######## clock_display ########
## config.mk

```make
export PLATFORM = sky130hd
export DESIGN_NAME = clock_display
export DESIGN_NICKNAME = d
export VERILOG_FILES = /design/src/rtl/clock_display.sv
export SDC_FILE = /design/constraint.sdc
export NUM_CORES = 1
export LEC_CHECK = 0
export CORE_ASPECT_RATIO = 0.8
export CORE_UTILIZATION = 49
export DETAILED_ROUTE_END_ITERATION = 8
export PLACE_DENSITY = 0.75
export SLEW_MARGIN = 25
export SYNTH_ARGS = -nofsm -noshare
export SYNTH_HDL_FRONTEND = slang
export SYNTH_SLANG_ARGS = --single-unit
```

## constraint.sdc

```tcl
create_clock -name clk -period 2.3 [get_ports clk]
set_input_delay 0.23 -clock clk [delete_from_list [all_inputs] [get_ports clk]]
set_output_delay 0.23 -clock clk [all_outputs]
set_load 0.1 [all_outputs]
```

## src/rtl/clock_display.sv

```systemverilog
`default_nettype none
// ============================================================================
// Module   : clock_display
// Purpose  : Multiplexed 4-digit 7-segment driver for an HH:MM alarm clock,
//            with colon blink, alarm flash and invalid-time dashes.
//            Optional macro LEADING_ZERO_BLANK_EN blanks a zero hours-tens digit.
// Revision : 1.0 - initial release
// ============================================================================
module clock_display #(
    parameter int SCAN_DIV   = 2,
    parameter int BLINK_HALF = 500
) (
    input  logic        clk,
    input  logic        reset,
    input  logic [15:0] Clock,
    input  logic        Alarm,
    output logic [3:0]  an,
    output logic [6:0]  seg,
    output logic        dp
);

    localparam int c_SCAN_W  = (SCAN_DIV > 1) ? $clog2(SCAN_DIV) : 1;
    localparam int c_BLINK_W = $clog2(2 * BLINK_HALF);
    localparam logic [c_SCAN_W-1:0]  c_SCAN_LAST  = c_SCAN_W'(SCAN_DIV - 1);
    localparam logic [c_BLINK_W-1:0] c_BLINK_LAST = c_BLINK_W'(2 * BLINK_HALF - 1);
    localparam logic [c_BLINK_W-1:0] c_BLINK_HALF = c_BLINK_W'(BLINK_HALF);
    localparam logic [6:0] c_SEG_BLANK = 7'h7F;
    localparam logic [6:0] c_SEG_DASH  = 7'b0111111;

    logic [15:0]          r_clock;
    logic [15:0]          r_snap;
    logic                 r_alarm;
    logic                 r_alarm_q;
    logic [c_SCAN_W-1:0]  r_scan_cnt;
    logic [1:0]           r_slot;
    logic [c_BLINK_W-1:0] r_blink;
    logic [3:0]           r_an;
    logic [6:0]           r_seg;
    logic                 r_dp;

    logic        w_slot_start;
    logic [15:0] w_time;
    logic [1:0]  w_digit;
    logic [3:0]  w_nibble;
    logic        w_valid;
    logic        w_rise;
    logic        w_on;
    logic [6:0]  w_seg;
    logic        w_dp;

    function automatic logic [6:0] f_seg7(input logic [3:0] n);
        case (n)
            4'd0:    f_seg7 = 7'b1000000;
            4'd1:    f_seg7 = 7'b1111001;
            4'd2:    f_seg7 = 7'b0100100;
            4'd3:    f_seg7 = 7'b0110000;
            4'd4:    f_seg7 = 7'b0011001;
            4'd5:    f_seg7 = 7'b0010010;
            4'd6:    f_seg7 = 7'b0000010;
            4'd7:    f_seg7 = 7'b1111000;
            4'd8:    f_seg7 = 7'b0000000;
            4'd9:    f_seg7 = 7'b0010000;
            default: f_seg7 = 7'h7F;
        endcase
    endfunction

    // A slot latches the time on its first cycle so mid-slot changes wait for the next digit
    assign w_slot_start = (r_scan_cnt == '0);
    assign w_time       = w_slot_start ? r_clock : r_snap;
    assign w_digit      = 2'd3 - r_slot;
    assign w_rise       = r_alarm & ~r_alarm_q;
    assign w_on         = w_rise | (r_blink < c_BLINK_HALF);

    always_comb begin
        w_nibble = w_time[3:0];
        case (w_digit)
            2'd3:    w_nibble = w_time[15:12];
            2'd2:    w_nibble = w_time[11:8];
            2'd1:    w_nibble = w_time[7:4];
            default: w_nibble = w_time[3:0];
        endcase
    end

    always_comb begin
        w_valid = (w_time[3:0] <= 4'd9) && (w_time[7:4] <= 4'd5) &&
                  (w_time[11:8] <= 4'd9) &&
                  ((w_time[15:12] < 4'd2) ||
                   ((w_time[15:12] == 4'd2) && (w_time[11:8] <= 4'd3)));
    end

    always_comb begin
        w_seg = f_seg7(w_nibble);
        w_dp  = 1'b1;
        if (!w_valid) begin
            w_seg = c_SEG_DASH;
        end else begin
`ifdef LEADING_ZERO_BLANK_EN
            if ((w_digit == 2'd3) && (w_nibble == 4'd0)) begin
                w_seg = c_SEG_BLANK;
            end
`endif
            if (r_alarm && !w_on) begin
                w_seg = c_SEG_BLANK;
            end
            if ((w_digit == 2'd2) && (r_alarm || w_on)) begin
                w_dp = 1'b0;
            end
        end
    end

    always_ff @(posedge clk) begin
        if (reset) begin
            r_clock    <= '0;
            r_snap     <= '0;
            r_alarm    <= 1'b0;
            r_alarm_q  <= 1'b0;
            r_scan_cnt <= '0;
            r_slot     <= '0;
            r_blink    <= '0;
            r_an       <= 4'b1111;
            r_seg      <= c_SEG_BLANK;
            r_dp       <= 1'b1;
        end else begin
            r_clock   <= Clock;
            r_alarm   <= Alarm;
            r_alarm_q <= r_alarm;
            if (w_slot_start) begin
                r_snap <= r_clock;
            end
            if (r_scan_cnt == c_SCAN_LAST) begin
                r_scan_cnt <= '0;
                r_slot     <= r_slot + 2'd1;
            end else begin
                r_scan_cnt <= r_scan_cnt + 1'b1;
            end
            // The rising-edge cycle itself is blink index 0, so continue from 1
            if (w_rise) begin
                r_blink <= c_BLINK_W'(1);
            end else if (r_blink == c_BLINK_LAST) begin
                r_blink <= '0;
            end else begin
                r_blink <= r_blink + 1'b1;
            end
            r_an  <= ~(4'b0001 << w_digit);
            r_seg <= w_seg;
            r_dp  <= w_dp;
        end
    end

    assign an  = r_an;
    assign seg = r_seg;
    assign dp  = r_dp;

endmodule
`default_nettype wire

```

######## memory_address_register_core ########
--- src/rtl/memory_address_register_core.sv ---
// SAP-1 memory address register: latches the W-bus address on MI in run mode,
// or follows the front-panel switches every clock in program mode.
module memory_address_register_core #(
  parameter int unsigned ADDR_WIDTH = 4,
  parameter int unsigned DEBUG      = 0
) (
  input  logic                  clk,
  input  logic                  reset,
  input  logic                  i_load,
  input  logic [ADDR_WIDTH-1:0] i_address,
  output logic [ADDR_WIDTH-1:0] o_address,
  input  logic                  i_prog,
  input  logic [ADDR_WIDTH-1:0] i_manual_address
);

  logic [ADDR_WIDTH-1:0] addr_r;
  logic [ADDR_WIDTH-1:0] addr_next_s;

  // Next-address select; a control at X/Z matches no branch and holds.
  always_comb begin
    addr_next_s = addr_r;
    if (i_prog === 1'b1) begin
      addr_next_s = i_manual_address;
    end else if ((i_prog === 1'b0) && (i_load === 1'b1)) begin
      addr_next_s = i_address;
    end else begin
      addr_next_s = addr_r;
    end
  end

  // Address register with asynchronous clear.
  always_ff @(posedge clk or posedge reset) begin
    if (reset) begin
      addr_r <= {ADDR_WIDTH{1'b0}};
    end else begin
      addr_r <= addr_next_s;
    end
  end

  assign o_address = addr_r;

  generate
    if (DEBUG != 0) begin : g_trace
      // Simulation-only trace of every stored-value change.
      always_ff @(posedge clk) begin
        if (!reset && (addr_next_s != addr_r)) begin
          $display("[%0t] mar %b -> %b", $time, addr_r, addr_next_s);
        end
      end
    end
  endgenerate

endmodule

--- config.mk ---
export PLATFORM = sky130hd
export DESIGN_NAME = memory_address_register_core
export DESIGN_NICKNAME = d
export VERILOG_FILES = /design/src/rtl/memory_address_register_core.sv
export SDC_FILE = /design/constraint.sdc
export NUM_CORES = 1
export LEC_CHECK = 0
export ABC_AREA = 1
export CORE_AREA = 4 4 41 43
export CTS_BUF_LIST = sky130_fd_sc_hd__clkbuf_8
export CTS_CLUSTER_DIAMETER = 100
export DETAILED_ROUTE_END_ITERATION = 7
export DIE_AREA = 0 0 45 47
export GPL_TIMING_DRIVEN = 0
export SLEW_MARGIN = 20
export SYNTH_ARGS = -nofsm -noshare
export SYNTH_HDL_FRONTEND = slang
export SYNTH_SLANG_ARGS = --single-unit
export TNS_END_PERCENT = 100
--- constraint.sdc ---
create_clock -name clk -period 0.8 [get_ports clk]
set_input_delay 0.16 -clock clk [delete_from_list [all_inputs] [get_ports clk]]
set_output_delay 0.16 -clock clk [all_outputs]
set_load 0.02 [all_outputs]
######## ram_proto_monitor ########
<file path="src/rtl/ram_mon_pkg.sv">
// Shared types and constants for the RAM protocol monitor.
//   cmd_e       - 2-bit command opcode carried in din[ADDR_WIDTH+1:ADDR_WIDTH]
//   CHK_*       - bit positions of each check in err_sticky
//   wr/rd state - two-state write and read command FSMs
//   token_t     - read-expectation token travelling down the latency pipeline
package ram_mon_pkg;

   typedef enum logic [1:0] {
      WR_ADDR = 2'b00,
      WR_DATA = 2'b01,
      RD_ADDR = 2'b10,
      RD_DATA = 2'b11
   } cmd_e;

   localparam int CHK_RST_OUT       = 0;
   localparam int CHK_SPURIOUS_TX   = 1;
   localparam int CHK_MISSING_TX    = 2;
   localparam int CHK_WR_ORDER      = 3;
   localparam int CHK_RD_ORDER      = 4;
   localparam int CHK_DATA_MISMATCH = 5;
   localparam int N_CHK             = 6;

   typedef enum logic {W_IDLE, W_ARMED} wr_state_e;
   typedef enum logic {R_IDLE, R_ARMED} rd_state_e;

   // Token data is held at a fixed maximum width; the monitor zero-extends its
   // ADDR_WIDTH-bit data into it, so ADDR_WIDTH must not exceed TOK_DATA_W.
   localparam int TOK_DATA_W = 32;

   typedef struct packed {
      logic                  exp;   // a read response is due this cycle
      logic                  chk;   // data is known and must be compared
      logic [TOK_DATA_W-1:0] data;
   } token_t;

endpackage

</file>
<file path="src/rtl/ram_mon_shadow.sv">
// Shadow copy of the monitored RAM.
//   clk, rst   - clock and synchronous active-high reset (clears valid bits only)
//   we         - write strobe; writes wdata to mem[waddr] and marks it valid
//   raddr      - combinational read address
//   rdata      - shadow data at raddr
//   rvalid     - set once raddr has been written since the last reset
module ram_mon_shadow #(
   parameter int unsigned ADDR_WIDTH = 8
) (
   input  logic                  clk,
   input  logic                  rst,
   input  logic                  we,
   input  logic [ADDR_WIDTH-1:0] waddr,
   input  logic [ADDR_WIDTH-1:0] wdata,
   input  logic [ADDR_WIDTH-1:0] raddr,
   output logic [ADDR_WIDTH-1:0] rdata,
   output logic                  rvalid
);

   localparam int unsigned DEPTH = 1 << ADDR_WIDTH;

   logic [ADDR_WIDTH-1:0] mem [DEPTH];
   logic [DEPTH-1:0]      valid;

   // Data array needs no reset: its contents are ignored until the valid bit is set.
   always_ff @(posedge clk) begin
      if (we) begin
         mem[waddr] <= wdata;
      end
   end

   always_ff @(posedge clk) begin
      if (rst) begin
         valid <= '0;
      end else if (we) begin
         valid[waddr] <= 1'b1;
      end
   end

   assign rdata  = mem[raddr];
   assign rvalid = valid[raddr];

endmodule

</file>
<file path="src/rtl/ram_proto_monitor.sv">
// Protocol monitor for the command-driven single-port RAM.
//   clk, rst   - clock and synchronous active-high reset
//   rx_valid   - din carries a command this cycle
//   din        - {opcode[1:0], payload[ADDR_WIDTH-1:0]}
//   tx_valid   - RAM is presenting read data on dout
//   dout       - RAM read data
//   clr        - synchronous clear of flags and counters (FSMs/shadow untouched)
//   err_sticky - sticky per-check failure flags, indexed by CHK_*
//   err_pulse  - one-cycle pulse the cycle after any failure
//   err_count  - saturating count of cycles with at least one failure
//   wr_count   - saturating count of accepted WR_DATA commands
//   rd_count   - saturating count of accepted RD_DATA commands
module ram_proto_monitor import ram_mon_pkg::*; #(
   parameter int unsigned ADDR_WIDTH = 8,
   parameter int unsigned RD_LATENCY = 1,
   parameter int unsigned CNT_WIDTH  = 16
) (
   input  logic                  clk,
   input  logic                  rst,
   input  logic                  rx_valid,
   input  logic [ADDR_WIDTH+1:0] din,
   input  logic                  tx_valid,
   input  logic [ADDR_WIDTH-1:0] dout,
   input  logic                  clr,
   output logic [N_CHK-1:0]      err_sticky,
   output logic                  err_pulse,
   output logic [CNT_WIDTH-1:0]  err_count,
   output logic [CNT_WIDTH-1:0]  wr_count,
   output logic [CNT_WIDTH-1:0]  rd_count
);

   function automatic logic [CNT_WIDTH-1:0] sat_inc(input logic [CNT_WIDTH-1:0] v);
      return (&v) ? v : v + 1'b1;
   endfunction

   cmd_e                  opcode;
   logic [ADDR_WIDTH-1:0] payload;
   logic                  wr_addr_cmd, wr_data_cmd, rd_addr_cmd, rd_data_cmd;

   wr_state_e             wr_state_q;
   rd_state_e             rd_state_q;
   logic [ADDR_WIDTH-1:0] waddr_q, raddr_q;
   logic                  rst_d;

   token_t                pipe_q [RD_LATENCY];
   token_t                push_tok, head_tok;

   logic                  sh_we;
   logic [ADDR_WIDTH-1:0] sh_rdata;
   logic                  sh_rvalid;

   logic [N_CHK-1:0]      fail;
   logic [N_CHK-1:0]      sticky_d;
   logic [CNT_WIDTH-1:0]  err_count_d, wr_count_d, rd_count_d;

   assign opcode  = cmd_e'(din[ADDR_WIDTH+1:ADDR_WIDTH]);
   assign payload = din[ADDR_WIDTH-1:0];

   // Commands are ignored while reset is asserted.
   assign wr_addr_cmd = rx_valid && !rst && (opcode == WR_ADDR);
   assign wr_data_cmd = rx_valid && !rst && (opcode == WR_DATA);
   assign rd_addr_cmd = rx_valid && !rst && (opcode == RD_ADDR);
   assign rd_data_cmd = rx_valid && !rst && (opcode == RD_DATA);

   assign sh_we = wr_data_cmd && (wr_state_q == W_ARMED);

   ram_mon_shadow #(
      .ADDR_WIDTH(ADDR_WIDTH)
   ) u_shadow (
      .clk    (clk),
      .rst    (rst),
      .we     (sh_we),
      .waddr  (waddr_q),
      .wdata  (payload),
      .raddr  (raddr_q),
      .rdata  (sh_rdata),
      .rvalid (sh_rvalid)
   );

   assign head_tok = pipe_q[RD_LATENCY-1];

   // An out-of-order RD_DATA still expects a response, but its data is never checked.
   always_comb begin
      push_tok = '0;
      if (rd_data_cmd) begin
         push_tok.exp  = 1'b1;
         push_tok.chk  = (rd_state_q == R_ARMED) && sh_rvalid;
         push_tok.data = TOK_DATA_W'(sh_rdata);
      end
   end

   always_comb begin
      fail = '0;
      if (!rst) begin
         fail[CHK_RST_OUT]       = rst_d && (tx_valid || (dout != '0));
         fail[CHK_SPURIOUS_TX]   = tx_valid && !head_tok.exp;
         fail[CHK_MISSING_TX]    = head_tok.exp && !tx_valid;
         fail[CHK_WR_ORDER]      = wr_data_cmd && (wr_state_q == W_IDLE);
         fail[CHK_RD_ORDER]      = rd_data_cmd && (rd_state_q == R_IDLE);
         fail[CHK_DATA_MISMATCH] = head_tok.exp && head_tok.chk && tx_valid &&
                                   (TOK_DATA_W'(dout) != head_tok.data);
      end
   end

   // clr zeroes first; a same-cycle failure or count then lands on top of it.
   always_comb begin
      sticky_d    = (clr ? '0 : err_sticky) | fail;
      err_count_d = clr ? '0 : err_count;
      wr_count_d  = clr ? '0 : wr_count;
      rd_count_d  = clr ? '0 : rd_count;
      if (|fail) begin
         err_count_d = sat_inc(err_count_d);
      end
      if (wr_data_cmd) begin
         wr_count_d = sat_inc(wr_count_d);
      end
      if (rd_data_cmd) begin
         rd_count_d = sat_inc(rd_count_d);
      end
   end

   always_ff @(posedge clk) begin
      rst_d <= rst;
      if (rst) begin
         wr_state_q <= W_IDLE;
         rd_state_q <= R_IDLE;
         waddr_q    <= '0;
         raddr_q    <= '0;
         for (int i = 0; i < RD_LATENCY; i++) begin
            pipe_q[i] <= '0;
         end
         err_sticky <= '0;
         err_pulse  <= 1'b0;
         err_count  <= '0;
         wr_count   <= '0;
         rd_count   <= '0;
      end else begin
         if (wr_addr_cmd) begin
            waddr_q    <= payload;
            wr_state_q <= W_ARMED;
         end else if (wr_data_cmd) begin
            wr_state_q <= W_IDLE;
         end

         if (rd_addr_cmd) begin
            raddr_q    <= payload;
            rd_state_q <= R_ARMED;
         end else if (rd_data_cmd) begin
            rd_state_q <= R_IDLE;
         end

         pipe_q[0] <= push_tok;
         for (int i = 1; i < RD_LATENCY; i++) begin
            pipe_q[i] <= pipe_q[i-1];
         end

         err_sticky <= sticky_d;
         err_pulse  <= |fail;
         err_count  <= err_count_d;
         wr_count   <= wr_count_d;
         rd_count   <= rd_count_d;
      end
   end

endmodule

</file>
<file path="config.mk">
export PLATFORM = sky130hd
export DESIGN_NAME = ram_proto_monitor
export DESIGN_NICKNAME = d
export VERILOG_FILES = /design/src/rtl/ram_mon_pkg.sv /design/src/rtl/ram_mon_shadow.sv /design/src/rtl/ram_proto_monitor.sv
export SDC_FILE = /design/constraint.sdc
export NUM_CORES = 2
export LEC_CHECK = 0
export CAP_MARGIN = 20
export CORE_MARGIN = 1
export CORE_UTILIZATION = 24
export CTS_BUF_LIST = sky130_fd_sc_hd__clkbuf_2
export CTS_CLUSTER_DIAMETER = 120
export CTS_CLUSTER_SIZE = 30
export DETAILED_ROUTE_END_ITERATION = 8
export SYNTH_ARGS = -nofsm -noshare
export SYNTH_HDL_FRONTEND = slang
export SYNTH_SLANG_ARGS = --single-unit
export TNS_END_PERCENT = 100
</file>
<file path="constraint.sdc">
create_clock -name clk -period 6.4 [get_ports clk]
set_input_delay 1.28 -clock clk [delete_from_list [all_inputs] [get_ports clk]]
set_output_delay 1.28 -clock clk [all_outputs]
set_load 0.01 [all_outputs]
</file>
######## mrv32_wb_pipe ########
===== src/rtl/mrv32_wb_pipe.sv =====
// Writeback/retire stage: captures EX/MEM results, extracts loads, selects wdata,
// drives the register file write port and commit pulse, and counts retired instructions.
module mrv32_wb_pipe #(
  parameter int unsigned XLEN      = 32,
  parameter int unsigned INSTRET_W = 64,
  parameter bit          SKID      = 1'b1
) (
  input  logic                 clk,
  input  logic                 rst_n,
  input  logic                 in_valid,
  output logic                 in_ready,
  input  logic                 in_reg_wen,
  input  logic [4:0]           in_rd,
  input  logic [2:0]           in_sel,
  input  logic                 in_take_branch,
  input  logic [XLEN-1:0]      in_target,
  input  logic [XLEN-1:0]      in_pc,
  input  logic [XLEN-1:0]      in_alu,
  input  logic [XLEN-1:0]      in_imm,
  input  logic [XLEN-1:0]      in_load_data,
  input  logic [2:0]           in_ld_funct3,
  input  logic [1:0]           in_ld_off,
  input  logic                 wb_stall,
  output logic                 rf_wen,
  output logic [4:0]           rf_waddr,
  output logic [XLEN-1:0]      rf_wdata,
  output logic                 instr_accept,
  output logic [XLEN-1:0]      pc_next,
  output logic                 ld_misalign,
  output logic                 fwd_valid,
  output logic [4:0]           fwd_rd,
  output logic [XLEN-1:0]      fwd_data,
  output logic [INSTRET_W-1:0] instret
);

  // wr already folds in rd!=0, legal sel and alignment so commit logic stays trivial.
  typedef struct packed {
    logic            wr;
    logic [4:0]      rd;
    logic [XLEN-1:0] wdata;
    logic [XLEN-1:0] pc_next;
    logic            mis;
  } entry_t;

  entry_t                h_q, h_d, k_q, k_d, new_e;
  logic                  h_valid_q, h_valid_d, k_valid_q, k_valid_d;
  logic [INSTRET_W-1:0]  instret_q;
  logic                  commit, push;
  logic [XLEN-1:0]       ld_shift, ld_val, sel_wdata;
  logic                  ld_mis, sel_legal, sel_mis;

  assign ld_shift = in_load_data >> {in_ld_off, 3'b000};

  always_comb begin
    ld_val = '0;
    ld_mis = 1'b0;
    case (in_ld_funct3)
      3'b000: ld_val = {{(XLEN-8){ld_shift[7]}}, ld_shift[7:0]};
      3'b100: ld_val = {{(XLEN-8){1'b0}}, ld_shift[7:0]};
      3'b001: begin
        ld_val = {{(XLEN-16){ld_shift[15]}}, ld_shift[15:0]};
        ld_mis = in_ld_off[0];
      end
      3'b101: begin
        ld_val = {{(XLEN-16){1'b0}}, ld_shift[15:0]};
        ld_mis = in_ld_off[0];
      end
      3'b010: begin
        ld_val = ld_shift;
        ld_mis = |in_ld_off;
      end
      default: ld_mis = 1'b1;
    endcase
  end

  always_comb begin
    sel_wdata = '0;
    sel_legal = 1'b1;
    sel_mis   = 1'b0;
    case (in_sel)
      3'd0: sel_wdata = in_alu;
      3'd1: begin
        sel_wdata = ld_val;
        sel_mis   = ld_mis;
      end
      3'd2: sel_wdata = in_imm;
      3'd3: sel_wdata = in_pc + in_imm;
      3'd4: sel_wdata = in_pc + XLEN'(4);
      default: sel_legal = 1'b0;
    endcase
  end

  always_comb begin
    new_e.wr      = in_reg_wen & sel_legal & (in_rd != 5'd0) & ~sel_mis;
    new_e.rd      = in_rd;
    new_e.wdata   = sel_wdata;
    new_e.pc_next = in_take_branch ? (in_target & ~XLEN'(1)) : in_pc + XLEN'(4);
    new_e.mis     = sel_mis;
  end

  assign commit   = h_valid_q & ~wb_stall;
  assign in_ready = SKID ? ~k_valid_q : (~h_valid_q | commit);
  assign push     = in_valid & in_ready;

  // Two-entry FIFO: retire first, then the arrival lands in the first free slot.
  always_comb begin
    h_valid_d = h_valid_q;
    k_valid_d = k_valid_q;
    h_d       = h_q;
    k_d       = k_q;
    if (commit) begin
      h_valid_d = k_valid_q;
      h_d       = k_q;
      k_valid_d = 1'b0;
    end
    if (push) begin
      if (!h_valid_d) begin
        h_valid_d = 1'b1;
        h_d       = new_e;
      end else begin
        k_valid_d = 1'b1;
        k_d       = new_e;
      end
    end
  end

  always_ff @(posedge clk or negedge rst_n) begin
    if (!rst_n) begin
      h_valid_q <= 1'b0;
      k_valid_q <= 1'b0;
      h_q       <= '0;
      k_q       <= '0;
      instret_q <= '0;
    end else begin
      h_valid_q <= h_valid_d;
      k_valid_q <= k_valid_d;
      h_q       <= h_d;
      k_q       <= k_d;
      if (commit) instret_q <= instret_q + INSTRET_W'(1);
    end
  end

  assign instr_accept = commit;
  assign rf_wen       = commit & h_q.wr;
  assign rf_waddr     = h_q.rd;
  assign rf_wdata     = h_q.wdata;
  assign pc_next      = h_q.pc_next;
  assign ld_misalign  = commit & h_q.mis;
  assign fwd_valid    = h_valid_q & h_q.wr;
  assign fwd_rd       = h_q.rd;
  assign fwd_data     = h_q.wdata;
  assign instret      = instret_q;

endmodule


===== config.mk =====
export PLATFORM = sky130hd
export DESIGN_NAME = mrv32_wb_pipe
export DESIGN_NICKNAME = d
export VERILOG_FILES = /design/src/rtl/mrv32_wb_pipe.sv
export SDC_FILE = /design/constraint.sdc
export NUM_CORES = 1
export LEC_CHECK = 0
export ABC_AREA = 0
export ABC_CLOCK_PERIOD_IN_PS = 3900
export CAP_MARGIN = 20
export CORE_UTILIZATION = 54
export CTS_CLUSTER_SIZE = 14
export DETAILED_ROUTE_END_ITERATION = 8
export GPL_TIMING_DRIVEN = 0
export MAX_ROUTING_LAYER = met4
export PLACE_DENSITY = 0.92
export SLEW_MARGIN = 20
export SYNTH_ARGS = -nofsm -noshare
export SYNTH_HDL_FRONTEND = slang
export SYNTH_SLANG_ARGS = --single-unit

===== constraint.sdc =====
create_clock -name clk -period 3.9 [get_ports clk]
set_input_delay 0.78 -clock clk [delete_from_list [all_inputs] [get_ports clk]]
set_output_delay 0.78 -clock clk [all_outputs]
set_load 0.005 [all_outputs]

Fig. 1: memory_address_register_core, routed clock nets over the placement
(12 px per um)
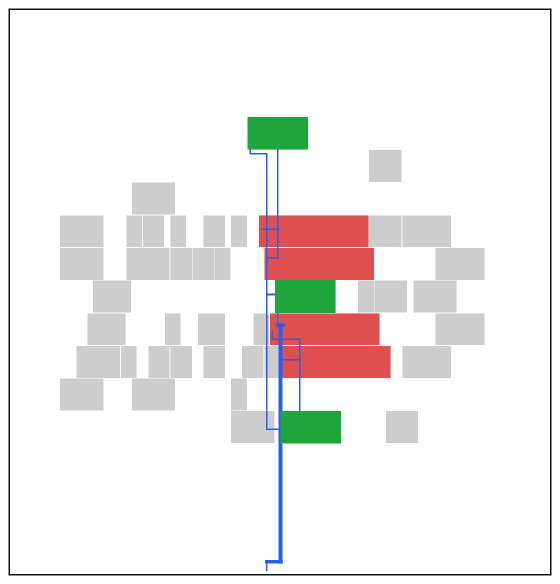
Key: flip-flops = red [count 4]; clock wires = blue [length 83.8 um]; cells driving clock nets = green [count 3]
There are 4 routed clock nets. Position of the flops: middle.
worst clock skew: 0 ns
latest clock arrival within the worst-skew pair: 0.21 ns
clock network power: 0.000413 W
clock share of power: 49.5%

==> notes.md, memory_address_register_core <==
yosys + openroad results -> delay-heaviest family, CP=flip-flops, share of the synthesized area in the top cell type=55.17%, Seq Cell Count=4, Clock Network Area Fraction=9.677%, failing checks=setup timing, clock tree root buffer cell=sky130_fd_sc_hd__clkbuf_8, fin worst setup slack=-0.08580 ns, layout inverter count without the clock tree=2, post-route antenna net violation count=0, setup slack on the worst flop-to-flop path=0.05 ns, detailed-route wire length per cell=8.900 um, WP data required=0.64 ns, result of the run=complete, but fails checks, count of filler cells inserted in the layout=151, initial antenna violation count=0, crit path max fanout=2, Setup-failing EPs final=4, number of instances resized during post-cts repair=27, die width=45 um, cells traversed along the worst timing path=buf_6, most heavily used metal layer in global routing=met4, vias in the first global route=258, Inserted Clock Buffers=3, #MultiIn Comb=17, count of placed standard cells in the final layout, fillers left out=60, share of power burned in registers=28.2%, first-pass GRT wire length=924 um
[memory_address_register_core: power groups by stage]
stage,Combinational [W],Clock [W],Sequential [W]
2_1_floorplan,0.0000291,0,0.000259
3_3_place_gp,0.000154,0,0.000236
3_5_place_dp,0.000156,0,0.000236
4_1_cts,0.000187,0.000428,0.000235
5_1_grt,0.000201,0.000444,0.000238
6_report,0.000185,0.000413,0.000236
[memory_address_register_core: kinds of logic after synthesis]
logic type,count (synthesis)
buffers and inverters,2
DFF,4
and+or+nand+nor,17
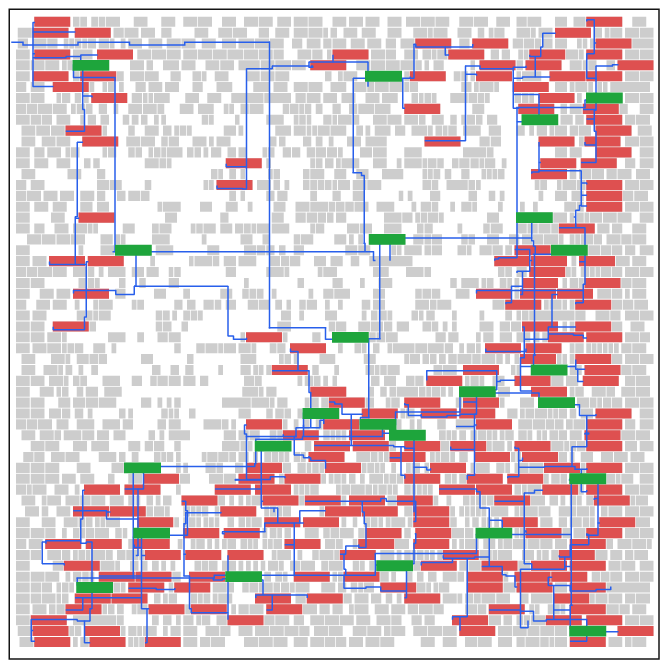
Fig. 2. Routed clock nets over the placement (mrv32_wb_pipe).
(4 px per um)
Key: flip-flops = red [count 208]; clock wires = blue [length 2770 um]; cells driving clock nets = green [count 24]
There are 25 routed clock nets.
clock share of power: 40.0%
latest clock arrival within the worst-skew pair: 0.55 ns
clock network power: 0.00231 W

==> notes.md, mrv32_wb_pipe <==
yosys + openroad results -> unrepaired setup endpoints after global routing=false, capture point of the worst path=k_q[47], top comb family, area=simple AND/OR/NAND/NOR gates, maximum buffer depth of the clock tree=3, total congestion overflow=0, result of the run=finished, final reports clean, number of hold violations in the final report=0, net switching power=0.001637 W, CTS tree=built, share of power burned in registers=38.7%, number of library cell types mapped by synthesis=71, # Post-CTS Setup Buffers=0, total of clock buffers placed in the layout=31, synthesized-area fraction occupied by and/or/nand/nor cells=20.43%, biggest area contributors in the synthesized netlist=sky130_fd_sc_hd__dfrtp_1 (38%), sky130_fd_sc_hd__nand2_1 (8.0%), sky130_fd_sc_hd__buf_4 (5.8%), sky130_fd_sc_hd__mux2i_1 (5.2%), sky130_fd_sc_hd__a21oi_1 (4.7%), tally of max-capacitance violations=0, Clock Network Area Fraction=4.320%, stage-log warning count=29, count of hold buffers inserted by post-cts repair=0, layout-stage area growth over the synthesis result=34.80%, Area-dominant class=combinational gates, met3 GRT Util=5.567%, floorplan net count=1830, post-route cell area=18650 um2, number of stages on the worst setup path=11, worst-case vdd ir drop=352.3 uV
-- mrv32_wb_pipe: sequential cells by signal, summed over array words and instances, names as in the netlist --
name       count
h_q            2
pc_next       32
instret       64
h_valid_q      1
k_valid_q      1
k_q           71
fwd_data      32
fwd_rd         5
-- mrv32_wb_pipe: metrics by stage --
step           util [%]  power [W]  hold WS [ns]  instances
2_1_floorplan         -   0.002857        0.4455       1617
3_3_place_gp      70.50   0.003452        0.4574       2297
3_5_place_dp      70.75   0.003463        0.4634       2299
4_1_cts           73.94   0.005739        0.1407       2342
5_1_grt           74.06   0.005926        0.1534       2343
6_report          74.06   0.005768        0.1307       2343
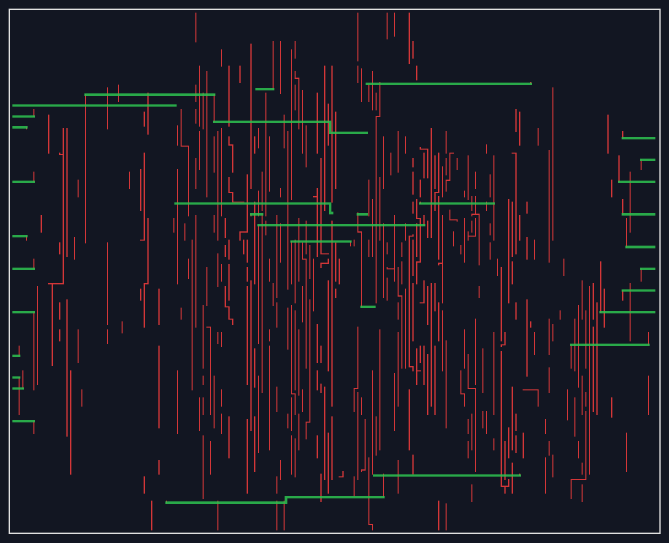
Fig. 3. Wiring by layer (clock_display).
(8 px per um) Only two layers are drawn.
Key: met2 = red [wire length 2090 um]; met3 = green [wire length 245 um]
DRT Wirelength: 4542 um
detailed-route wire length per cell: 12.58 um
all-layer global routing usage: 19.57%
via count of the routed design: 1813

==> notes.md, clock_display <==
yosys + openroad results -> result of the run=finished, final reports clean, startpoint of the worst hold path=Clock[4], final-layout non-clock buffer area share=12.95%, Chip Area, Yosys=2456 um2, latest clock arrival within the worst-skew pair=0.33 ns, layout inverter count without the clock tree=9, multi-input gate share of total cell area=39.34%, final net count=326, number of synthesized flops with an enable pin=0, data arrival at the endpoint of the critical path=2.37 ns, proportion of total power due to net switching=28.14%, unrepaired setup endpoints after global routing=false, DRC=0, setup slack on the worst flop-to-flop path=0.14 ns, floorplan net count=278, number of hold violations in the final report=0, count of port buffers added during placement=30, sequential group power=0.00112 W, share of post-route cells with drive strength above 1=21.93%, depth of the most critical reg-to-reg path=6, Crit-path slowest cell=sky130_fd_sc_hd__or4_4, crit path capture type=flip-flop, TritonCTS sink count=59, Worst-path clk slew=0.06 ns, Seq Cell Count=59, count of filler cells inserted in the layout=399, H-tree lvl count=3, initial antenna violation count=0, Inserted Clock Buffers=9, post-synthesis instance area=2456 um2, capture point of the worst path=seg[5], M1 GR Usage=23.68%, share of the synthesized area in the top cell type=48.09%
==> clock_display: state kept, by name, summed over array words and instances, names as in the netlist <==
signal,cells
r_clock,16
r_snap,16
r_blink,10
seg,7
an,4
r_slot,2
dp,1
r_alarm,1
r_alarm_q,1
r_scan_cnt,1
==> clock_display: kinds of logic after synthesis <==
group,count (synthesis),share of synthesized area (%)
AND-OR/OR-AND,40,10.60
XOR/XNOR,9,3.209
adder cells (fa/ha/maj),11,5.604
buffers and inverters,18,3.668
flip-flops,59,48.09
multiplexers,19,8.864
AND/OR/NAND/NOR,92,19.97
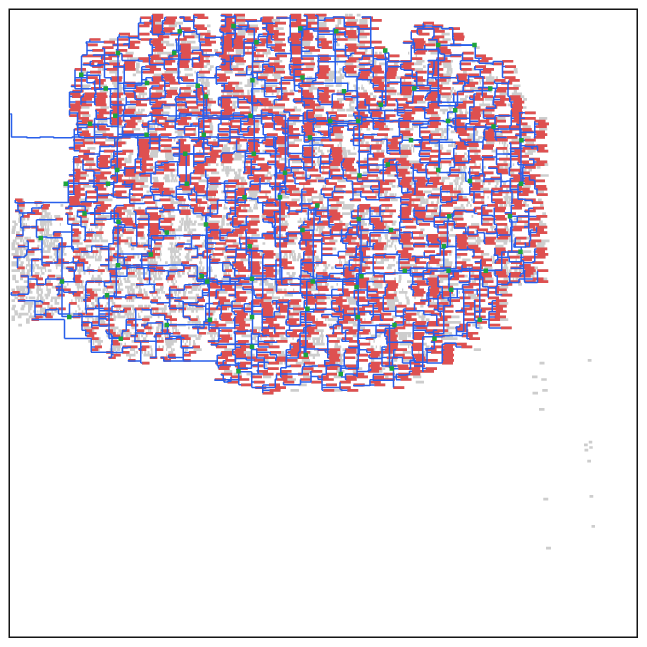
Fig. 4. Routed clock nets over the placement (ram_proto_monitor).
(1 px per um)
Key: clock wires = blue [length 24.2 mm]; cells driving clock nets = green [count 91]; flip-flops = red [count 2396]
There are 92 routed clock nets.
clock network power: 0.00516 W
worst clock skew: 0.2574 ns
latest clock arrival within the worst-skew pair: 1.91 ns
clock share of power: 22.5%

==> notes.md, ram_proto_monitor <==
yosys + openroad results -> result of the run=finished, final reports clean, Hold EP=wr_count[6], sequential cell area in the final layout=68490 um2, count of filler cells inserted in the layout=38986, compound-gate portion of the synthesized area=4.752%, placer's final routability congestion estimate=0.8495, count of pins on the block boundary=78, cell total in the yosys stat output=5289, comb. cell area=23210 um2, Clock Network Area Fraction=0.8994%, delay-heaviest family, CP=AND-OR/OR-AND gates, Worst-path clk slew=0.58 ns, post-synthesis share of cell area spent on xor and xnor gates=0.3930%, die width=626.5 um, wl on met1=110600 um, H-tree lvl count=3, Post-Synth Adder-Cell Area=0.04010%, worst-case vdd ir drop=121.2 uV, Top cells excl fill/tap=sky130_fd_sc_hd__edfxtp_1 (2048), sky130_fd_sc_hd__nor2_1 (663), sky130_fd_sc_hd__mux4_2 (472), element type at the critical path start=flip-flop, stage-log warning count=60, post-route core utilization=26.22%, post-synthesis instance area=93610 um2, Antenna diodes=19
## ram_proto_monitor: power groups by stage
stage | clock network, W | registers, W | logic (W)
global route | 0.00572 | 0.0170 | 0.000863
floorplan | 0 | 0.0173 | 0.000353
global placement | 0 | 0.0173 | 0.000803
detailed placement | 0 | 0.0173 | 0.000821
CTS | 0.00525 | 0.0170 | 0.000829
finish | 0.00516 | 0.0170 | 0.000822
## ram_proto_monitor: metal layers
metal / GRT usage [%] / vias to the layer above
met1: 17.99 / 26634
met5: 0 / -
met2: 20.53 / 2342
met4: 2.416 / 6
met3: 2.051 / 273
li1: - / 20944

######## seg7_scan_driver_flat ########
Fig. 5: seg7_scan_driver_flat, floorplan with the power grid
(4 px per um) Pins as bars on the die edge.
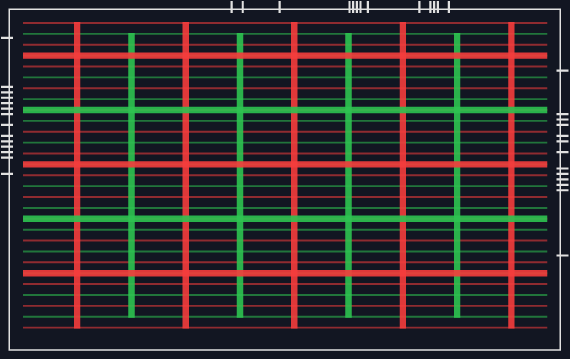

--- src/rtl/seg7_pkg.sv ---
// seg7_pkg: active-low {g,f,e,d,c,b,a} glyph constants and off patterns shared by seven-segment blocks.
package seg7_pkg;
   localparam logic [6:0] SEG_0   = 7'h40;
   localparam logic [6:0] SEG_1   = 7'h79;
   localparam logic [6:0] SEG_2   = 7'h24;
   localparam logic [6:0] SEG_3   = 7'h30;
   localparam logic [6:0] SEG_4   = 7'h19;
   localparam logic [6:0] SEG_5   = 7'h12;
   localparam logic [6:0] SEG_6   = 7'h02;
   localparam logic [6:0] SEG_7   = 7'h78;
   localparam logic [6:0] SEG_8   = 7'h00;
   localparam logic [6:0] SEG_9   = 7'h10;
   localparam logic [6:0] SEG_A   = 7'h08;
   localparam logic [6:0] SEG_B   = 7'h03;
   localparam logic [6:0] SEG_C   = 7'h46;
   localparam logic [6:0] SEG_D   = 7'h21;
   localparam logic [6:0] SEG_E   = 7'h06;
   localparam logic [6:0] SEG_F   = 7'h0E;
   localparam logic [6:0] SEG_OFF = 7'h7F;
   localparam logic [3:0] AN_OFF  = 4'hF;
endpackage

--- src/rtl/seg7_scan_driver_if.sv ---
// seg7_scan_driver_if: digit source to display driver bundle; master is the digit source, slave the driver.
interface seg7_scan_driver_if;
   logic [15:0] digits_i;
   logic [3:0]  dp_i;
   logic [3:0]  blink_mask_i;
   logic        blank_i;
   logic [6:0]  seg_o;
   logic        dp_o;
   logic [3:0]  an_o;
   logic        frame_o;
   modport master (output digits_i, dp_i, blink_mask_i, blank_i, input seg_o, dp_o, an_o, frame_o);
   modport slave  (input digits_i, dp_i, blink_mask_i, blank_i, output seg_o, dp_o, an_o, frame_o);
endinterface

--- src/rtl/seg7_hex_decode.sv ---
// seg7_hex_decode: 4-bit nibble to active-low seven-segment hex glyph.
module seg7_hex_decode
   import seg7_pkg::*;
(
   input  logic [3:0] nib_i,
   output logic [6:0] seg_o
);
   always_comb begin
      case (nib_i)
         4'h0: seg_o = SEG_0;
         4'h1: seg_o = SEG_1;
         4'h2: seg_o = SEG_2;
         4'h3: seg_o = SEG_3;
         4'h4: seg_o = SEG_4;
         4'h5: seg_o = SEG_5;
         4'h6: seg_o = SEG_6;
         4'h7: seg_o = SEG_7;
         4'h8: seg_o = SEG_8;
         4'h9: seg_o = SEG_9;
         4'hA: seg_o = SEG_A;
         4'hB: seg_o = SEG_B;
         4'hC: seg_o = SEG_C;
         4'hD: seg_o = SEG_D;
         4'hE: seg_o = SEG_E;
         default: seg_o = SEG_F;
      endcase
   end
endmodule

--- src/rtl/seg7_scan_driver.sv ---
// seg7_scan_driver: 4-digit common-anode scan with per-frame snapshot, dead-time guard,
// per-digit blink and global blank; all pins registered one cycle behind counter state.
module seg7_scan_driver
   import seg7_pkg::*;
#(
   parameter int REFRESH_DIV = 100000,
   parameter int GUARD       = 1000,
   parameter int BLINK_DIV   = 250
) (
   input logic               clk,
   input logic               arst_i,
   seg7_scan_driver_if.slave bus
);
   localparam int CW = $clog2(REFRESH_DIV);
   localparam int BW = $clog2(BLINK_DIV + 1);
   localparam logic [CW-1:0] CNT_TERM   = CW'(REFRESH_DIV - 1);
   localparam logic [CW-1:0] CNT_GUARD  = CW'(GUARD);
   localparam logic [BW-1:0] BLINK_TERM = BW'(BLINK_DIV - 1);
   logic [CW-1:0] cnt_q, cnt_d;
   logic [1:0]    idx_q, idx_d;
   logic [BW-1:0] bcnt_q, bcnt_d;
   logic          phase_q, phase_d;
   logic [15:0]   snap_dig_q, snap_dig_d;
   logic [3:0]    snap_dp_q, snap_dp_d, snap_mask_q, snap_mask_d;
   logic [6:0]    seg_q, seg_d, glyph;
   logic [3:0]    an_q, an_d;
   logic          dp_q, dp_d, frame_q, frame_d;
   logic          slot_tick, wrap, hide;
   seg7_hex_decode u_dec (.nib_i(snap_dig_q[{idx_q, 2'b00} +: 4]), .seg_o(glyph));
   always_comb begin
      slot_tick   = cnt_q == CNT_TERM;
      wrap        = slot_tick && idx_q == 2'd3;
      cnt_d       = slot_tick ? '0 : cnt_q + CW'(1);
      idx_d       = idx_q + 2'(slot_tick);
      bcnt_d      = !slot_tick ? bcnt_q : (bcnt_q == BLINK_TERM) ? '0 : bcnt_q + BW'(1);
      phase_d     = phase_q ^ (slot_tick && bcnt_q == BLINK_TERM);
      snap_dig_d  = wrap ? bus.digits_i : snap_dig_q;
      snap_dp_d   = wrap ? bus.dp_i : snap_dp_q;
      snap_mask_d = wrap ? bus.blink_mask_i : snap_mask_q;
      // guard runs off the counter state, so the anode registered at an index change is always off
      hide        = bus.blank_i || cnt_q < CNT_GUARD || (phase_q && snap_mask_q[idx_q]);
      an_d        = hide ? AN_OFF : ~(4'b0001 << idx_q);
      seg_d       = glyph;
      dp_d        = ~snap_dp_q[idx_q];
      frame_d     = wrap;
   end
   always_ff @(posedge clk or posedge arst_i) begin
      if (arst_i) begin
         cnt_q       <= '0;
         idx_q       <= '0;
         bcnt_q      <= '0;
         phase_q     <= 1'b0;
         snap_dig_q  <= '0;
         snap_dp_q   <= '0;
         snap_mask_q <= '0;
         seg_q       <= SEG_OFF;
         an_q        <= AN_OFF;
         dp_q        <= 1'b1;
         frame_q     <= 1'b0;
      end else begin
         cnt_q       <= cnt_d;
         idx_q       <= idx_d;
         bcnt_q      <= bcnt_d;
         phase_q     <= phase_d;
         snap_dig_q  <= snap_dig_d;
         snap_dp_q   <= snap_dp_d;
         snap_mask_q <= snap_mask_d;
         seg_q       <= seg_d;
         an_q        <= an_d;
         dp_q        <= dp_d;
         frame_q     <= frame_d;
      end
   end
   assign bus.seg_o   = seg_q;
   assign bus.an_o    = an_q;
   assign bus.dp_o    = dp_q;
   assign bus.frame_o = frame_q;
endmodule

--- src/flat_wrapper.sv ---
// flat-port wrapper written by rule: the top's interface ports become plain ports
module seg7_scan_driver_flat import seg7_pkg::*;
#(
   parameter int REFRESH_DIV = 100000,
   parameter int GUARD       = 1000,
   parameter int BLINK_DIV   = 250
)
  (clk, arst_i, bus_digits_i, bus_dp_i, bus_blink_mask_i, bus_blank_i, bus_seg_o, bus_dp_o, bus_an_o, bus_frame_o);
  seg7_scan_driver_if bus_i ();
  input logic clk;
  input logic arst_i;
  input wire logic [$bits(bus_i.digits_i)-1:0] bus_digits_i;
  input wire logic [$bits(bus_i.dp_i)-1:0] bus_dp_i;
  input wire logic [$bits(bus_i.blink_mask_i)-1:0] bus_blink_mask_i;
  input wire logic [$bits(bus_i.blank_i)-1:0] bus_blank_i;
  output wire logic [$bits(bus_i.seg_o)-1:0] bus_seg_o;
  output wire logic [$bits(bus_i.dp_o)-1:0] bus_dp_o;
  output wire logic [$bits(bus_i.an_o)-1:0] bus_an_o;
  output wire logic [$bits(bus_i.frame_o)-1:0] bus_frame_o;
  assign bus_i.digits_i = bus_digits_i;
  assign bus_i.dp_i = bus_dp_i;
  assign bus_i.blink_mask_i = bus_blink_mask_i;
  assign bus_i.blank_i = bus_blank_i;
  assign bus_seg_o = bus_i.seg_o;
  assign bus_dp_o = bus_i.dp_o;
  assign bus_an_o = bus_i.an_o;
  assign bus_frame_o = bus_i.frame_o;
  seg7_scan_driver #(.REFRESH_DIV(REFRESH_DIV), .GUARD(GUARD), .BLINK_DIV(BLINK_DIV)) u_core (.clk(clk), .arst_i(arst_i), .bus(bus_i));
endmodule
--- config.mk ---
export PLATFORM = sky130hd
export DESIGN_NAME = seg7_scan_driver_flat
export DESIGN_NICKNAME = d
export VERILOG_FILES = /design/src/rtl/seg7_pkg.sv /design/src/rtl/seg7_scan_driver_if.sv /design/src/rtl/seg7_hex_decode.sv /design/src/rtl/seg7_scan_driver.sv /design/src/flat_wrapper.sv
export SDC_FILE = /design/constraint.sdc
export NUM_CORES = 1
export LEC_CHECK = 0
export ABC_AREA = 1
export CAP_MARGIN = 20
export CORE_ASPECT_RATIO = 0.6
export CORE_MARGIN = 3
export CORE_UTILIZATION = 35
export CTS_CLUSTER_DIAMETER = 120
export DETAILED_ROUTE_END_ITERATION = 6
export PLACE_DENSITY = 0.55
export SYNTH_ARGS = -nofsm -noshare
export SYNTH_HDL_FRONTEND = slang
export SYNTH_SLANG_ARGS = --single-unit
export TNS_END_PERCENT = 5
--- constraint.sdc ---
create_clock -name clk -period 3.1 [get_ports clk]
set_input_delay 0.31 -clock clk [delete_from_list [all_inputs] [get_ports clk]]
set_output_delay 0.31 -clock clk [all_outputs]
set_load 0.01 [all_outputs]
######## alu_sequencer_flat ########
$ cat config.mk
export PLATFORM = sky130hd
export DESIGN_NAME = alu_sequencer_flat
export DESIGN_NICKNAME = d
export VERILOG_FILES = /design/src/rtl/alu_sequencer_if.sv /design/src/rtl/alu_sequencer.sv /design/src/flat_wrapper.sv
export SDC_FILE = /design/constraint.sdc
export NUM_CORES = 1
export LEC_CHECK = 0
export CORE_ASPECT_RATIO = 0.6
export CORE_MARGIN = 4
export CORE_UTILIZATION = 52
export CTS_CLUSTER_DIAMETER = 100
export DETAILED_ROUTE_END_ITERATION = 8
export PLACE_DENSITY = 0.75
export SYNTH_ARGS = -nofsm -noshare
export SYNTH_HDL_FRONTEND = slang
export SYNTH_SLANG_ARGS = --single-unit
$ cat constraint.sdc
create_clock -name clk -period 1.9 [get_ports clk]
set_input_delay 0.38 -clock clk [delete_from_list [all_inputs] [get_ports clk]]
set_output_delay 0.38 -clock clk [all_outputs]
set_load 0.02 [all_outputs]
$ cat src/rtl/alu_sequencer_if.sv
// Command, response and ALU-operand bundle between the sequencer, its
// command source/response sink, and the attached 16-bit combinational ALU.
interface alu_sequencer_if #(
    parameter int N    = 16,
    parameter int NREG = 8
);
    localparam int RW = $clog2(NREG);

    logic          cmd_valid;
    logic          cmd_ready;
    logic [2:0]    cmd_op;
    logic [RW-1:0] cmd_rd;
    logic [RW-1:0] cmd_rs1;
    logic [RW-1:0] cmd_rs2;
    logic [N-1:0]  cmd_imm;

    logic [N-1:0]  alu_a;
    logic [N-1:0]  alu_b;
    logic [2:0]    alu_op;
    logic [N-1:0]  alu_result;
    logic          alu_carry;
    logic          alu_zero;

    logic          rsp_valid;
    logic          rsp_ready;
    logic [N-1:0]  rsp_data;
    logic          rsp_carry;
    logic          rsp_zero;

    modport slave (
        input  cmd_valid, cmd_op, cmd_rd, cmd_rs1, cmd_rs2, cmd_imm,
        input  alu_result, alu_carry, alu_zero, rsp_ready,
        output cmd_ready, alu_a, alu_b, alu_op,
        output rsp_valid, rsp_data, rsp_carry, rsp_zero
    );

    modport master (
        output cmd_valid, cmd_op, cmd_rd, cmd_rs1, cmd_rs2, cmd_imm,
        output alu_result, alu_carry, alu_zero, rsp_ready,
        input  cmd_ready, alu_a, alu_b, alu_op,
        input  rsp_valid, rsp_data, rsp_carry, rsp_zero
    );
endinterface

$ cat src/rtl/alu_sequencer.sv
// Register-file front end for a combinational ALU: accept a command, present
// latched operands for one EXEC cycle, write back, then hold the response.
module alu_sequencer #(
    parameter int N    = 16,
    parameter int NREG = 8
) (
    input  logic            clk,
    input  logic            rst,
    alu_sequencer_if.slave  bus
);
    localparam int RW = $clog2(NREG);

    localparam logic [2:0] OP_ADD   = 3'd0;
    localparam logic [2:0] OP_LOADI = 3'd7;

    typedef enum logic [1:0] {IDLE, EXEC, RESP} state_t;

    typedef struct packed {
        logic [N-1:0] data;
        logic         carry;
        logic         zero;
    } rsp_t;

    state_t        state_q, state_d;
    logic [2:0]    op_q, op_d;
    logic [RW-1:0] rd_q, rd_d;
    logic [N-1:0]  imm_q, imm_d;
    logic [N-1:0]  a_q, a_d;
    logic [N-1:0]  b_q, b_d;
    logic [N-1:0]  regs_q [NREG];
    logic [N-1:0]  regs_d [NREG];
    rsp_t          rsp_q, rsp_d;

    always_comb begin
        state_d = state_q;
        op_d    = op_q;
        rd_d    = rd_q;
        imm_d   = imm_q;
        a_d     = a_q;
        b_d     = b_q;
        regs_d  = regs_q;
        rsp_d   = rsp_q;
        case (state_q)
            IDLE: begin
                if (bus.cmd_valid) begin
                    op_d    = bus.cmd_op;
                    rd_d    = bus.cmd_rd;
                    imm_d   = bus.cmd_imm;
                    a_d     = regs_q[bus.cmd_rs1];
                    b_d     = regs_q[bus.cmd_rs2];
                    state_d = EXEC;
                end
            end
            EXEC: begin
                // Writeback lands here so the next IDLE read sees it (no hazards).
                if (op_q == OP_LOADI) begin
                    regs_d[rd_q] = imm_q;
                    rsp_d = '{data: imm_q, carry: 1'b0, zero: (imm_q == '0)};
                end else begin
                    regs_d[rd_q] = bus.alu_result;
                    rsp_d = '{data: bus.alu_result, carry: bus.alu_carry,
                              zero: bus.alu_zero};
                end
                state_d = RESP;
            end
            RESP: begin
                if (bus.rsp_ready) state_d = IDLE;
            end
            default: state_d = IDLE;
        endcase
    end

    always_ff @(posedge clk) begin
        if (rst) begin
            state_q <= IDLE;
            op_q    <= '0;
            rd_q    <= '0;
            imm_q   <= '0;
            a_q     <= '0;
            b_q     <= '0;
            regs_q  <= '{default: '0};
            rsp_q   <= '0;
        end else begin
            state_q <= state_d;
            op_q    <= op_d;
            rd_q    <= rd_d;
            imm_q   <= imm_d;
            a_q     <= a_d;
            b_q     <= b_d;
            regs_q  <= regs_d;
            rsp_q   <= rsp_d;
        end
    end

    // Operands come straight from the latches, so they only move on accept/reset.
    assign bus.cmd_ready = (state_q == IDLE) && !rst;
    assign bus.alu_a     = a_q;
    assign bus.alu_b     = b_q;
    assign bus.alu_op    = (op_q == OP_LOADI) ? OP_ADD : op_q;
    assign bus.rsp_valid = (state_q == RESP);
    assign bus.rsp_data  = rsp_q.data;
    assign bus.rsp_carry = rsp_q.carry;
    assign bus.rsp_zero  = rsp_q.zero;
endmodule

$ cat src/flat_wrapper.sv
// flat-port wrapper written by rule: the top's interface ports become plain ports
module alu_sequencer_flat 
#(
    parameter int N    = 16,
    parameter int NREG = 8
)
  (clk, rst, bus_cmd_valid, bus_cmd_op, bus_cmd_rd, bus_cmd_rs1, bus_cmd_rs2, bus_cmd_imm, bus_alu_result, bus_alu_carry, bus_alu_zero, bus_rsp_ready, bus_cmd_ready, bus_alu_a, bus_alu_b, bus_alu_op, bus_rsp_valid, bus_rsp_data, bus_rsp_carry, bus_rsp_zero);
  alu_sequencer_if #(.N(N), .NREG(NREG)) bus_i ();
  input  logic clk;
  input  logic rst;
  input wire logic [$bits(bus_i.cmd_valid)-1:0] bus_cmd_valid;
  input wire logic [$bits(bus_i.cmd_op)-1:0] bus_cmd_op;
  input wire logic [$bits(bus_i.cmd_rd)-1:0] bus_cmd_rd;
  input wire logic [$bits(bus_i.cmd_rs1)-1:0] bus_cmd_rs1;
  input wire logic [$bits(bus_i.cmd_rs2)-1:0] bus_cmd_rs2;
  input wire logic [$bits(bus_i.cmd_imm)-1:0] bus_cmd_imm;
  input wire logic [$bits(bus_i.alu_result)-1:0] bus_alu_result;
  input wire logic [$bits(bus_i.alu_carry)-1:0] bus_alu_carry;
  input wire logic [$bits(bus_i.alu_zero)-1:0] bus_alu_zero;
  input wire logic [$bits(bus_i.rsp_ready)-1:0] bus_rsp_ready;
  output wire logic [$bits(bus_i.cmd_ready)-1:0] bus_cmd_ready;
  output wire logic [$bits(bus_i.alu_a)-1:0] bus_alu_a;
  output wire logic [$bits(bus_i.alu_b)-1:0] bus_alu_b;
  output wire logic [$bits(bus_i.alu_op)-1:0] bus_alu_op;
  output wire logic [$bits(bus_i.rsp_valid)-1:0] bus_rsp_valid;
  output wire logic [$bits(bus_i.rsp_data)-1:0] bus_rsp_data;
  output wire logic [$bits(bus_i.rsp_carry)-1:0] bus_rsp_carry;
  output wire logic [$bits(bus_i.rsp_zero)-1:0] bus_rsp_zero;
  assign bus_i.cmd_valid = bus_cmd_valid;
  assign bus_i.cmd_op = bus_cmd_op;
  assign bus_i.cmd_rd = bus_cmd_rd;
  assign bus_i.cmd_rs1 = bus_cmd_rs1;
  assign bus_i.cmd_rs2 = bus_cmd_rs2;
  assign bus_i.cmd_imm = bus_cmd_imm;
  assign bus_i.alu_result = bus_alu_result;
  assign bus_i.alu_carry = bus_alu_carry;
  assign bus_i.alu_zero = bus_alu_zero;
  assign bus_i.rsp_ready = bus_rsp_ready;
  assign bus_cmd_ready = bus_i.cmd_ready;
  assign bus_alu_a = bus_i.alu_a;
  assign bus_alu_b = bus_i.alu_b;
  assign bus_alu_op = bus_i.alu_op;
  assign bus_rsp_valid = bus_i.rsp_valid;
  assign bus_rsp_data = bus_i.rsp_data;
  assign bus_rsp_carry = bus_i.rsp_carry;
  assign bus_rsp_zero = bus_i.rsp_zero;
  alu_sequencer #(.N(N), .NREG(NREG)) u_core (.clk(clk), .rst(rst), .bus(bus_i));
endmodule
######## led_ctrl_sched ########
File: src/rtl/led_ctrl_pkg.sv
// Shared types and constants for the LED pattern scheduler.
package led_ctrl_pkg;

  typedef enum logic [2:0] {
    S_CPU,
    S_RUN,
    S_COUNT,
    S_BLINK,
    S_SWITCH
  } state_t;

  localparam logic [1:0] MODE_CPU   = 2'b00;
  localparam logic [1:0] MODE_RUN   = 2'b01;
  localparam logic [1:0] MODE_COUNT = 2'b10;
  localparam logic [1:0] MODE_BLINK = 2'b11;

  localparam logic [7:0] RUN_INIT   = 8'h01;
  localparam logic [7:0] COUNT_INIT = 8'h00;

  function automatic state_t mode_to_state(input logic [1:0] mode);
    state_t st;
    case (mode)
      MODE_RUN:   st = S_RUN;
      MODE_COUNT: st = S_COUNT;
      MODE_BLINK: st = S_BLINK;
      default:    st = S_CPU;
    endcase
    return st;
  endfunction

endpackage

File: src/rtl/mode_debounce.sv
// Two-flop synchroniser followed by a stability debouncer for the mode switches.
module mode_debounce #(
  parameter int DEBOUNCE_CYCLES = 500000,
  parameter int WIDTH           = 2
) (
  input  logic             clk,
  input  logic             reset_n,
  input  logic [WIDTH-1:0] i_raw,
  output logic [WIDTH-1:0] o_db
);

  localparam int CW = (DEBOUNCE_CYCLES > 2) ? $clog2(DEBOUNCE_CYCLES) : 1;

  logic [WIDTH-1:0] r_sync1;
  logic [WIDTH-1:0] r_sync2;
  logic [WIDTH-1:0] r_db;
  logic [CW-1:0]    r_cnt;

  always_ff @(posedge clk or negedge reset_n) begin
    if (!reset_n) begin
      r_sync1 <= '0;
      r_sync2 <= '0;
      r_db    <= '0;
      r_cnt   <= '0;
    end else begin
      r_sync1 <= i_raw;
      r_sync2 <= r_sync1;
      // Any return to the accepted value restarts the stability window.
      if (r_sync2 == r_db) begin
        r_cnt <= '0;
      end else if (r_cnt == CW'(DEBOUNCE_CYCLES - 1)) begin
        r_db  <= r_sync2;
        r_cnt <= '0;
      end else begin
        r_cnt <= r_cnt + CW'(1);
      end
    end
  end

  assign o_db = r_db;

endmodule

File: src/rtl/led_ctrl_sched.sv
// LED bank scheduler: CPU pass-through or one of three timed patterns, chosen by debounced switches.
module led_ctrl_sched
  import led_ctrl_pkg::*;
#(
  parameter int DEBOUNCE_CYCLES = 500000,
  parameter int TICK_CYCLES     = 12500000
) (
  input  logic       clk,
  input  logic       reset_n,
  input  logic [1:0] mode_raw,
  input  logic [7:0] cpu_leds,
  output logic [1:0] mode_db,
  output logic [7:0] q
);

  localparam int TW = (TICK_CYCLES > 2) ? $clog2(TICK_CYCLES) : 1;

  logic [1:0]    w_mode_db;
  logic          w_tick;
  logic [7:0]    w_run_next;
  state_t        r_state;
  logic [TW-1:0] r_presc;
  logic [7:0]    r_run;
  logic [7:0]    r_count;
  logic          r_phase;
  logic [7:0]    r_q;

  mode_debounce #(
    .DEBOUNCE_CYCLES(DEBOUNCE_CYCLES),
    .WIDTH          (2)
  ) u_mode_debounce (
    .clk    (clk),
    .reset_n(reset_n),
    .i_raw  (mode_raw),
    .o_db   (w_mode_db)
  );

  assign w_tick     = (r_presc == TW'(TICK_CYCLES - 1));
  assign w_run_next = {r_run[6:0], r_run[7]};

  always_ff @(posedge clk or negedge reset_n) begin
    if (!reset_n) begin
      r_state <= S_CPU;
      r_presc <= '0;
      r_run   <= RUN_INIT;
      r_count <= COUNT_INIT;
      r_phase <= 1'b0;
      r_q     <= 8'h00;
    end else if (r_state == S_SWITCH) begin
      // Target is taken from the mode at exit, so late changes need no second switch cycle.
      r_state <= mode_to_state(w_mode_db);
      r_presc <= '0;
      r_run   <= RUN_INIT;
      r_count <= COUNT_INIT;
      r_phase <= 1'b0;
      case (w_mode_db)
        MODE_CPU: r_q <= cpu_leds;
        MODE_RUN: r_q <= RUN_INIT;
        default:  r_q <= COUNT_INIT;
      endcase
    end else if (mode_to_state(w_mode_db) != r_state) begin
      // Mode change wins over a coincident tick; the tick is dropped.
      r_state <= S_SWITCH;
      r_q     <= 8'h00;
    end else begin
      if (r_state == S_CPU) begin
        r_presc <= '0;
      end else begin
        r_presc <= w_tick ? '0 : r_presc + TW'(1);
      end
      case (r_state)
        S_RUN: begin
          if (w_tick) r_run <= w_run_next;
          r_q <= w_tick ? w_run_next : r_run;
        end
        S_COUNT: begin
          if (w_tick) r_count <= r_count + 8'd1;
          r_q <= w_tick ? r_count + 8'd1 : r_count;
        end
        S_BLINK: begin
          if (w_tick) r_phase <= ~r_phase;
          r_q <= {8{r_phase ^ w_tick}};
        end
        default: r_q <= cpu_leds;
      endcase
    end
  end

  assign mode_db = w_mode_db;
  assign q       = r_q;

endmodule

File: config.mk
export PLATFORM = sky130hd
export DESIGN_NAME = led_ctrl_sched
export DESIGN_NICKNAME = d
export VERILOG_FILES = /design/src/rtl/led_ctrl_pkg.sv /design/src/rtl/mode_debounce.sv /design/src/rtl/led_ctrl_sched.sv
export SDC_FILE = /design/constraint.sdc
export NUM_CORES = 1
export LEC_CHECK = 0
export CORE_UTILIZATION = 45
export DETAILED_ROUTE_END_ITERATION = 10
export GPL_TIMING_DRIVEN = 1
export PLACE_DENSITY = 0.69
export SYNTH_ARGS = -nofsm -noshare
export SYNTH_HDL_FRONTEND = slang
export SYNTH_SLANG_ARGS = --single-unit
File: constraint.sdc
create_clock -name clk -period 2.2 [get_ports clk]
set_input_delay 0.33 -clock clk [delete_from_list [all_inputs] [get_ports clk]]
set_output_delay 0.33 -clock clk [all_outputs]
set_load 0.02 [all_outputs]
######## mem_responder ########
===== src/rtl/mem_pkg.sv =====
// Shared encodings for the memory responder.
// Sizes, FSM states and request kinds.
package mem_pkg;

  localparam logic [1:0] SZ_BYTE = 2'b00;
  localparam logic [1:0] SZ_HALF = 2'b01;
  localparam logic [1:0] SZ_WORD = 2'b10;
  localparam logic [1:0] SZ_RSVD = 2'b11;

  typedef enum logic [1:0] {
    ST_IDLE,
    ST_WAIT,
    ST_ACCESS,
    ST_RESP
  } state_e;

  typedef enum logic [1:0] {
    REQ_FETCH,
    REQ_LOAD,
    REQ_STORE
  } req_e;

endpackage


===== src/rtl/mem_lane_align.sv =====
// Byte-lane steering between right-aligned core data
// and the 32-bit SRAM word, for both stores and loads.
module mem_lane_align
  import mem_pkg::*;
(
  input  logic [1:0]  size_i,
  input  logic [1:0]  off_i,
  input  logic        sgn_i,
  input  logic [31:0] wdata_i,
  input  logic [31:0] ram_rdata_i,
  output logic [3:0]  we_o,
  output logic [31:0] wdata_o,
  output logic [31:0] rdata_o
);

  logic [31:0] sh;

  always_comb begin
    sh      = ram_rdata_i >> {off_i, 3'b000};
    we_o    = 4'b1111;
    wdata_o = wdata_i;
    rdata_o = sh;
    case (size_i)
      SZ_BYTE: begin
        we_o    = 4'b0001 << off_i;
        wdata_o = {4{wdata_i[7:0]}};
        rdata_o = {{24{sgn_i & sh[7]}}, sh[7:0]};
      end
      SZ_HALF: begin
        we_o    = 4'b0011 << off_i;
        wdata_o = {2{wdata_i[15:0]}};
        rdata_o = {{16{sgn_i & sh[15]}}, sh[15:0]};
      end
      default: begin
        we_o    = 4'b1111;
        wdata_o = wdata_i;
        rdata_o = sh;
      end
    endcase
  end

endmodule


===== src/rtl/mem_responder.sv =====
// Memory responder: request check, wait states,
// one SRAM access and a single-cycle ready pulse.
module mem_responder
  import mem_pkg::*;
#(
  parameter int ADDR_W      = 32,
  parameter int MEM_WORDS   = 1024,
  parameter int WAIT_CYCLES = 0,
  localparam int AW         = $clog2(MEM_WORDS)
) (
  input  logic              clk,
  input  logic              rst,
  input  logic              cu_fetch,
  input  logic              cu_rd_mem,
  input  logic              cu_wr_mem,
  input  logic [ADDR_W-1:0] addr,
  input  logic [1:0]        size,
  input  logic              ld_signed,
  input  logic [31:0]       wdata,
  output logic [31:0]       rdata,
  output logic              ready,
  output logic              fault,
  output logic              ram_en,
  output logic [3:0]        ram_we,
  output logic [AW-1:0]     ram_addr,
  output logic [31:0]       ram_wdata,
  input  logic [31:0]       ram_rdata
);

  localparam logic [ADDR_W-1:0] LIMIT = ADDR_W'(MEM_WORDS);
  localparam logic [3:0] WLOAD =
    (WAIT_CYCLES > 0) ? 4'(WAIT_CYCLES - 1) : 4'd0;

  state_e        state_q, state_d;
  req_e          kind_q, kind_d;
  logic [1:0]    size_q, size_d;
  logic [1:0]    off_q, off_d;
  logic          sgn_q, sgn_d;
  logic          fault_q, fault_d;
  logic [AW-1:0] widx_q, widx_d;
  logic [31:0]   wdata_q, wdata_d;
  logic [31:0]   rdata_q, rdata_d;
  logic [3:0]    cnt_q, cnt_d;

  req_e        req_kind;
  logic        req_any;
  logic [1:0]  req_size;
  logic        req_bad;
  logic [3:0]  lane_we;
  logic [31:0] lane_wdata;
  logic [31:0] lane_rdata;
  logic        acc;
  logic        is_st;
  logic        rd_ok;

  mem_lane_align u_align (
    .size_i      (size_q),
    .off_i       (off_q),
    .sgn_i       (sgn_q),
    .wdata_i     (wdata_q),
    .ram_rdata_i (ram_rdata),
    .we_o        (lane_we),
    .wdata_o     (lane_wdata),
    .rdata_o     (lane_rdata)
  );

  always_comb begin
    req_any  = cu_wr_mem | cu_rd_mem | cu_fetch;
    req_kind = REQ_FETCH;
    if (cu_wr_mem)      req_kind = REQ_STORE;
    else if (cu_rd_mem) req_kind = REQ_LOAD;
    // Fetch is always a halfword, whatever size says
    req_size = (req_kind == REQ_FETCH) ? SZ_HALF : size;
    req_bad  = (req_size == SZ_RSVD)
             | ((req_size == SZ_HALF) & addr[0])
             | ((req_size == SZ_WORD) & (|addr[1:0]))
             | ({2'b00, addr[ADDR_W-1:2]} >= LIMIT);
  end

  always_comb begin
    state_d = state_q;
    kind_d  = kind_q;
    size_d  = size_q;
    off_d   = off_q;
    sgn_d   = sgn_q;
    fault_d = fault_q;
    widx_d  = widx_q;
    wdata_d = wdata_q;
    rdata_d = rdata_q;
    cnt_d   = cnt_q;
    unique case (state_q)
      ST_IDLE: begin
        if (req_any) begin
          kind_d  = req_kind;
          size_d  = req_size;
          off_d   = addr[1:0];
          sgn_d   = (req_kind == REQ_LOAD) & ld_signed;
          widx_d  = addr[AW+1:2];
          wdata_d = wdata;
          fault_d = req_bad;
          cnt_d   = WLOAD;
          if (req_bad)              state_d = ST_RESP;
          else if (WAIT_CYCLES > 0) state_d = ST_WAIT;
          else                      state_d = ST_ACCESS;
        end
      end
      ST_WAIT: begin
        if (cnt_q == 4'd0) state_d = ST_ACCESS;
        else               cnt_d   = cnt_q - 4'd1;
      end
      ST_ACCESS: state_d = ST_RESP;
      ST_RESP: begin
        if (rd_ok) rdata_d = lane_rdata;
        state_d = ST_IDLE;
      end
      default: state_d = ST_IDLE;
    endcase
  end

  always_ff @(posedge clk or negedge rst) begin
    if (!rst) begin
      state_q <= ST_IDLE;
      kind_q  <= REQ_FETCH;
      size_q  <= SZ_BYTE;
      off_q   <= 2'b00;
      sgn_q   <= 1'b0;
      fault_q <= 1'b0;
      widx_q  <= '0;
      wdata_q <= '0;
      rdata_q <= '0;
      cnt_q   <= 4'd0;
    end else begin
      state_q <= state_d;
      kind_q  <= kind_d;
      size_q  <= size_d;
      off_q   <= off_d;
      sgn_q   <= sgn_d;
      fault_q <= fault_d;
      widx_q  <= widx_d;
      wdata_q <= wdata_d;
      rdata_q <= rdata_d;
      cnt_q   <= cnt_d;
    end
  end

  assign acc   = (state_q == ST_ACCESS);
  assign is_st = (kind_q == REQ_STORE);
  assign rd_ok = (state_q == ST_RESP) & ~is_st & ~fault_q;

  assign ram_en    = acc;
  assign ram_we    = (acc & is_st) ? lane_we : 4'b0000;
  assign ram_addr  = acc ? widx_q : '0;
  assign ram_wdata = (acc & is_st) ? lane_wdata : 32'h0;

  // Load data is shown alongside ready and held afterwards
  assign ready = (state_q == ST_RESP);
  assign fault = ready & fault_q;
  assign rdata = rd_ok ? lane_rdata : rdata_q;

endmodule


===== config.mk =====
export PLATFORM = sky130hd
export DESIGN_NAME = mem_responder
export DESIGN_NICKNAME = d
export VERILOG_FILES = /design/src/rtl/mem_pkg.sv /design/src/rtl/mem_lane_align.sv /design/src/rtl/mem_responder.sv
export SDC_FILE = /design/constraint.sdc
export NUM_CORES = 1
export LEC_CHECK = 0
export CORE_ASPECT_RATIO = 0.8
export CORE_MARGIN = 2
export CORE_UTILIZATION = 37
export DETAILED_ROUTE_END_ITERATION = 6
export PLACE_DENSITY = 0.68
export SETUP_SLACK_MARGIN = 0.1
export SYNTH_ARGS = -nofsm -noshare
export SYNTH_HDL_FRONTEND = slang
export SYNTH_HIERARCHICAL = 1
export SYNTH_SLANG_ARGS = --single-unit

===== constraint.sdc =====
create_clock -name clk -period 1.9 [get_ports clk]
set_clock_uncertainty 0.2 [all_clocks]
set_input_delay 0.285 -clock clk [delete_from_list [all_inputs] [get_ports clk]]
set_output_delay 0.285 -clock clk [all_outputs]
set_load 0.01 [all_outputs]

Fig. 6: alu_sequencer_flat, cell area per tile
(2 px per um) The die is cut into 17 by 11 equal tiles; white is low, dark blue is high, 0 to 100% covered.
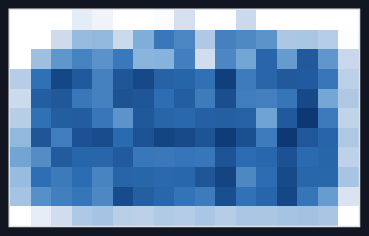
The emptiest ninth of the die: top left. 10% of the tiles are nearly empty. 37% of the tiles are over 75% full. The mean over all tiles is 57%.
post-route core utilization: 67.96%
Floorplan Utilization: 53.13%
core area: 16260 um2

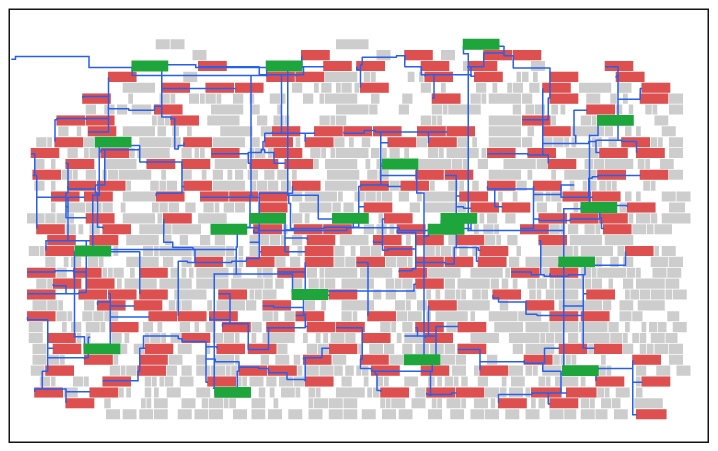
Fig. 7. Routed clock nets over the placement (alu_sequencer_flat).
(4 px per um)
Key: flip-flops = red [count 202]; cells driving clock nets = green [count 19]; clock wires = blue [length 2360 um]
Position of the flops: spread over the die. There are 20 routed clock nets.
clock network power: 0.00381 W
clock share of power: 39.1%

==> notes.md, alu_sequencer_flat <==
yosys + openroad results -> result of the run=finished, final reports clean, post-synthesis instance area=8640 um2, compound-gate portion of the synthesized area=16.45%, met3 wirelength from detailed routing=2675 um, vias in the first global route=7107, data arrival at the endpoint of the critical path=1.49 ns, layout-stage area growth over the synthesis result=27.91%, Setup-failing EPs final=0, TritonCTS sink count=202, maximum buffer depth of the clock tree=3, total congestion overflow=0, slew at the pin closest to its max-slew limit=0.9955 ns, Iteration-0 DRC Markers=751, Post-Route Setup TNS=0 ns, launching element of the worst setup path=u_core.bus.alu_a[14], via count of the routed design=7377, first-pass GRT wire length=39670 um, cell area power density=881.2 nW/um2, met2 wire len=10990 um, crit path max fanout=2, CP Class=flip-flop to primary output, top comb family, area=multiplexers, proportion of total power due to net switching=25.35%, number of hold violations in the final report=0, worst clock skew=0.008499 ns, capture point of the worst path=bus_alu_a[14], row cnt=36, post-route cell area=11050 um2, worst-case vdd ir drop=658.6 uV, setup slack on the worst flop-to-flop path=0.19 ns, Synth Register Bits=202, post-synthesis area per instance=10.08 um2, all-layer global routing usage=26.46%, unrepaired setup endpoints after global routing=false, tally of max-capacitance violations=0, warnings from Yosys=0, post-route antenna net violation count=0, leakage power=3.893 nW, die outline area=18810 um2, start of the worst register-to-register path=u_core.state_q[0], DRC=0, Commonest Layout Cell=sky130_fd_sc_hd__dfxtp_1, Post-Synth Adder-Cell Area=0%, final net count=1021
alu_sequencer_flat: layout make-up:
cell class,count,share of cell area (%)
multi-input combinational,572,38.86
sequential,202,36.63
timing repair buffer,176,16.41
clock buffer,31,5.254
tap,228,2.582
clock inverter,1,0.2717
alu_sequencer_flat: routing by layer:
metal	track usage (%)	up-vias
met3	7.933	31
met2	40.17	347
li1	-	3404
met5	0	-
met1	37.81	3595
met4	5.308	0
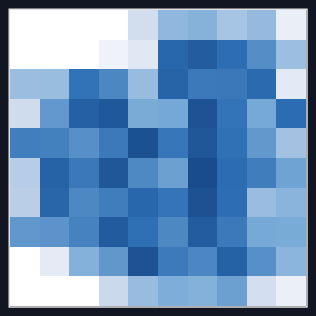
Fig. 8. Cell area per tile (led_ctrl_sched).
(3 px per um) The die is cut into 10 by 10 equal tiles; white is low, dark blue is high, 0 to 100% covered.
The fullest tile reaches 89%. 11% of the tiles are nearly empty. The emptiest ninth of the die: top left. 23% of the tiles are over 75% full.
core area: 8891 um2
Floorplan Utilization: 47.41%

==> notes.md, led_ctrl_sched <==
yosys + openroad results -> result of the run=finished, final reports clean, met2 wire len=4780 um, hold_ws=0.009026 ns, data arrival at the endpoint of the critical path=2.42 ns, die outline area=9758 um2, most common cell in the synthesized netlist=sky130_fd_sc_hd__dfrtp_1, depth of the most critical reg-to-reg path=9, cell area power density=534.1 nW/um2, maximum number of pins on one net before global-route repair=53, Power Combinational=0.000143 W, via count of the routed design=3610, WP data required=2.43 ns, stage-log warning count=28, part of the power in combinational logic=5.2%, number of library cell types mapped by synthesis=65, biggest area contributors in the synthesized netlist=sky130_fd_sc_hd__dfrtp_1 (45%), sky130_fd_sc_hd__nand2_1 (4.8%), sky130_fd_sc_hd__xnor2_1 (4.8%), sky130_fd_sc_hd__nor2_1 (4.5%), sky130_fd_sc_hd__o21ai_0 (4.2%)
==> led_ctrl_sched: path summary, 6_finish.rpt <==
kind	to	slack, ns
setup / recovery	r_presc[22]	0.005
hold / removal	r_run[4]	0.009
setup reg to reg	r_presc[22]	0.005
hold reg to reg	u_mode_debounce.r_sync2[1]	0.39
max in group asynchronous	u_mode_debounce.r_cnt[1]	1.61
min in group clk	u_mode_debounce.r_sync2[1]	0.39
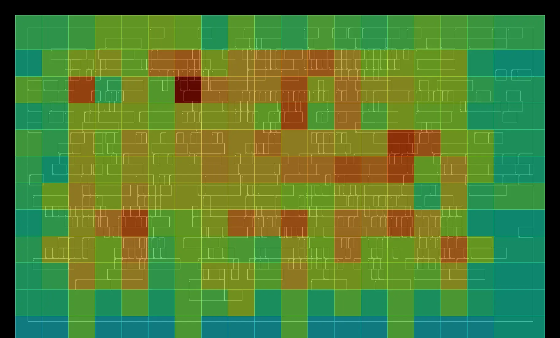
Fig. 9. Congestion heat map (seg7_scan_driver_flat).
all-layer global routing usage: 17.54%
most heavily used metal layer in global routing: met1
met3 GRT Util: 6.220%

Notes on Fig. 5 above:
Key: VDD = green; VSS = red
The core has 28 rows. 5 straps on met5.
height of the die: 84.84 um
worst-case vdd ir drop: 265.8 uV

==> notes.md, seg7_scan_driver_flat <==
yosys + openroad results -> result of the run=finished, final reports clean, startpoint of the worst hold path=u_core.cnt_q[0], maximum buffer depth of the clock tree=2, count of filler cells inserted in the layout=991, Final period util=78.40%, share of cell area taken by flip-flops and latches=37.08%, die outline area=11660 um2, # Post-CTS Setup Buffers=0, Commonest Layout Cell=sky130_fd_sc_hd__nand2_1, multi-input gate share of total cell area=39.17%, Regs by FF count=u_core.cnt_q x17, u_core.snap_dig_q x16, u_core.bcnt_q x8, Floorplan Utilization=36.32%, non-clock buffer instance count of the final layout=40, Placed Cells incl. Taps=643, count of mapped cells out of synthesis=480, most repeated library cell on the critical path=sky130_fd_sc_hd__nand2_1, total congestion overflow=0, placer's final routability congestion estimate=0.9376, Area-dominant class=combinational gates, mux share of post-synthesis cell area=0%, met2 Usage GRT=19.20%
-- seg7_scan_driver_flat: metal layers --
metal / share of wire, % / wire (um) / up-vias
met5: 0 / 0 / -
met4: 0.61 / 58 / 0
met3: 7.6 / 729 / 6
met2: 34 / 3237 / 114
met1: 58 / 5523 / 1495
li1: - / - / 1623
-- seg7_scan_driver_flat: metrics by stage --
step | total power (W) | setup slack [ns]
2_1_floorplan | 0.0008764 | 1.183
3_3_place_gp | 0.0009180 | 0.8320
3_5_place_dp | 0.0009180 | 0.7597
4_1_cts | 0.001979 | 0.7295
5_1_grt | 0.002023 | 0.5092
6_report | 0.001956 | 0.6696
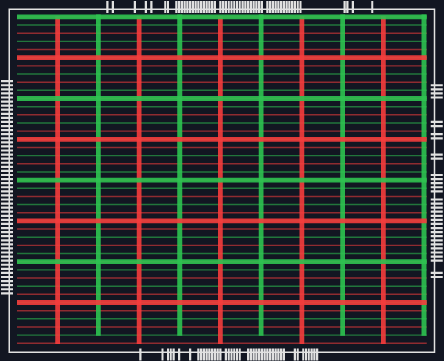
Fig. 10. Floorplan with the power grid (mem_responder).
(3 px per um) Pins as bars on the die edge.
Key: VDD = green; VSS = red
8 straps on met5. 41 met1 rails follow the rows.
core area: 14860 um2
height of the die: 113.8 um
die width: 141.3 um
worst-case vdd ir drop: 768.4 uV

==> notes.md, mem_responder <==
yosys + openroad results -> total power after layout=0.01803 W, Setup-failing EPs final=109, Post-Synth Adder-Cell Area=0.2243%, CP Class=flip-flop to primary output, post-synthesis share of cell area spent on xor and xnor gates=0.1570%, cell taking the most area after synthesis=sky130_fd_sc_hd__dfrtp_1, Final period util=143.8%, post-route cell area=10370 um2, via count of the routed design=5860, maximum number of pins on one net before global-route repair=37, count of hold buffers inserted by post-cts repair=1, result of the run=complete, but fails checks, failing checks=setup timing, total congestion overflow=0, clock network power=0.00183 W, share of the synthesized area in the top cell type=39.48%, area post-placement=8278 um2, number of optimization iterations in the first detailed-route pass=5, Post-Route Setup TNS=-43.08 ns, Crit-path slowest cell=sky130_fd_sc_hd__dfrtp_2, cell area power density=1738 nW/um2, top flip-flop cell by instance count after synthesis=sky130_fd_sc_hd__dfrtp_1, fin worst setup slack=-0.8326 ns, CTS tree=built, DRC=0, most common cell in the synthesized netlist=sky130_fd_sc_hd__nand2_1, number of instances resized during post-cts repair=521, capture point of the worst path=rdata[28], setup slack on the worst flop-to-flop path=-0.30 ns, fin crit period=2.733 ns, WP data required=1.41 ns, comb. cell area=3849 um2, delay of the slowest cell on the worst path=0.45 ns, leakage power=4.964 nW
-- mem_responder: cell type report --
class / instances / area share (%)
Timing Repair Buffer: 364 / 36.20
Clock buffer: 14 / 2.545
Inverter: 6 / 0.2171
Sequential cell: 88 / 21.27
Multi-Input combinational cell: 452 / 37.11
Antenna cell: 1 / 0.02413
Clock inverter: 2 / 0.3619
Tap cell: 189 / 2.280
-- mem_responder: layer usage --
metal	wire, um	vias to the layer above
met5	0	-
met4	655	0
met3	1236	51
met2	10670	194
met1	9599	2899
li1	-	2716

==> layout pictures side by side <==
The metal 4 layer.
image #1
(3 px per um)
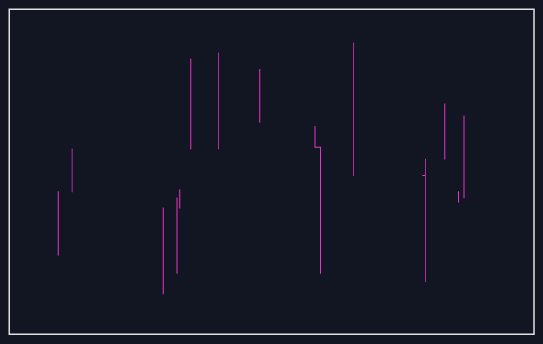
image #2
(4 px per um)
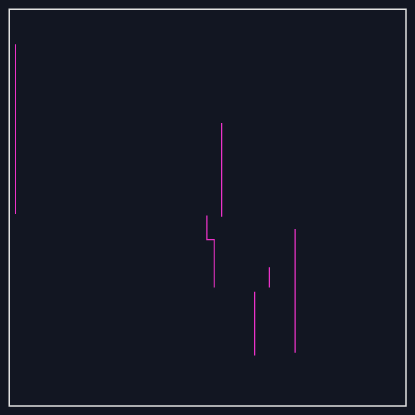
image #3
(3 px per um)
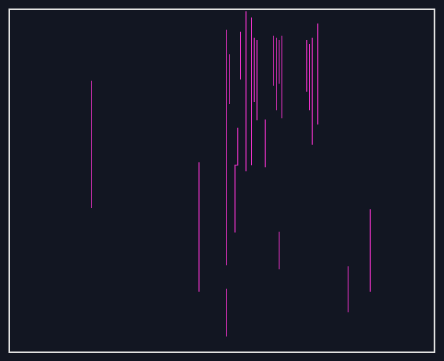
mem_responder: image #3
alu_sequencer_flat: image #1
led_ctrl_sched: image #2

Key to image #1:
The layer carries 360 um of wire. 7 nets have wire on it. The wires run mostly vertical. The layer holds 1.4% of the routed length.


######## regfile_2r1w ########
Fig. 11: regfile_2r1w, cell area per tile
(0.5 px per um) The die is cut into 22 by 22 equal tiles; white is low, dark blue is high, 0 to 100% covered.
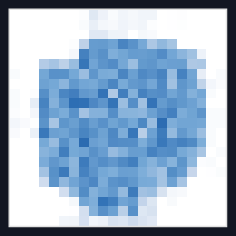

===== config.mk =====
export PLATFORM = sky130hd
export DESIGN_NAME = regfile_2r1w
export DESIGN_NICKNAME = d
export VERILOG_FILES = /design/src/rtl/mips_pkg.sv /design/src/rtl/rf_clear_seq.sv /design/src/rtl/regfile_2r1w.sv
export SDC_FILE = /design/constraint.sdc
export NUM_CORES = 1
export LEC_CHECK = 0
export CAP_MARGIN = 40
export CORE_MARGIN = 8
export CORE_UTILIZATION = 28
export DETAILED_ROUTE_END_ITERATION = 16
export PLACE_DENSITY = 0.53
export RECOVER_POWER = 25
export SETUP_SLACK_MARGIN = 0.05
export SYNTH_ARGS = -nofsm -noshare
export SYNTH_HDL_FRONTEND = slang
export SYNTH_SLANG_ARGS = --single-unit

===== constraint.sdc =====
create_clock -name clk -period 3.3 [get_ports clk]
set_input_delay 0.495 -clock clk [delete_from_list [all_inputs] [get_ports clk]]
set_output_delay 0.495 -clock clk [all_outputs]
set_load 0.01 [all_outputs]

===== src/rtl/mips_pkg.sv =====
// Shared MIPS datapath types and constants.
// Register-file widths, the zero register and sequencer states.
package mips_pkg;

  localparam int WORD_W = 32;
  localparam int REG_AW = 5;

  localparam logic [REG_AW-1:0] REG_ZERO = 5'd0;

  typedef enum logic {
    CLEAR,
    RUN
  } rf_state_t;

endpackage


===== src/rtl/rf_clear_seq.sv =====
// Post-reset clear sweep for the register file.
// Walks every address once, writing zero, then raises ready.
module rf_clear_seq
  import mips_pkg::*;
#(
  parameter int AW = REG_AW
) (
  input  logic          clk,
  input  logic          reset,
  output logic          clr_we,
  output logic [AW-1:0] clr_addr,
  output logic          ready
);

  rf_state_t     state;
  rf_state_t     state_n;
  logic [AW-1:0] cnt;
  logic [AW-1:0] cnt_n;

  always_ff @(posedge clk) begin
    if (reset) begin
      state <= CLEAR;
      cnt   <= '0;
    end else begin
      state <= state_n;
      cnt   <= cnt_n;
    end
  end

  // cnt parks at its terminal value so it never wraps
  always_comb begin
    state_n = state;
    cnt_n   = cnt;
    clr_we  = 1'b0;
    ready   = 1'b0;
    unique case (state)
      CLEAR: begin
        clr_we = ~reset;
        if (cnt == '1) begin
          state_n = RUN;
        end else begin
          cnt_n = cnt + AW'(1);
        end
      end
      RUN: begin
        ready = 1'b1;
      end
    endcase
  end

  assign clr_addr = cnt;

endmodule


===== src/rtl/regfile_2r1w.sv =====
// Two-read, one-write MIPS register file with registered reads,
// write-first bypass, hardwired r0 and a post-reset clear sweep.
module regfile_2r1w
  import mips_pkg::*;
#(
  parameter int WIDTH = WORD_W,
  parameter int AW    = REG_AW
) (
  input  logic             clk,
  input  logic             reset,
  input  logic [AW-1:0]    ra,
  input  logic [AW-1:0]    rb,
  input  logic [AW-1:0]    rw,
  input  logic [WIDTH-1:0] busw,
  input  logic             regwr,
  output logic [WIDTH-1:0] busa,
  output logic [WIDTH-1:0] busb,
  output logic             ready
);

  localparam int DEPTH = 1 << AW;
  localparam logic [AW-1:0] ZERO = AW'(REG_ZERO);

  logic             clr_we;
  logic [AW-1:0]    clr_addr;
  logic             rdy;

  logic             usr_we;
  logic             we;
  logic [AW-1:0]    wa;
  logic [WIDTH-1:0] wd;
  logic             byp_a;
  logic             byp_b;

  logic [WIDTH-1:0] mem [DEPTH];

  rf_clear_seq #(
    .AW(AW)
  ) u_seq (
    .clk      (clk),
    .reset    (reset),
    .clr_we   (clr_we),
    .clr_addr (clr_addr),
    .ready    (rdy)
  );

  assign ready = rdy;

  // user writes only land once the sweep is done
  assign usr_we = rdy & ~reset & regwr & (rw != ZERO);

  always_comb begin
    we = clr_we | usr_we;
    wa = clr_we ? clr_addr : rw;
    wd = clr_we ? '0 : busw;
  end

  always_ff @(posedge clk) begin
    if (we) begin
      mem[wa] <= wd;
    end
  end

  assign byp_a = usr_we & (rw == ra);
  assign byp_b = usr_we & (rw == rb);

  always_ff @(posedge clk) begin
    if (reset || !rdy) begin
      busa <= '0;
      busb <= '0;
    end else begin
      if (ra == ZERO) begin
        busa <= '0;
      end else if (byp_a) begin
        busa <= busw;
      end else begin
        busa <= mem[ra];
      end
      if (rb == ZERO) begin
        busb <= '0;
      end else if (byp_b) begin
        busb <= busw;
      end else begin
        busb <= mem[rb];
      end
    end
  end

endmodule


######## multicycle_ctrl ########
$ cat config.mk
export PLATFORM = sky130hd
export DESIGN_NAME = multicycle_ctrl
export DESIGN_NICKNAME = d
export VERILOG_FILES = /design/src/rtl/multicycle_ctrl_pkg.sv /design/src/rtl/multicycle_ctrl_decode.sv /design/src/rtl/multicycle_ctrl.sv
export SDC_FILE = /design/constraint.sdc
export NUM_CORES = 1
export LEC_CHECK = 0
export CORE_ASPECT_RATIO = 1.25
export CORE_MARGIN = 2
export CORE_UTILIZATION = 44
export CTS_CLUSTER_DIAMETER = 80
export DETAILED_ROUTE_END_ITERATION = 8
export GPL_ROUTABILITY_DRIVEN = 0
export PLACE_DENSITY = 0.83
export SETUP_SLACK_MARGIN = 0.5
export SKIP_LAST_GASP = 1
export SLEW_MARGIN = 5
export SYNTH_ARGS = -nofsm -noshare
export SYNTH_HDL_FRONTEND = slang
export SYNTH_SLANG_ARGS = --single-unit
$ cat constraint.sdc
create_clock -name clk -period 2.59 [get_ports clk]
set_clock_uncertainty 0.05 [all_clocks]
set_input_delay 0.3885 -clock clk [delete_from_list [all_inputs] [get_ports clk]]
set_output_delay 0.3885 -clock clk [all_outputs]
set_load 0.005 [all_outputs]
$ cat src/rtl/multicycle_ctrl_pkg.sv
// definitions: shared state/aluOp enums and opcode-slice constants for the 9-bit core.
package definitions;
    typedef enum logic [1:0] {PC, REGISTERREAD, DATAMEM, REGISTERWRITE} state;
    typedef enum logic [2:0] {ADD, XOR, AND, RSL, MOV, LD, ST, BLQZ} aluOp;
    localparam int OPC_W = 3;
    localparam int INSTR_W_DEF = 9;
    localparam int OPC_MSB = INSTR_W_DEF - 1;
    localparam int OPC_LSB = OPC_MSB - OPC_W + 1;
endpackage

$ cat src/rtl/multicycle_ctrl_decode.sv
// ctrl_decode: combinational (opcode, state, branch_cond) -> datapath enables and alu_op.
module ctrl_decode
    import definitions::*;
(
    input  logic       run_i,
    input  state       state_i,
    input  aluOp       opcode_i,
    input  logic       branch_cond_i,
    output logic [2:0] alu_op_o,
    output logic       ir_load_o,
    output logic       reg_wr_en_o,
    output logic       mem_rd_en_o,
    output logic       mem_wr_en_o,
    output logic       pc_inc_o,
    output logic       pc_load_o
);
    logic dm, rw, taken;

    always_comb begin
        dm = run_i && state_i == DATAMEM;
        rw = run_i && state_i == REGISTERWRITE;
        taken = rw && opcode_i == BLQZ && branch_cond_i;
        alu_op_o = opcode_i;
        ir_load_o = run_i && state_i == PC;
        mem_rd_en_o = dm && opcode_i == LD;
        mem_wr_en_o = dm && opcode_i == ST;
        reg_wr_en_o = rw && opcode_i != ST && opcode_i != BLQZ;
        pc_load_o = taken;
        pc_inc_o = rw && !taken;
    end
endmodule

$ cat src/rtl/multicycle_ctrl.sv
// multicycle_ctrl: PC->REGISTERREAD->DATAMEM->REGISTERWRITE sequencer with start/done and retire counter.
// Define CTRL_STALL_EN to hold DATAMEM on LD/ST until mem_ready.
module multicycle_ctrl
    import definitions::*;
#(
    parameter int INSTR_W = OPC_MSB + 1,
    parameter int CNT_W   = 16
) (
    input  logic               clk,
    input  logic               reset,
    input  logic               start,
    input  logic [INSTR_W-1:0] instr,
    input  logic               branch_cond,
    input  logic               halt,
    input  logic               mem_ready,
    output logic [1:0]         cur_state,
    output logic [2:0]         alu_op,
    output logic               ir_load,
    output logic               reg_wr_en,
    output logic               mem_rd_en,
    output logic               mem_wr_en,
    output logic               pc_inc,
    output logic               pc_load,
    output logic               done,
    output logic [CNT_W-1:0]   instr_count
);
    state             state_q, state_d;
    aluOp             opc_q, opc_d;
    logic             run_q, run_d, done_q, done_d, stall;
    logic [CNT_W-1:0] cnt_q, cnt_d;
    logic [INSTR_W-OPC_W-1:0] unused_instr;

    assign unused_instr = instr[INSTR_W-OPC_W-1:0];

`ifdef CTRL_STALL_EN
    assign stall = (opc_q == LD || opc_q == ST) && !mem_ready;
`else
    logic unused_mem_ready;
    assign unused_mem_ready = mem_ready;
    assign stall = 1'b0;
`endif

    always_comb begin
        state_d = state_q;
        opc_d = opc_q;
        run_d = run_q;
        done_d = done_q;
        cnt_d = cnt_q;
        if (!run_q) begin
            state_d = PC;
            if (start) begin
                run_d = 1'b1;
                done_d = 1'b0;
                cnt_d = '0;
            end
        end else begin
            case (state_q)
                PC: begin
                    opc_d = aluOp'(instr[INSTR_W-1 -: OPC_W]);
                    state_d = REGISTERREAD;
                end
                REGISTERREAD: state_d = DATAMEM;
                DATAMEM: state_d = stall ? DATAMEM : REGISTERWRITE;
                REGISTERWRITE: begin
                    state_d = PC;
                    cnt_d = cnt_q + CNT_W'(~&cnt_q);
                    run_d = !halt;
                    done_d = halt;
                end
            endcase
        end
    end

    always_ff @(posedge clk) begin
        if (reset) begin
            state_q <= PC;
            opc_q <= ADD;
            run_q <= 1'b0;
            done_q <= 1'b0;
            cnt_q <= '0;
        end else begin
            state_q <= state_d;
            opc_q <= opc_d;
            run_q <= run_d;
            done_q <= done_d;
            cnt_q <= cnt_d;
        end
    end

    // Enables are suppressed during a reset cycle so an aborted instruction never writes.
    ctrl_decode u_dec (
        .run_i         (run_q && !reset),
        .state_i       (state_q),
        .opcode_i      (opc_q),
        .branch_cond_i (branch_cond),
        .alu_op_o      (alu_op),
        .ir_load_o     (ir_load),
        .reg_wr_en_o   (reg_wr_en),
        .mem_rd_en_o   (mem_rd_en),
        .mem_wr_en_o   (mem_wr_en),
        .pc_inc_o      (pc_inc),
        .pc_load_o     (pc_load)
    );

    assign cur_state = state_q;
    assign done = done_q;
    assign instr_count = cnt_q;
endmodule
######## lsu_axi_write_responder ########
## config.mk

```make
export PLATFORM = sky130hd
export DESIGN_NAME = lsu_axi_write_responder
export DESIGN_NICKNAME = d
export VERILOG_FILES = /design/src/rtl/lsu_axi_write_responder.sv
export SDC_FILE = /design/constraint.sdc
export NUM_CORES = 1
export LEC_CHECK = 0
export CORE_ASPECT_RATIO = 0.9
export CORE_MARGIN = 1
export CORE_UTILIZATION = 49
export CTS_BUF_LIST = sky130_fd_sc_hd__clkbuf_4
export DETAILED_ROUTE_END_ITERATION = 8
export PLACE_DENSITY = 0.83
export SLEW_MARGIN = 10
export SYNTH_ARGS = -nofsm -noshare
export SYNTH_HDL_FRONTEND = slang
export SYNTH_SLANG_ARGS = --single-unit
```

## constraint.sdc

```tcl
create_clock -name wb_clk_i -period 3.25 [get_ports wb_clk_i]
set_input_delay 0.4875 -clock wb_clk_i [delete_from_list [all_inputs] [get_ports wb_clk_i]]
set_output_delay 0.4875 -clock wb_clk_i [all_outputs]
set_load 0.05 [all_outputs]
```

## src/rtl/lsu_axi_write_responder.sv

```systemverilog
// AXI4 write slave terminating the LSU write master: commits byte-strobed beats into
// the GPIO/LA register bank and returns a B response tagged with the accepted ID.
module lsu_axi_write_responder #(
  parameter int          ID_W      = 3,
  parameter logic [31:0] BASE_ADDR = 32'hD000_0000
) (
  input  logic            wb_clk_i,
  input  logic            wb_rst_i,
  input  logic            awvalid,
  output logic            awready,
  input  logic [ID_W-1:0] awid,
  input  logic [31:0]     awaddr,
  input  logic [7:0]      awlen,
  input  logic [2:0]      awsize,
  input  logic [1:0]      awburst,
  input  logic            wvalid,
  output logic            wready,
  input  logic [63:0]     wdata,
  input  logic [7:0]      wstrb,
  input  logic            wlast,
  output logic            bvalid,
  input  logic            bready,
  output logic [1:0]      bresp,
  output logic [ID_W-1:0] bid,
  output logic [27:0]     gpio_out,
  output logic [27:0]     gpio_oeb,
  output logic [63:0]     la_out,
  output logic            wr_pulse
);

  localparam logic [1:0] RESP_OKAY   = 2'b00;
  localparam logic [1:0] RESP_SLVERR = 2'b10;
  localparam logic [1:0] RESP_DECERR = 2'b11;
  localparam logic [1:0] BURST_INCR  = 2'b01;

  typedef enum logic [1:0] {S_IDLE, S_DATA, S_RESP} state_t;

  state_t          state, state_nxt;
  logic            awready_q;
  logic [ID_W-1:0] id_q;
  logic [11:0]     addr_q;
  logic [7:0]      len_q;
  logic [7:0]      cnt_q;
  logic [2:0]      size_q;
  logic [1:0]      burst_q;
  logic [1:0]      err_q;
  logic            discard_q;

  logic            aw_hs, w_hs, final_beat, beat_ok;
  logic            aw_decerr, aw_slverr;
  logic [1:0]      beat_err;
  logic [31:0]     gpio_data_m, gpio_oeb_m, la_lo_m, la_hi_m;

  // Response codes are ordered by severity, so the numerically larger one wins.
  function automatic logic [1:0] worst(input logic [1:0] a, input logic [1:0] b);
    return (a > b) ? a : b;
  endfunction

  function automatic logic [31:0] merge32(input logic [31:0] old_v, input logic [31:0] new_v,
                                          input logic [3:0] strb);
    logic [31:0] r;
    r = old_v;
    for (int i = 0; i < 4; i++)
      if (strb[i]) r[8*i +: 8] = new_v[8*i +: 8];
    return r;
  endfunction

  assign aw_hs      = awvalid && awready_q;
  assign w_hs       = wvalid && (state == S_DATA);
  assign final_beat = (cnt_q == len_q);
  assign aw_decerr  = (awaddr[31:12] != BASE_ADDR[31:12]);
  assign aw_slverr  = awsize[2] || awburst[1];
  assign beat_err   = ((addr_q[11:4] != 8'd0) || (wlast != final_beat)) ? RESP_SLVERR : RESP_OKAY;
  assign beat_ok    = !discard_q && (beat_err == RESP_OKAY);

  assign gpio_data_m = merge32({4'd0, gpio_out}, wdata[31:0],  wstrb[3:0]);
  assign gpio_oeb_m  = merge32({4'd0, gpio_oeb}, wdata[63:32], wstrb[7:4]);
  assign la_lo_m     = merge32(la_out[31:0],     wdata[31:0],  wstrb[3:0]);
  assign la_hi_m     = merge32(la_out[63:32],    wdata[63:32], wstrb[7:4]);

  always_ff @(posedge wb_clk_i) begin
    if (wb_rst_i) state <= S_IDLE;
    else          state <= state_nxt;
  end

  always_comb begin
    state_nxt = state;
    case (state)
      S_IDLE:  if (aw_hs)               state_nxt = S_DATA;
      S_DATA:  if (w_hs && final_beat)  state_nxt = S_RESP;
      S_RESP:  if (bready)              state_nxt = S_IDLE;
      default:                          state_nxt = S_IDLE;
    endcase
  end

  always_comb begin
    wready = (state == S_DATA);
    bvalid = (state == S_RESP);
  end

  // awready is its own flop so it stays low through reset while the FSM already sits in IDLE.
  always_ff @(posedge wb_clk_i) begin
    if (wb_rst_i) awready_q <= 1'b0;
    else          awready_q <= (state_nxt == S_IDLE);
  end

  assign awready = awready_q;
  assign bresp   = err_q;
  assign bid     = id_q;

  always_ff @(posedge wb_clk_i) begin
    if (wb_rst_i) begin
      err_q     <= RESP_OKAY;
      id_q      <= '0;
      discard_q <= 1'b0;
    end else if (aw_hs) begin
      id_q      <= awid;
      discard_q <= aw_decerr || aw_slverr;
      err_q     <= aw_decerr ? RESP_DECERR : (aw_slverr ? RESP_SLVERR : RESP_OKAY);
    end else if (w_hs) begin
      err_q     <= worst(err_q, beat_err);
    end
  end

  always_ff @(posedge wb_clk_i) begin
    if (aw_hs) begin
      addr_q  <= awaddr[11:0];
      len_q   <= awlen;
      size_q  <= awsize;
      burst_q <= awburst;
      cnt_q   <= 8'd0;
    end else if (w_hs) begin
      cnt_q <= cnt_q + 8'd1;
      if (burst_q == BURST_INCR) addr_q <= addr_q + (12'd1 << size_q);
    end
  end

  // Offset bit 3 selects the GPIO pair (0x00/0x04) or the LA pair (0x08/0x0C).
  always_ff @(posedge wb_clk_i) begin
    if (wb_rst_i) begin
      gpio_out <= '0;
      gpio_oeb <= '1;
      la_out   <= '0;
      wr_pulse <= 1'b0;
    end else begin
      wr_pulse <= 1'b0;
      if (w_hs && beat_ok && (wstrb != 8'd0)) begin
        wr_pulse <= 1'b1;
        if (!addr_q[3]) begin
          gpio_out <= gpio_data_m[27:0];
          gpio_oeb <= gpio_oeb_m[27:0];
        end else begin
          la_out <= {la_hi_m, la_lo_m};
        end
      end
    end
  end

endmodule

```

Fig. 12: regfile_2r1w, routed clock nets over the placement
(1.5 px per um)
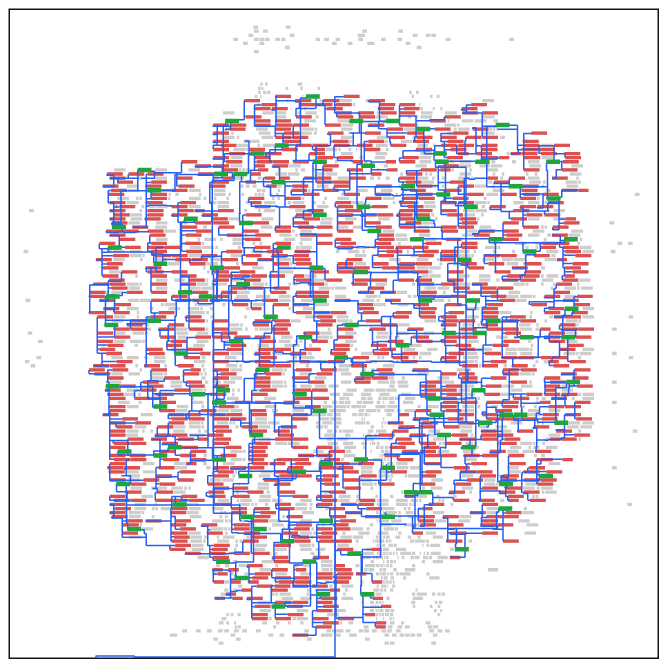
Key: clock wires = blue [length 13700 um]; cells driving clock nets = green [count 114]; flip-flops = red [count 1094]
There are 115 routed clock nets.
latest clock arrival within the worst-skew pair: 0.75 ns
clock share of power: 43.1%
clock network power: 0.0134 W
worst clock skew: 0.06945 ns

## Picture notes: Fig. 11
The mean over all tiles is 30%. 33% of the tiles are nearly empty. The emptiest ninth of the die: top left. The fullest tile reaches 76%. The densest ninth of the die: middle.
post-route core utilization: 33.97%
core area: 171500 um2
Floorplan Utilization: 28.20%

==> notes.md, regfile_2r1w <==
yosys + openroad results -> depth of the most critical reg-to-reg path=4, final net count=2676, fin worst setup slack=0.3903 ns, M1 GR Usage=21.00%, start of the worst register-to-register path=u_seq.state, Crit-path slowest cell=sky130_fd_sc_hd__clkbuf_1, fin crit period=2.910 ns, initial antenna violation count=0, data arrival at the endpoint of the critical path=3.26 ns, hold_ws=0.5525 ns, Chip Area, Yosys=48370 um2, delay-heaviest family, CP=buffers and inverters, share of post-route cells with drive strength above 1=35.27%, class of the tightest hold or removal check=flip-flop to flip-flop, slew at the pin closest to its max-slew limit=1.579 ns, Post-Synth Adder-Cell Area=0.05173%, final tally of max-slew violations=70, cells traversed along the worst timing path=or2_2, buf_12, and2_0, clkbuf_1, Synth Register Bits=1094, delay of the slowest cell on the worst path=0.97 ns, post-synthesis share of cell area spent on xor and xnor gates=0.09053%, number of instances resized during post-cts repair=0, FF-to-FF End=mem[25][20], tally of max-capacitance violations=2, failing checks=capacitance limit, slew limit, result of the run=complete, but fails checks, Async S/R FF share, synth=0%, placer's final routability congestion estimate=0.8629, comb. cell area=15480 um2, layout inverter count without the clock tree=4
==> regfile_2r1w: flip-flops by register name, indices dropped and copies added (netlist names) <==
| name | flops |
|---|---|
| busa | 32 |
| u_seq.state | 1 |
| mem | 1024 |
| busb | 32 |
| u_seq.clr_addr | 5 |
==> regfile_2r1w: worst min-delay path: cells and delay by family (launching register included) <==
kind	cells	cell delay [ns]
AND-OR/OR-AND	2	0.16
flip-flops	1	0.34
==> regfile_2r1w: report_power, final <==
group | internal (W) | switching, W
sequential | 0.0153 | 0.0000494
combinational | 0.00101 | 0.00135
clock | 0.00785 | 0.00558
total | 0.0242 | 0.00698
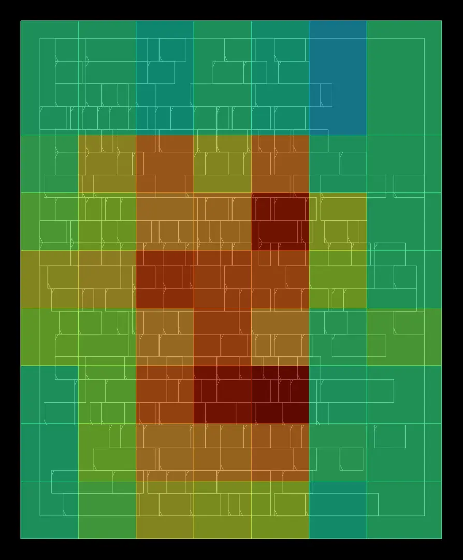
Fig. 13. Congestion heat map (multicycle_ctrl).
all-layer global routing usage: 20.30%
met2 Usage GRT: 40.98%
post-route core utilization: 70.24%
M1 GR Usage: 21.28%
detailed-route wire length per cell: 14.19 um

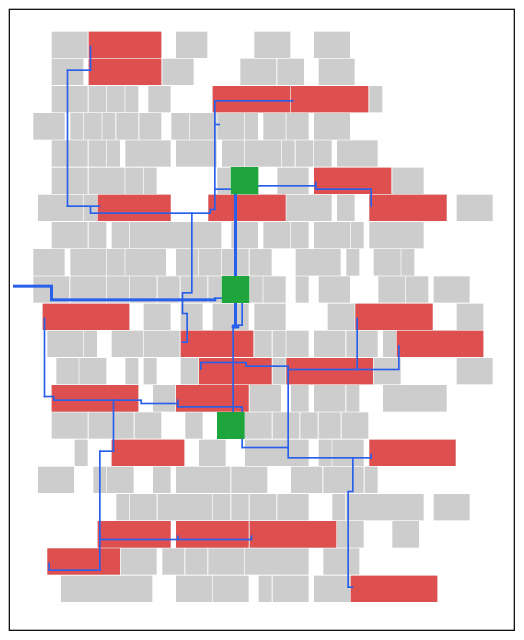
Fig. 14. Routed clock nets over the placement (multicycle_ctrl).
(10 px per um)
Key: cells driving clock nets = green [count 3]; clock wires = blue [length 279 um]; flip-flops = red [count 23]
There are 4 routed clock nets.
latest clock arrival within the worst-skew pair: 0.33 ns
clock share of power: 29.8%
clock network power: 0.000179 W

==> notes.md, multicycle_ctrl <==
yosys + openroad results -> result of the run=finished, final reports clean, Worst-path clk slew=0.15 ns, #MultiIn Comb=107, non-clock buffer instance count of the final layout=51, proportion of total power due to net switching=26.30%, Hold EP=cur_state[0], area post-placement=1593 um2, layout-stage area growth over the synthesis result=56.08%, Clock Network Area Fraction=1.627%, final tally of max-slew violations=0, number of stages on the worst setup path=9, count of mapped cells out of synthesis=141, Chip Area, Yosys=1182 um2, top comb family, area=simple AND/OR/NAND/NOR gates, proportion of synthesized chip area in sequential cells=38.94%, Cells on Worst Hold Path=3, Final period util=79.60%, final-layout non-clock buffer area share=25.63%, number of library cell types mapped by synthesis=39, crit path max fanout=6, setup slack on the worst flop-to-flop path=0.53 ns, number of hold violations in the final report=0, height of the die=61.96 um, detailed-route vias per instance=5.631, top flip-flop cell by instance count after synthesis=sky130_fd_sc_hd__dfxtp_1, TritonCTS sink count=23, CTS tree=built, vias in the first global route=1183, DRT Wirelength=3192 um, leakage power=0.6889 nW, initial antenna violation count=0, Iteration-0 DRC Markers=35, row cnt=21, post-route antenna net violation count=0, cell area power density=326.7 nW/um2
## multicycle_ctrl: power groups by stage
stage	combinational, W	sequential (W)	clock, W
after floorplan	0.0000280	0.000371	0
after global placement	0.0000578	0.000372	0
after detailed placement	0.0000595	0.000372	0
after CTS	0.0000639	0.000360	0.000181
after global routing	0.0000701	0.000360	0.000194
final	0.0000643	0.000359	0.000179
## multicycle_ctrl: sequential cells by signal, indices dropped and copies added, names as in the netlist
| name | cells |
|---|---|
| run_q | 1 |
| opc_q | 3 |
| instr_count | 16 |
| cur_state | 2 |
| done | 1 |
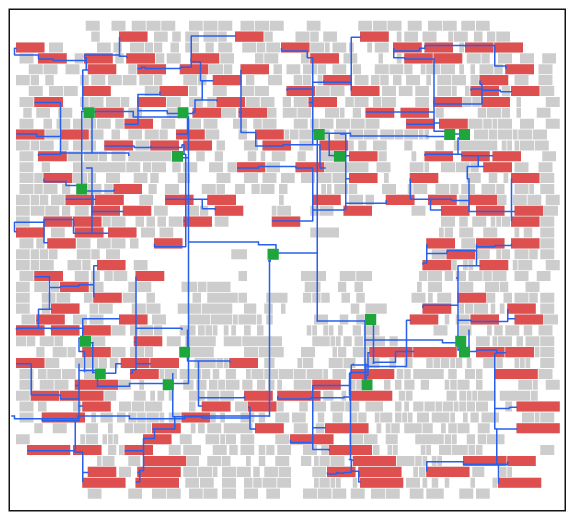
Fig. 15. Routed clock nets over the placement (lsu_axi_write_responder).
(4 px per um)
Key: flip-flops = red [count 163]; cells driving clock nets = green [count 17]; clock wires = blue [length 1920 um]
Position of the flops: spread over the die. There are 18 routed clock nets.
clock share of power: 35.3%
clock network power: 0.00142 W
latest clock arrival within the worst-skew pair: 0.58 ns
worst clock skew: 0.01778 ns

==> notes.md, lsu_axi_write_responder <==
yosys + openroad results -> tally of max-capacitance violations=0, first-pass GRT wire length=31670 um, DRC=16, delay-heaviest family, CP=simple AND/OR/NAND/NOR gates, placer's final routability congestion estimate=0.8432, post-route antenna net violation count=0, Seq Cell Count=163, cell total in the yosys stat output=820, Post-Synth Adder-Cell Area=1.763%, Worst-path clk slew=0.14 ns, number of hold violations in the final report=0, net switching power=0.001045 W, count of hold buffers inserted by post-cts repair=0, non-clock buffer instance count of the final layout=264, result of the run=complete, but fails checks, failing checks=DRC, Antenna diodes=0, fin crit period=2.640 ns, startpoint of the worst hold path=awid[0], Clock Network Area Fraction=3.109%
## lsu_axi_write_responder: how the worst max path moves through the flow
stage / start / endpoint / cells after the start
3_3_place_gp: wlast / bresp[1] / 10
2_1_floorplan: len_q[2] / bresp[1] / 12
5_1_grt: size_q[0] / addr_q[11] / 7
4_1_cts: size_q[0] / addr_q[11] / 7
3_5_place_dp: wlast / bresp[1] / 10
6_report: size_q[0] / addr_q[11] / 7

==> layout pictures side by side <==
Floorplan with the power grid.
(a)
(1 px per um) Pins as bars on the die edge.
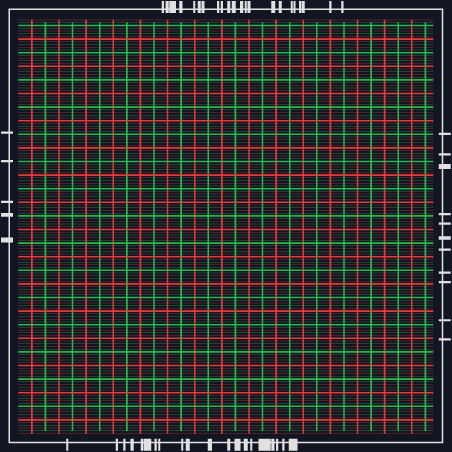
(b)
(8 px per um) Pins as bars on the die edge.
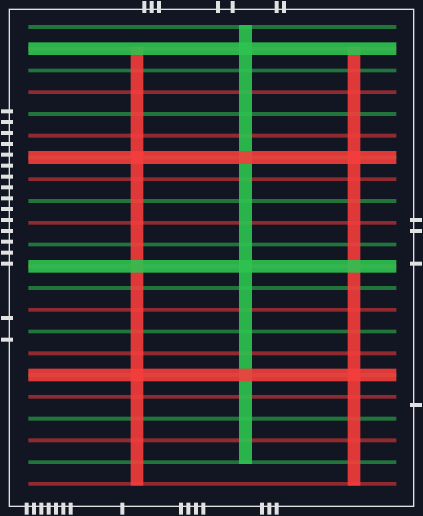
(c)
(3 px per um) Pins as bars on the die edge.
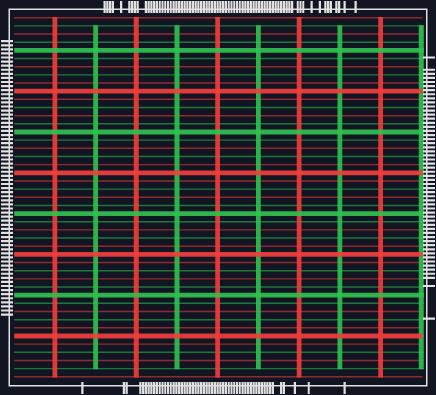
(b): multicycle_ctrl
(a): regfile_2r1w
(c): lsu_axi_write_responder
The one with the smallest die is (b).
The one with the most pins is (c).

Key to (c):
Key: VSS = red; VDD = green
255 signal pins sit on the boundary. 45 met1 rails follow the rows. 8 straps on met5.


######## mem_request_arbiter ########
Fig. 16: mem_request_arbiter, congestion heat map
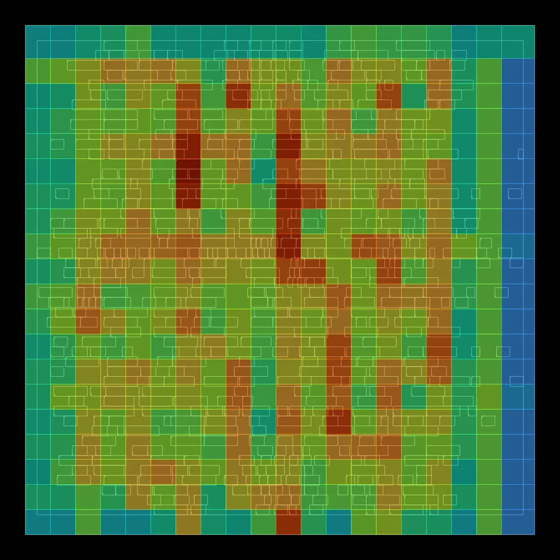
Fig. 17: mem_request_arbiter, cell area per tile
(2 px per um) The die is cut into 14 by 14 equal tiles; white is low, dark blue is high, 0 to 100% covered.
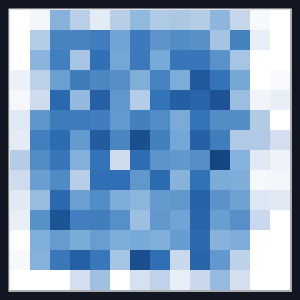
--- src/rtl/mem_request_arbiter.sv ---
// Arbitrates demand misses against queued prefetches onto one memory read port and
// tracks outstanding reads in order. Define MEM_REQ_DEDUP_EN for block-address dedup.
module mem_request_arbiter #(
  parameter int unsigned AW        = 16,
  parameter int unsigned ORL_DEPTH = 4,
  parameter int unsigned PF_DEPTH  = 4
) (
  input  logic          clk,
  input  logic          rst_n,
  input  logic          dem_valid,
  input  logic [AW-1:0] dem_addr,
  output logic          dem_stall,
  output logic          dem_inflight,
  input  logic          pf_valid,
  input  logic [AW-1:0] pf_addr,
  output logic          pf_full,
  output logic          mem_en,
  output logic [AW-1:0] mem_addr,
  input  logic          mem_ready,
  output logic          ret_valid,
  output logic [AW-1:0] ret_addr,
  output logic          ret_is_demand,
  output logic          err_underflow
);

  localparam int unsigned OPW = $clog2(ORL_DEPTH);
  localparam int unsigned OCW = OPW + 1;
  localparam int unsigned PPW = $clog2(PF_DEPTH);
  localparam int unsigned PCW = PPW + 1;

  logic [AW-1:0]       orl_addr_q [ORL_DEPTH];
  logic [AW-1:0]       orl_addr_d [ORL_DEPTH];
  logic [ORL_DEPTH-1:0] orl_dem_q, orl_dem_d;
  logic [OPW-1:0]      orl_rd_q, orl_rd_d, orl_wr_q, orl_wr_d;
  logic [OCW-1:0]      orl_cnt_q, orl_cnt_d;
  logic [AW-1:0]       pf_addr_q [PF_DEPTH];
  logic [AW-1:0]       pf_addr_d [PF_DEPTH];
  logic [PF_DEPTH-1:0] pf_kill_q, pf_kill_d;
  logic [PPW-1:0]      pf_rd_q, pf_rd_d, pf_wr_q, pf_wr_d;
  logic [PCW-1:0]      pf_cnt_q, pf_cnt_d;
  logic                err_q, err_d;

  logic orl_empty, orl_full, orl_pop, orl_room, orl_push;
  logic pf_head_vld, pf_head_kill, pf_issue, pf_pop, pf_push;
  logic dem_issue, dem_orl_hit, pf_dup;
  logic [PF_DEPTH-1:0] kill_set;

  assign orl_empty = (orl_cnt_q == '0);
  assign orl_full  = (orl_cnt_q == OCW'(ORL_DEPTH));
  assign orl_pop   = mem_ready && !orl_empty;
  assign orl_room  = !orl_full || mem_ready;

  assign pf_head_vld  = (pf_cnt_q != '0);
  assign pf_head_kill = pf_kill_q[pf_rd_q];
  assign pf_full      = (pf_cnt_q == PCW'(PF_DEPTH));

  // Issue priority: demand, then live prefetch head, else drop a killed head.
  assign dem_inflight = dem_valid && dem_orl_hit;
  assign dem_issue    = orl_room && dem_valid && !dem_inflight;
  assign dem_stall    = dem_valid && !orl_room && !dem_inflight;
  assign pf_issue     = orl_room && !dem_issue && pf_head_vld && !pf_head_kill;
  assign pf_pop       = orl_room && !dem_issue && pf_head_vld;
  assign mem_en       = dem_issue || pf_issue;
  assign mem_addr     = dem_issue ? dem_addr : (pf_issue ? pf_addr_q[pf_rd_q] : '0);
  assign orl_push     = mem_en;
  assign pf_push      = pf_valid && (!pf_full || pf_pop) && !pf_dup;

  assign ret_valid     = orl_pop;
  assign ret_addr      = orl_empty ? '1 : orl_addr_q[orl_rd_q];
  assign ret_is_demand = !orl_empty && orl_dem_q[orl_rd_q];
  assign err_underflow = err_q;

`ifdef MEM_REQ_DEDUP_EN
  logic [ORL_DEPTH-1:0] orl_live;
  logic [PF_DEPTH-1:0]  pf_live, dem_pf_hit;
  logic                 pf_tbl_hit;

  // Live entries; the head leaving this cycle no longer counts as outstanding.
  always_comb begin
    orl_live = '0;
    pf_live  = '0;
    for (int i = 0; i < ORL_DEPTH; i++) begin
      orl_live[i] = (OCW'(OPW'(OPW'(i) - orl_rd_q)) < orl_cnt_q) &&
                    !(orl_pop && (OPW'(i) == orl_rd_q));
    end
    for (int j = 0; j < PF_DEPTH; j++) begin
      pf_live[j] = (PCW'(PPW'(PPW'(j) - pf_rd_q)) < pf_cnt_q);
    end
  end

  always_comb begin
    dem_orl_hit = 1'b0;
    pf_tbl_hit  = 1'b0;
    dem_pf_hit  = '0;
    for (int i = 0; i < ORL_DEPTH; i++) begin
      if (orl_live[i] && (orl_addr_q[i][AW-1:2] == dem_addr[AW-1:2])) dem_orl_hit = 1'b1;
      if (orl_live[i] && (orl_addr_q[i][AW-1:2] == pf_addr[AW-1:2]))  pf_tbl_hit  = 1'b1;
    end
    for (int j = 0; j < PF_DEPTH; j++) begin
      if (pf_live[j] && (pf_addr_q[j][AW-1:2] == dem_addr[AW-1:2])) dem_pf_hit[j] = 1'b1;
      if (pf_live[j] && (pf_addr_q[j][AW-1:2] == pf_addr[AW-1:2]))  pf_tbl_hit    = 1'b1;
    end
  end

  assign kill_set = dem_issue ? dem_pf_hit : '0;
  assign pf_dup   = pf_tbl_hit || (mem_en && (mem_addr[AW-1:2] == pf_addr[AW-1:2]));
`else
  assign dem_orl_hit = 1'b0;
  assign kill_set    = '0;
  assign pf_dup      = 1'b0;
`endif

  // Next-state for both queues and the sticky underflow flag.
  always_comb begin
    orl_addr_d = orl_addr_q;
    orl_dem_d  = orl_dem_q;
    orl_rd_d   = orl_rd_q;
    orl_wr_d   = orl_wr_q;
    orl_cnt_d  = orl_cnt_q + OCW'(orl_push) - OCW'(orl_pop);
    pf_addr_d  = pf_addr_q;
    pf_kill_d  = pf_kill_q | kill_set;
    pf_rd_d    = pf_rd_q;
    pf_wr_d    = pf_wr_q;
    pf_cnt_d   = pf_cnt_q + PCW'(pf_push) - PCW'(pf_pop);
    err_d      = err_q || (mem_ready && orl_empty);
    if (orl_push) begin
      orl_addr_d[orl_wr_q] = mem_addr;
      orl_dem_d[orl_wr_q]  = dem_issue;
      orl_wr_d             = orl_wr_q + OPW'(1);
    end
    if (orl_pop) orl_rd_d = orl_rd_q + OPW'(1);
    if (pf_push) begin
      pf_addr_d[pf_wr_q] = pf_addr;
      pf_kill_d[pf_wr_q] = 1'b0;
      pf_wr_d            = pf_wr_q + PPW'(1);
    end
    if (pf_pop) pf_rd_d = pf_rd_q + PPW'(1);
  end

  always_ff @(posedge clk or negedge rst_n) begin
    if (!rst_n) begin
      for (int i = 0; i < ORL_DEPTH; i++) orl_addr_q[i] <= '0;
      for (int j = 0; j < PF_DEPTH; j++) pf_addr_q[j] <= '0;
      orl_dem_q <= '0;
      orl_rd_q  <= '0;
      orl_wr_q  <= '0;
      orl_cnt_q <= '0;
      pf_kill_q <= '0;
      pf_rd_q   <= '0;
      pf_wr_q   <= '0;
      pf_cnt_q  <= '0;
      err_q     <= 1'b0;
    end else begin
      orl_addr_q <= orl_addr_d;
      pf_addr_q  <= pf_addr_d;
      orl_dem_q  <= orl_dem_d;
      orl_rd_q   <= orl_rd_d;
      orl_wr_q   <= orl_wr_d;
      orl_cnt_q  <= orl_cnt_d;
      pf_kill_q  <= pf_kill_d;
      pf_rd_q    <= pf_rd_d;
      pf_wr_q    <= pf_wr_d;
      pf_cnt_q   <= pf_cnt_d;
      err_q      <= err_d;
    end
  end

endmodule

--- config.mk ---
export PLATFORM = sky130hd
export DESIGN_NAME = mem_request_arbiter
export DESIGN_NICKNAME = d
export VERILOG_FILES = /design/src/rtl/mem_request_arbiter.sv
export SDC_FILE = /design/constraint.sdc
export NUM_CORES = 1
export LEC_CHECK = 0
export CAP_MARGIN = 20
export CORE_MARGIN = 3
export CORE_UTILIZATION = 40
export DETAILED_ROUTE_END_ITERATION = 8
export SLEW_MARGIN = 30
export SYNTH_ARGS = -nofsm -noshare
export SYNTH_HDL_FRONTEND = slang
export SYNTH_SLANG_ARGS = --single-unit
--- constraint.sdc ---
create_clock -name clk -period 2.95 [get_ports clk]
set_input_delay 0.4425 -clock clk [delete_from_list [all_inputs] [get_ports clk]]
set_output_delay 0.4425 -clock clk [all_outputs]
set_load 0.02 [all_outputs]
==> notes.md <==
yosys + openroad results -> area post-placement=8497 um2, part of the power in combinational logic=52.2%, cell total in the yosys stat output=472, maximum number of pins on one net before global-route repair=72, capture point of the worst path=mem_addr[11], proportion of synthesized chip area in sequential cells=52.49%, count of mapped cells out of synthesis=472, clock tree root buffer cell=sky130_fd_sc_hd__clkbuf_16, die width=140.2 um, Post-Synth Adder-Cell Area=2.468%, final tally of max-slew violations=0, setup slack on the worst flop-to-flop path=0.50 ns, floorplan net count=522, commonest cells in the netlist=sky130_fd_sc_hd__dfrtp_1 (151), sky130_fd_sc_hd__mux2_2 (144), sky130_fd_sc_hd__mux4_2 (29), Area-dominant class=flip-flops and latches, Async S/R FF share, synth=100.0%, compound-gate portion of the synthesized area=0.8342%, latest clock arrival within the worst-skew pair=0.41 ns, internal power=0.007801 W, Post-Route Setup TNS=0 ns, row cnt=48, delay of the slowest cell on the worst path=0.49 ns, total of clock buffers placed in the layout=18, Inserted Clock Buffers=17, Iteration-0 DRC Markers=138, TritonCTS sink count=151, worst slack at placement=-0.5350 ns, Top cells excl fill/tap=sky130_fd_sc_hd__dfrtp_1 (151), sky130_fd_sc_hd__mux2_2 (144), sky130_fd_sc_hd__clkdlybuf4s50_1 (55), result of the run=finished, final reports clean, non-clock buffer instance count of the final layout=122, final net count=638, multi-input gate share of total cell area=35.29%, post-synthesis area per instance=15.25 um2, number of stages on the worst setup path=7, cells traversed along the worst timing path=mux4_2, o21a_1, or2_1, buf_4, buf_12, nor2b_1, clkdlybuf4s15_1, Seq Cell Count=151, Crit-path slowest cell=sky130_fd_sc_hd__mux4_2, relative max-transition margin=55.64%, detailed-route vias per instance=5.096, post-route cell area=9051 um2, count of port buffers added during placement=74, comb. cell area=3194 um2
Notes on Fig. 16 above:
all-layer global routing usage: 16.85%
detailed-route wire length per cell: 18.81 um
M1 GR Usage: 21.35%

Notes on Fig. 17 above:
The mean over all tiles is 45%. The fullest tile reaches 91%. 11% of the tiles are over 75% full. The densest ninth of the die: middle.
Floorplan Utilization: 41.19%
core area: 17480 um2
post-route core utilization: 51.79%

[worst register-to-register path, delay by kind of cell (launching register included)]
kind / cells / cell delay, ns
fa+ha+maj: 2 / 0.58
simple gates: 2 / 0.57
flops: 1 / 0.40
xor+xnor: 2 / 0.35
buf+inv: 2 / 0.26
compound gates: 1 / 0.21
[routing by layer]
metal,share of wire (%),up-vias,global-route usage [%]
met5,0,-,0
met3,3.4,16,3.585
met1,44,2202,21.35
met4,1.6,0,5.711
li1,-,1930,-
met2,51,61,28.81


==> layout pictures side by side <==
Wiring by layer.
panel A
(10 px per um) Only two layers are drawn.
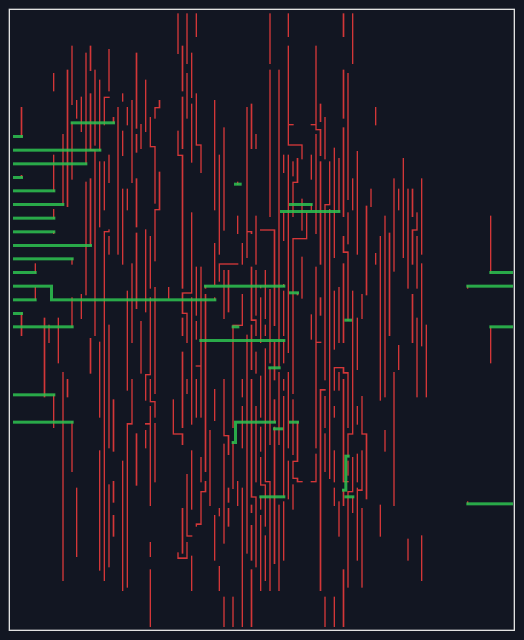
panel B
(6 px per um) Only two layers are drawn.
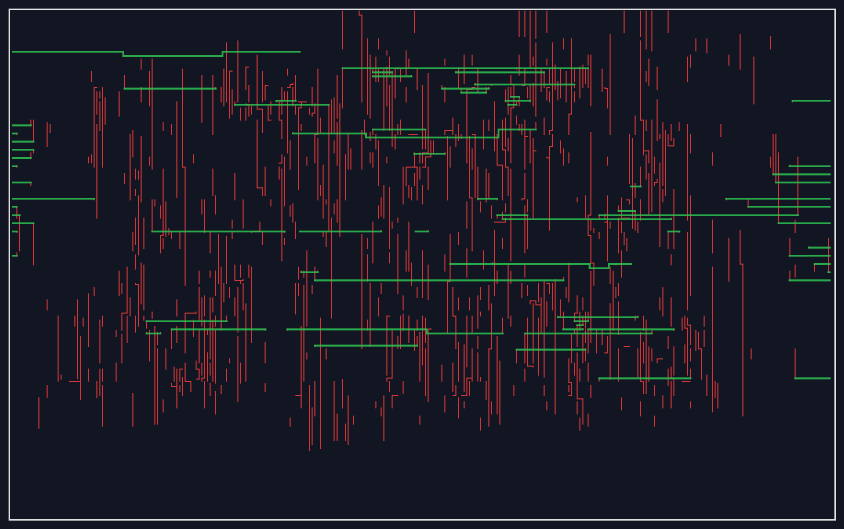
panel C
(12 px per um) Only two layers are drawn.
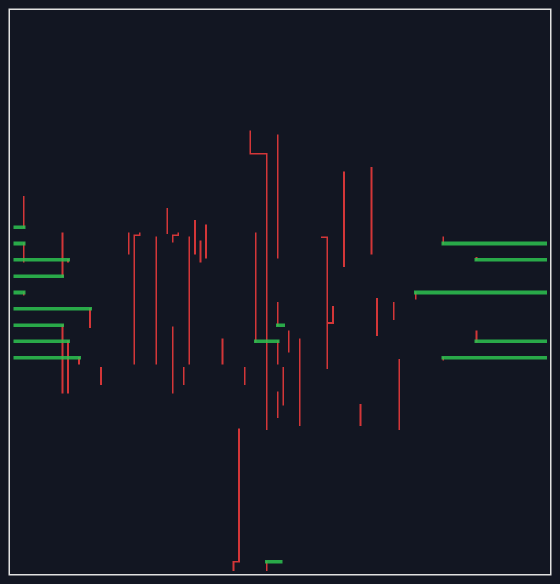
multicycle_ctrl: panel A
seg7_scan_driver_flat: panel B
memory_address_register_core: panel C
Of these, largest die: panel B
Of these, smallest die: panel C

Key to panel A:
Key: met2 = red [wire length 1740 um]; met3 = green [wire length 146 um]


==> layout pictures side by side <==
Congestion heat map.
picture 1
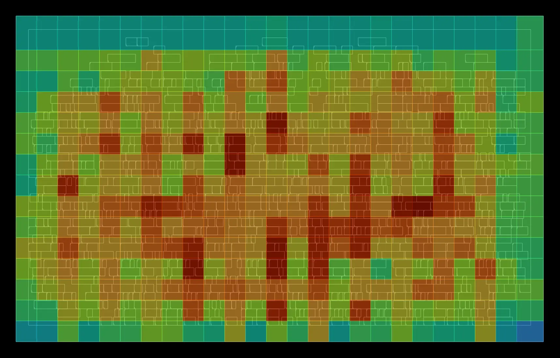
picture 2
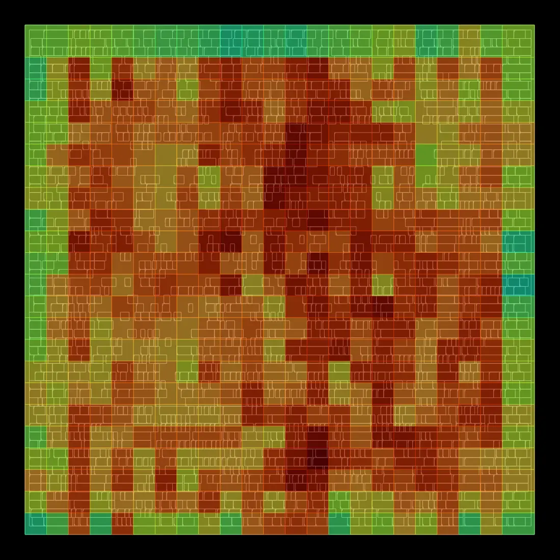
picture 3
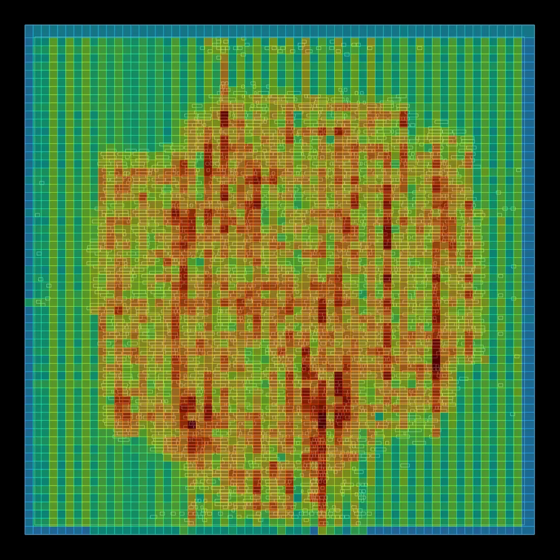
picture 4
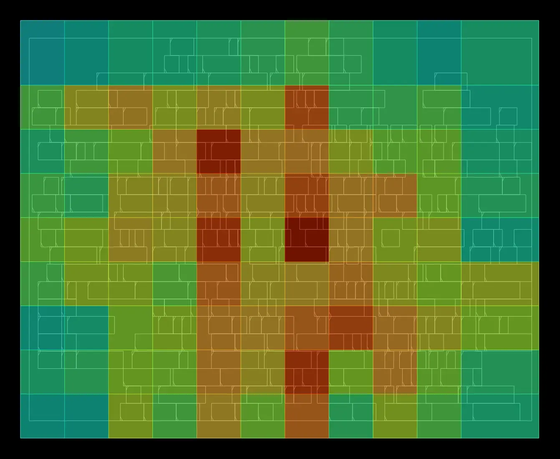
picture 5
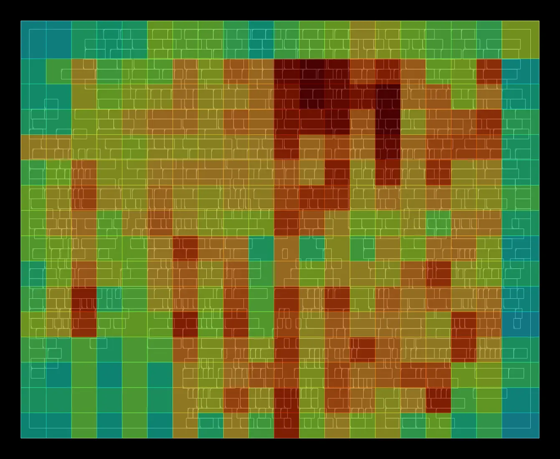
picture 6
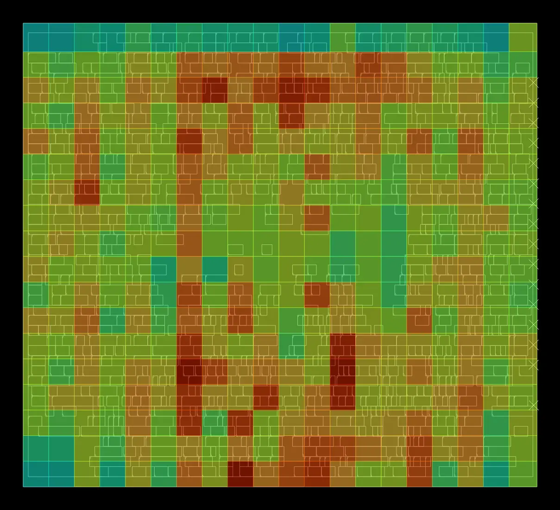
Picture 5 is mem_responder.
Picture 4 is clock_display.
Picture 3 is regfile_2r1w.
Picture 6 is lsu_axi_write_responder.
Picture 1 is alu_sequencer_flat.
Picture 2 is mrv32_wb_pipe.

No activity file was given, so power comes from the tool's default toggle rates.
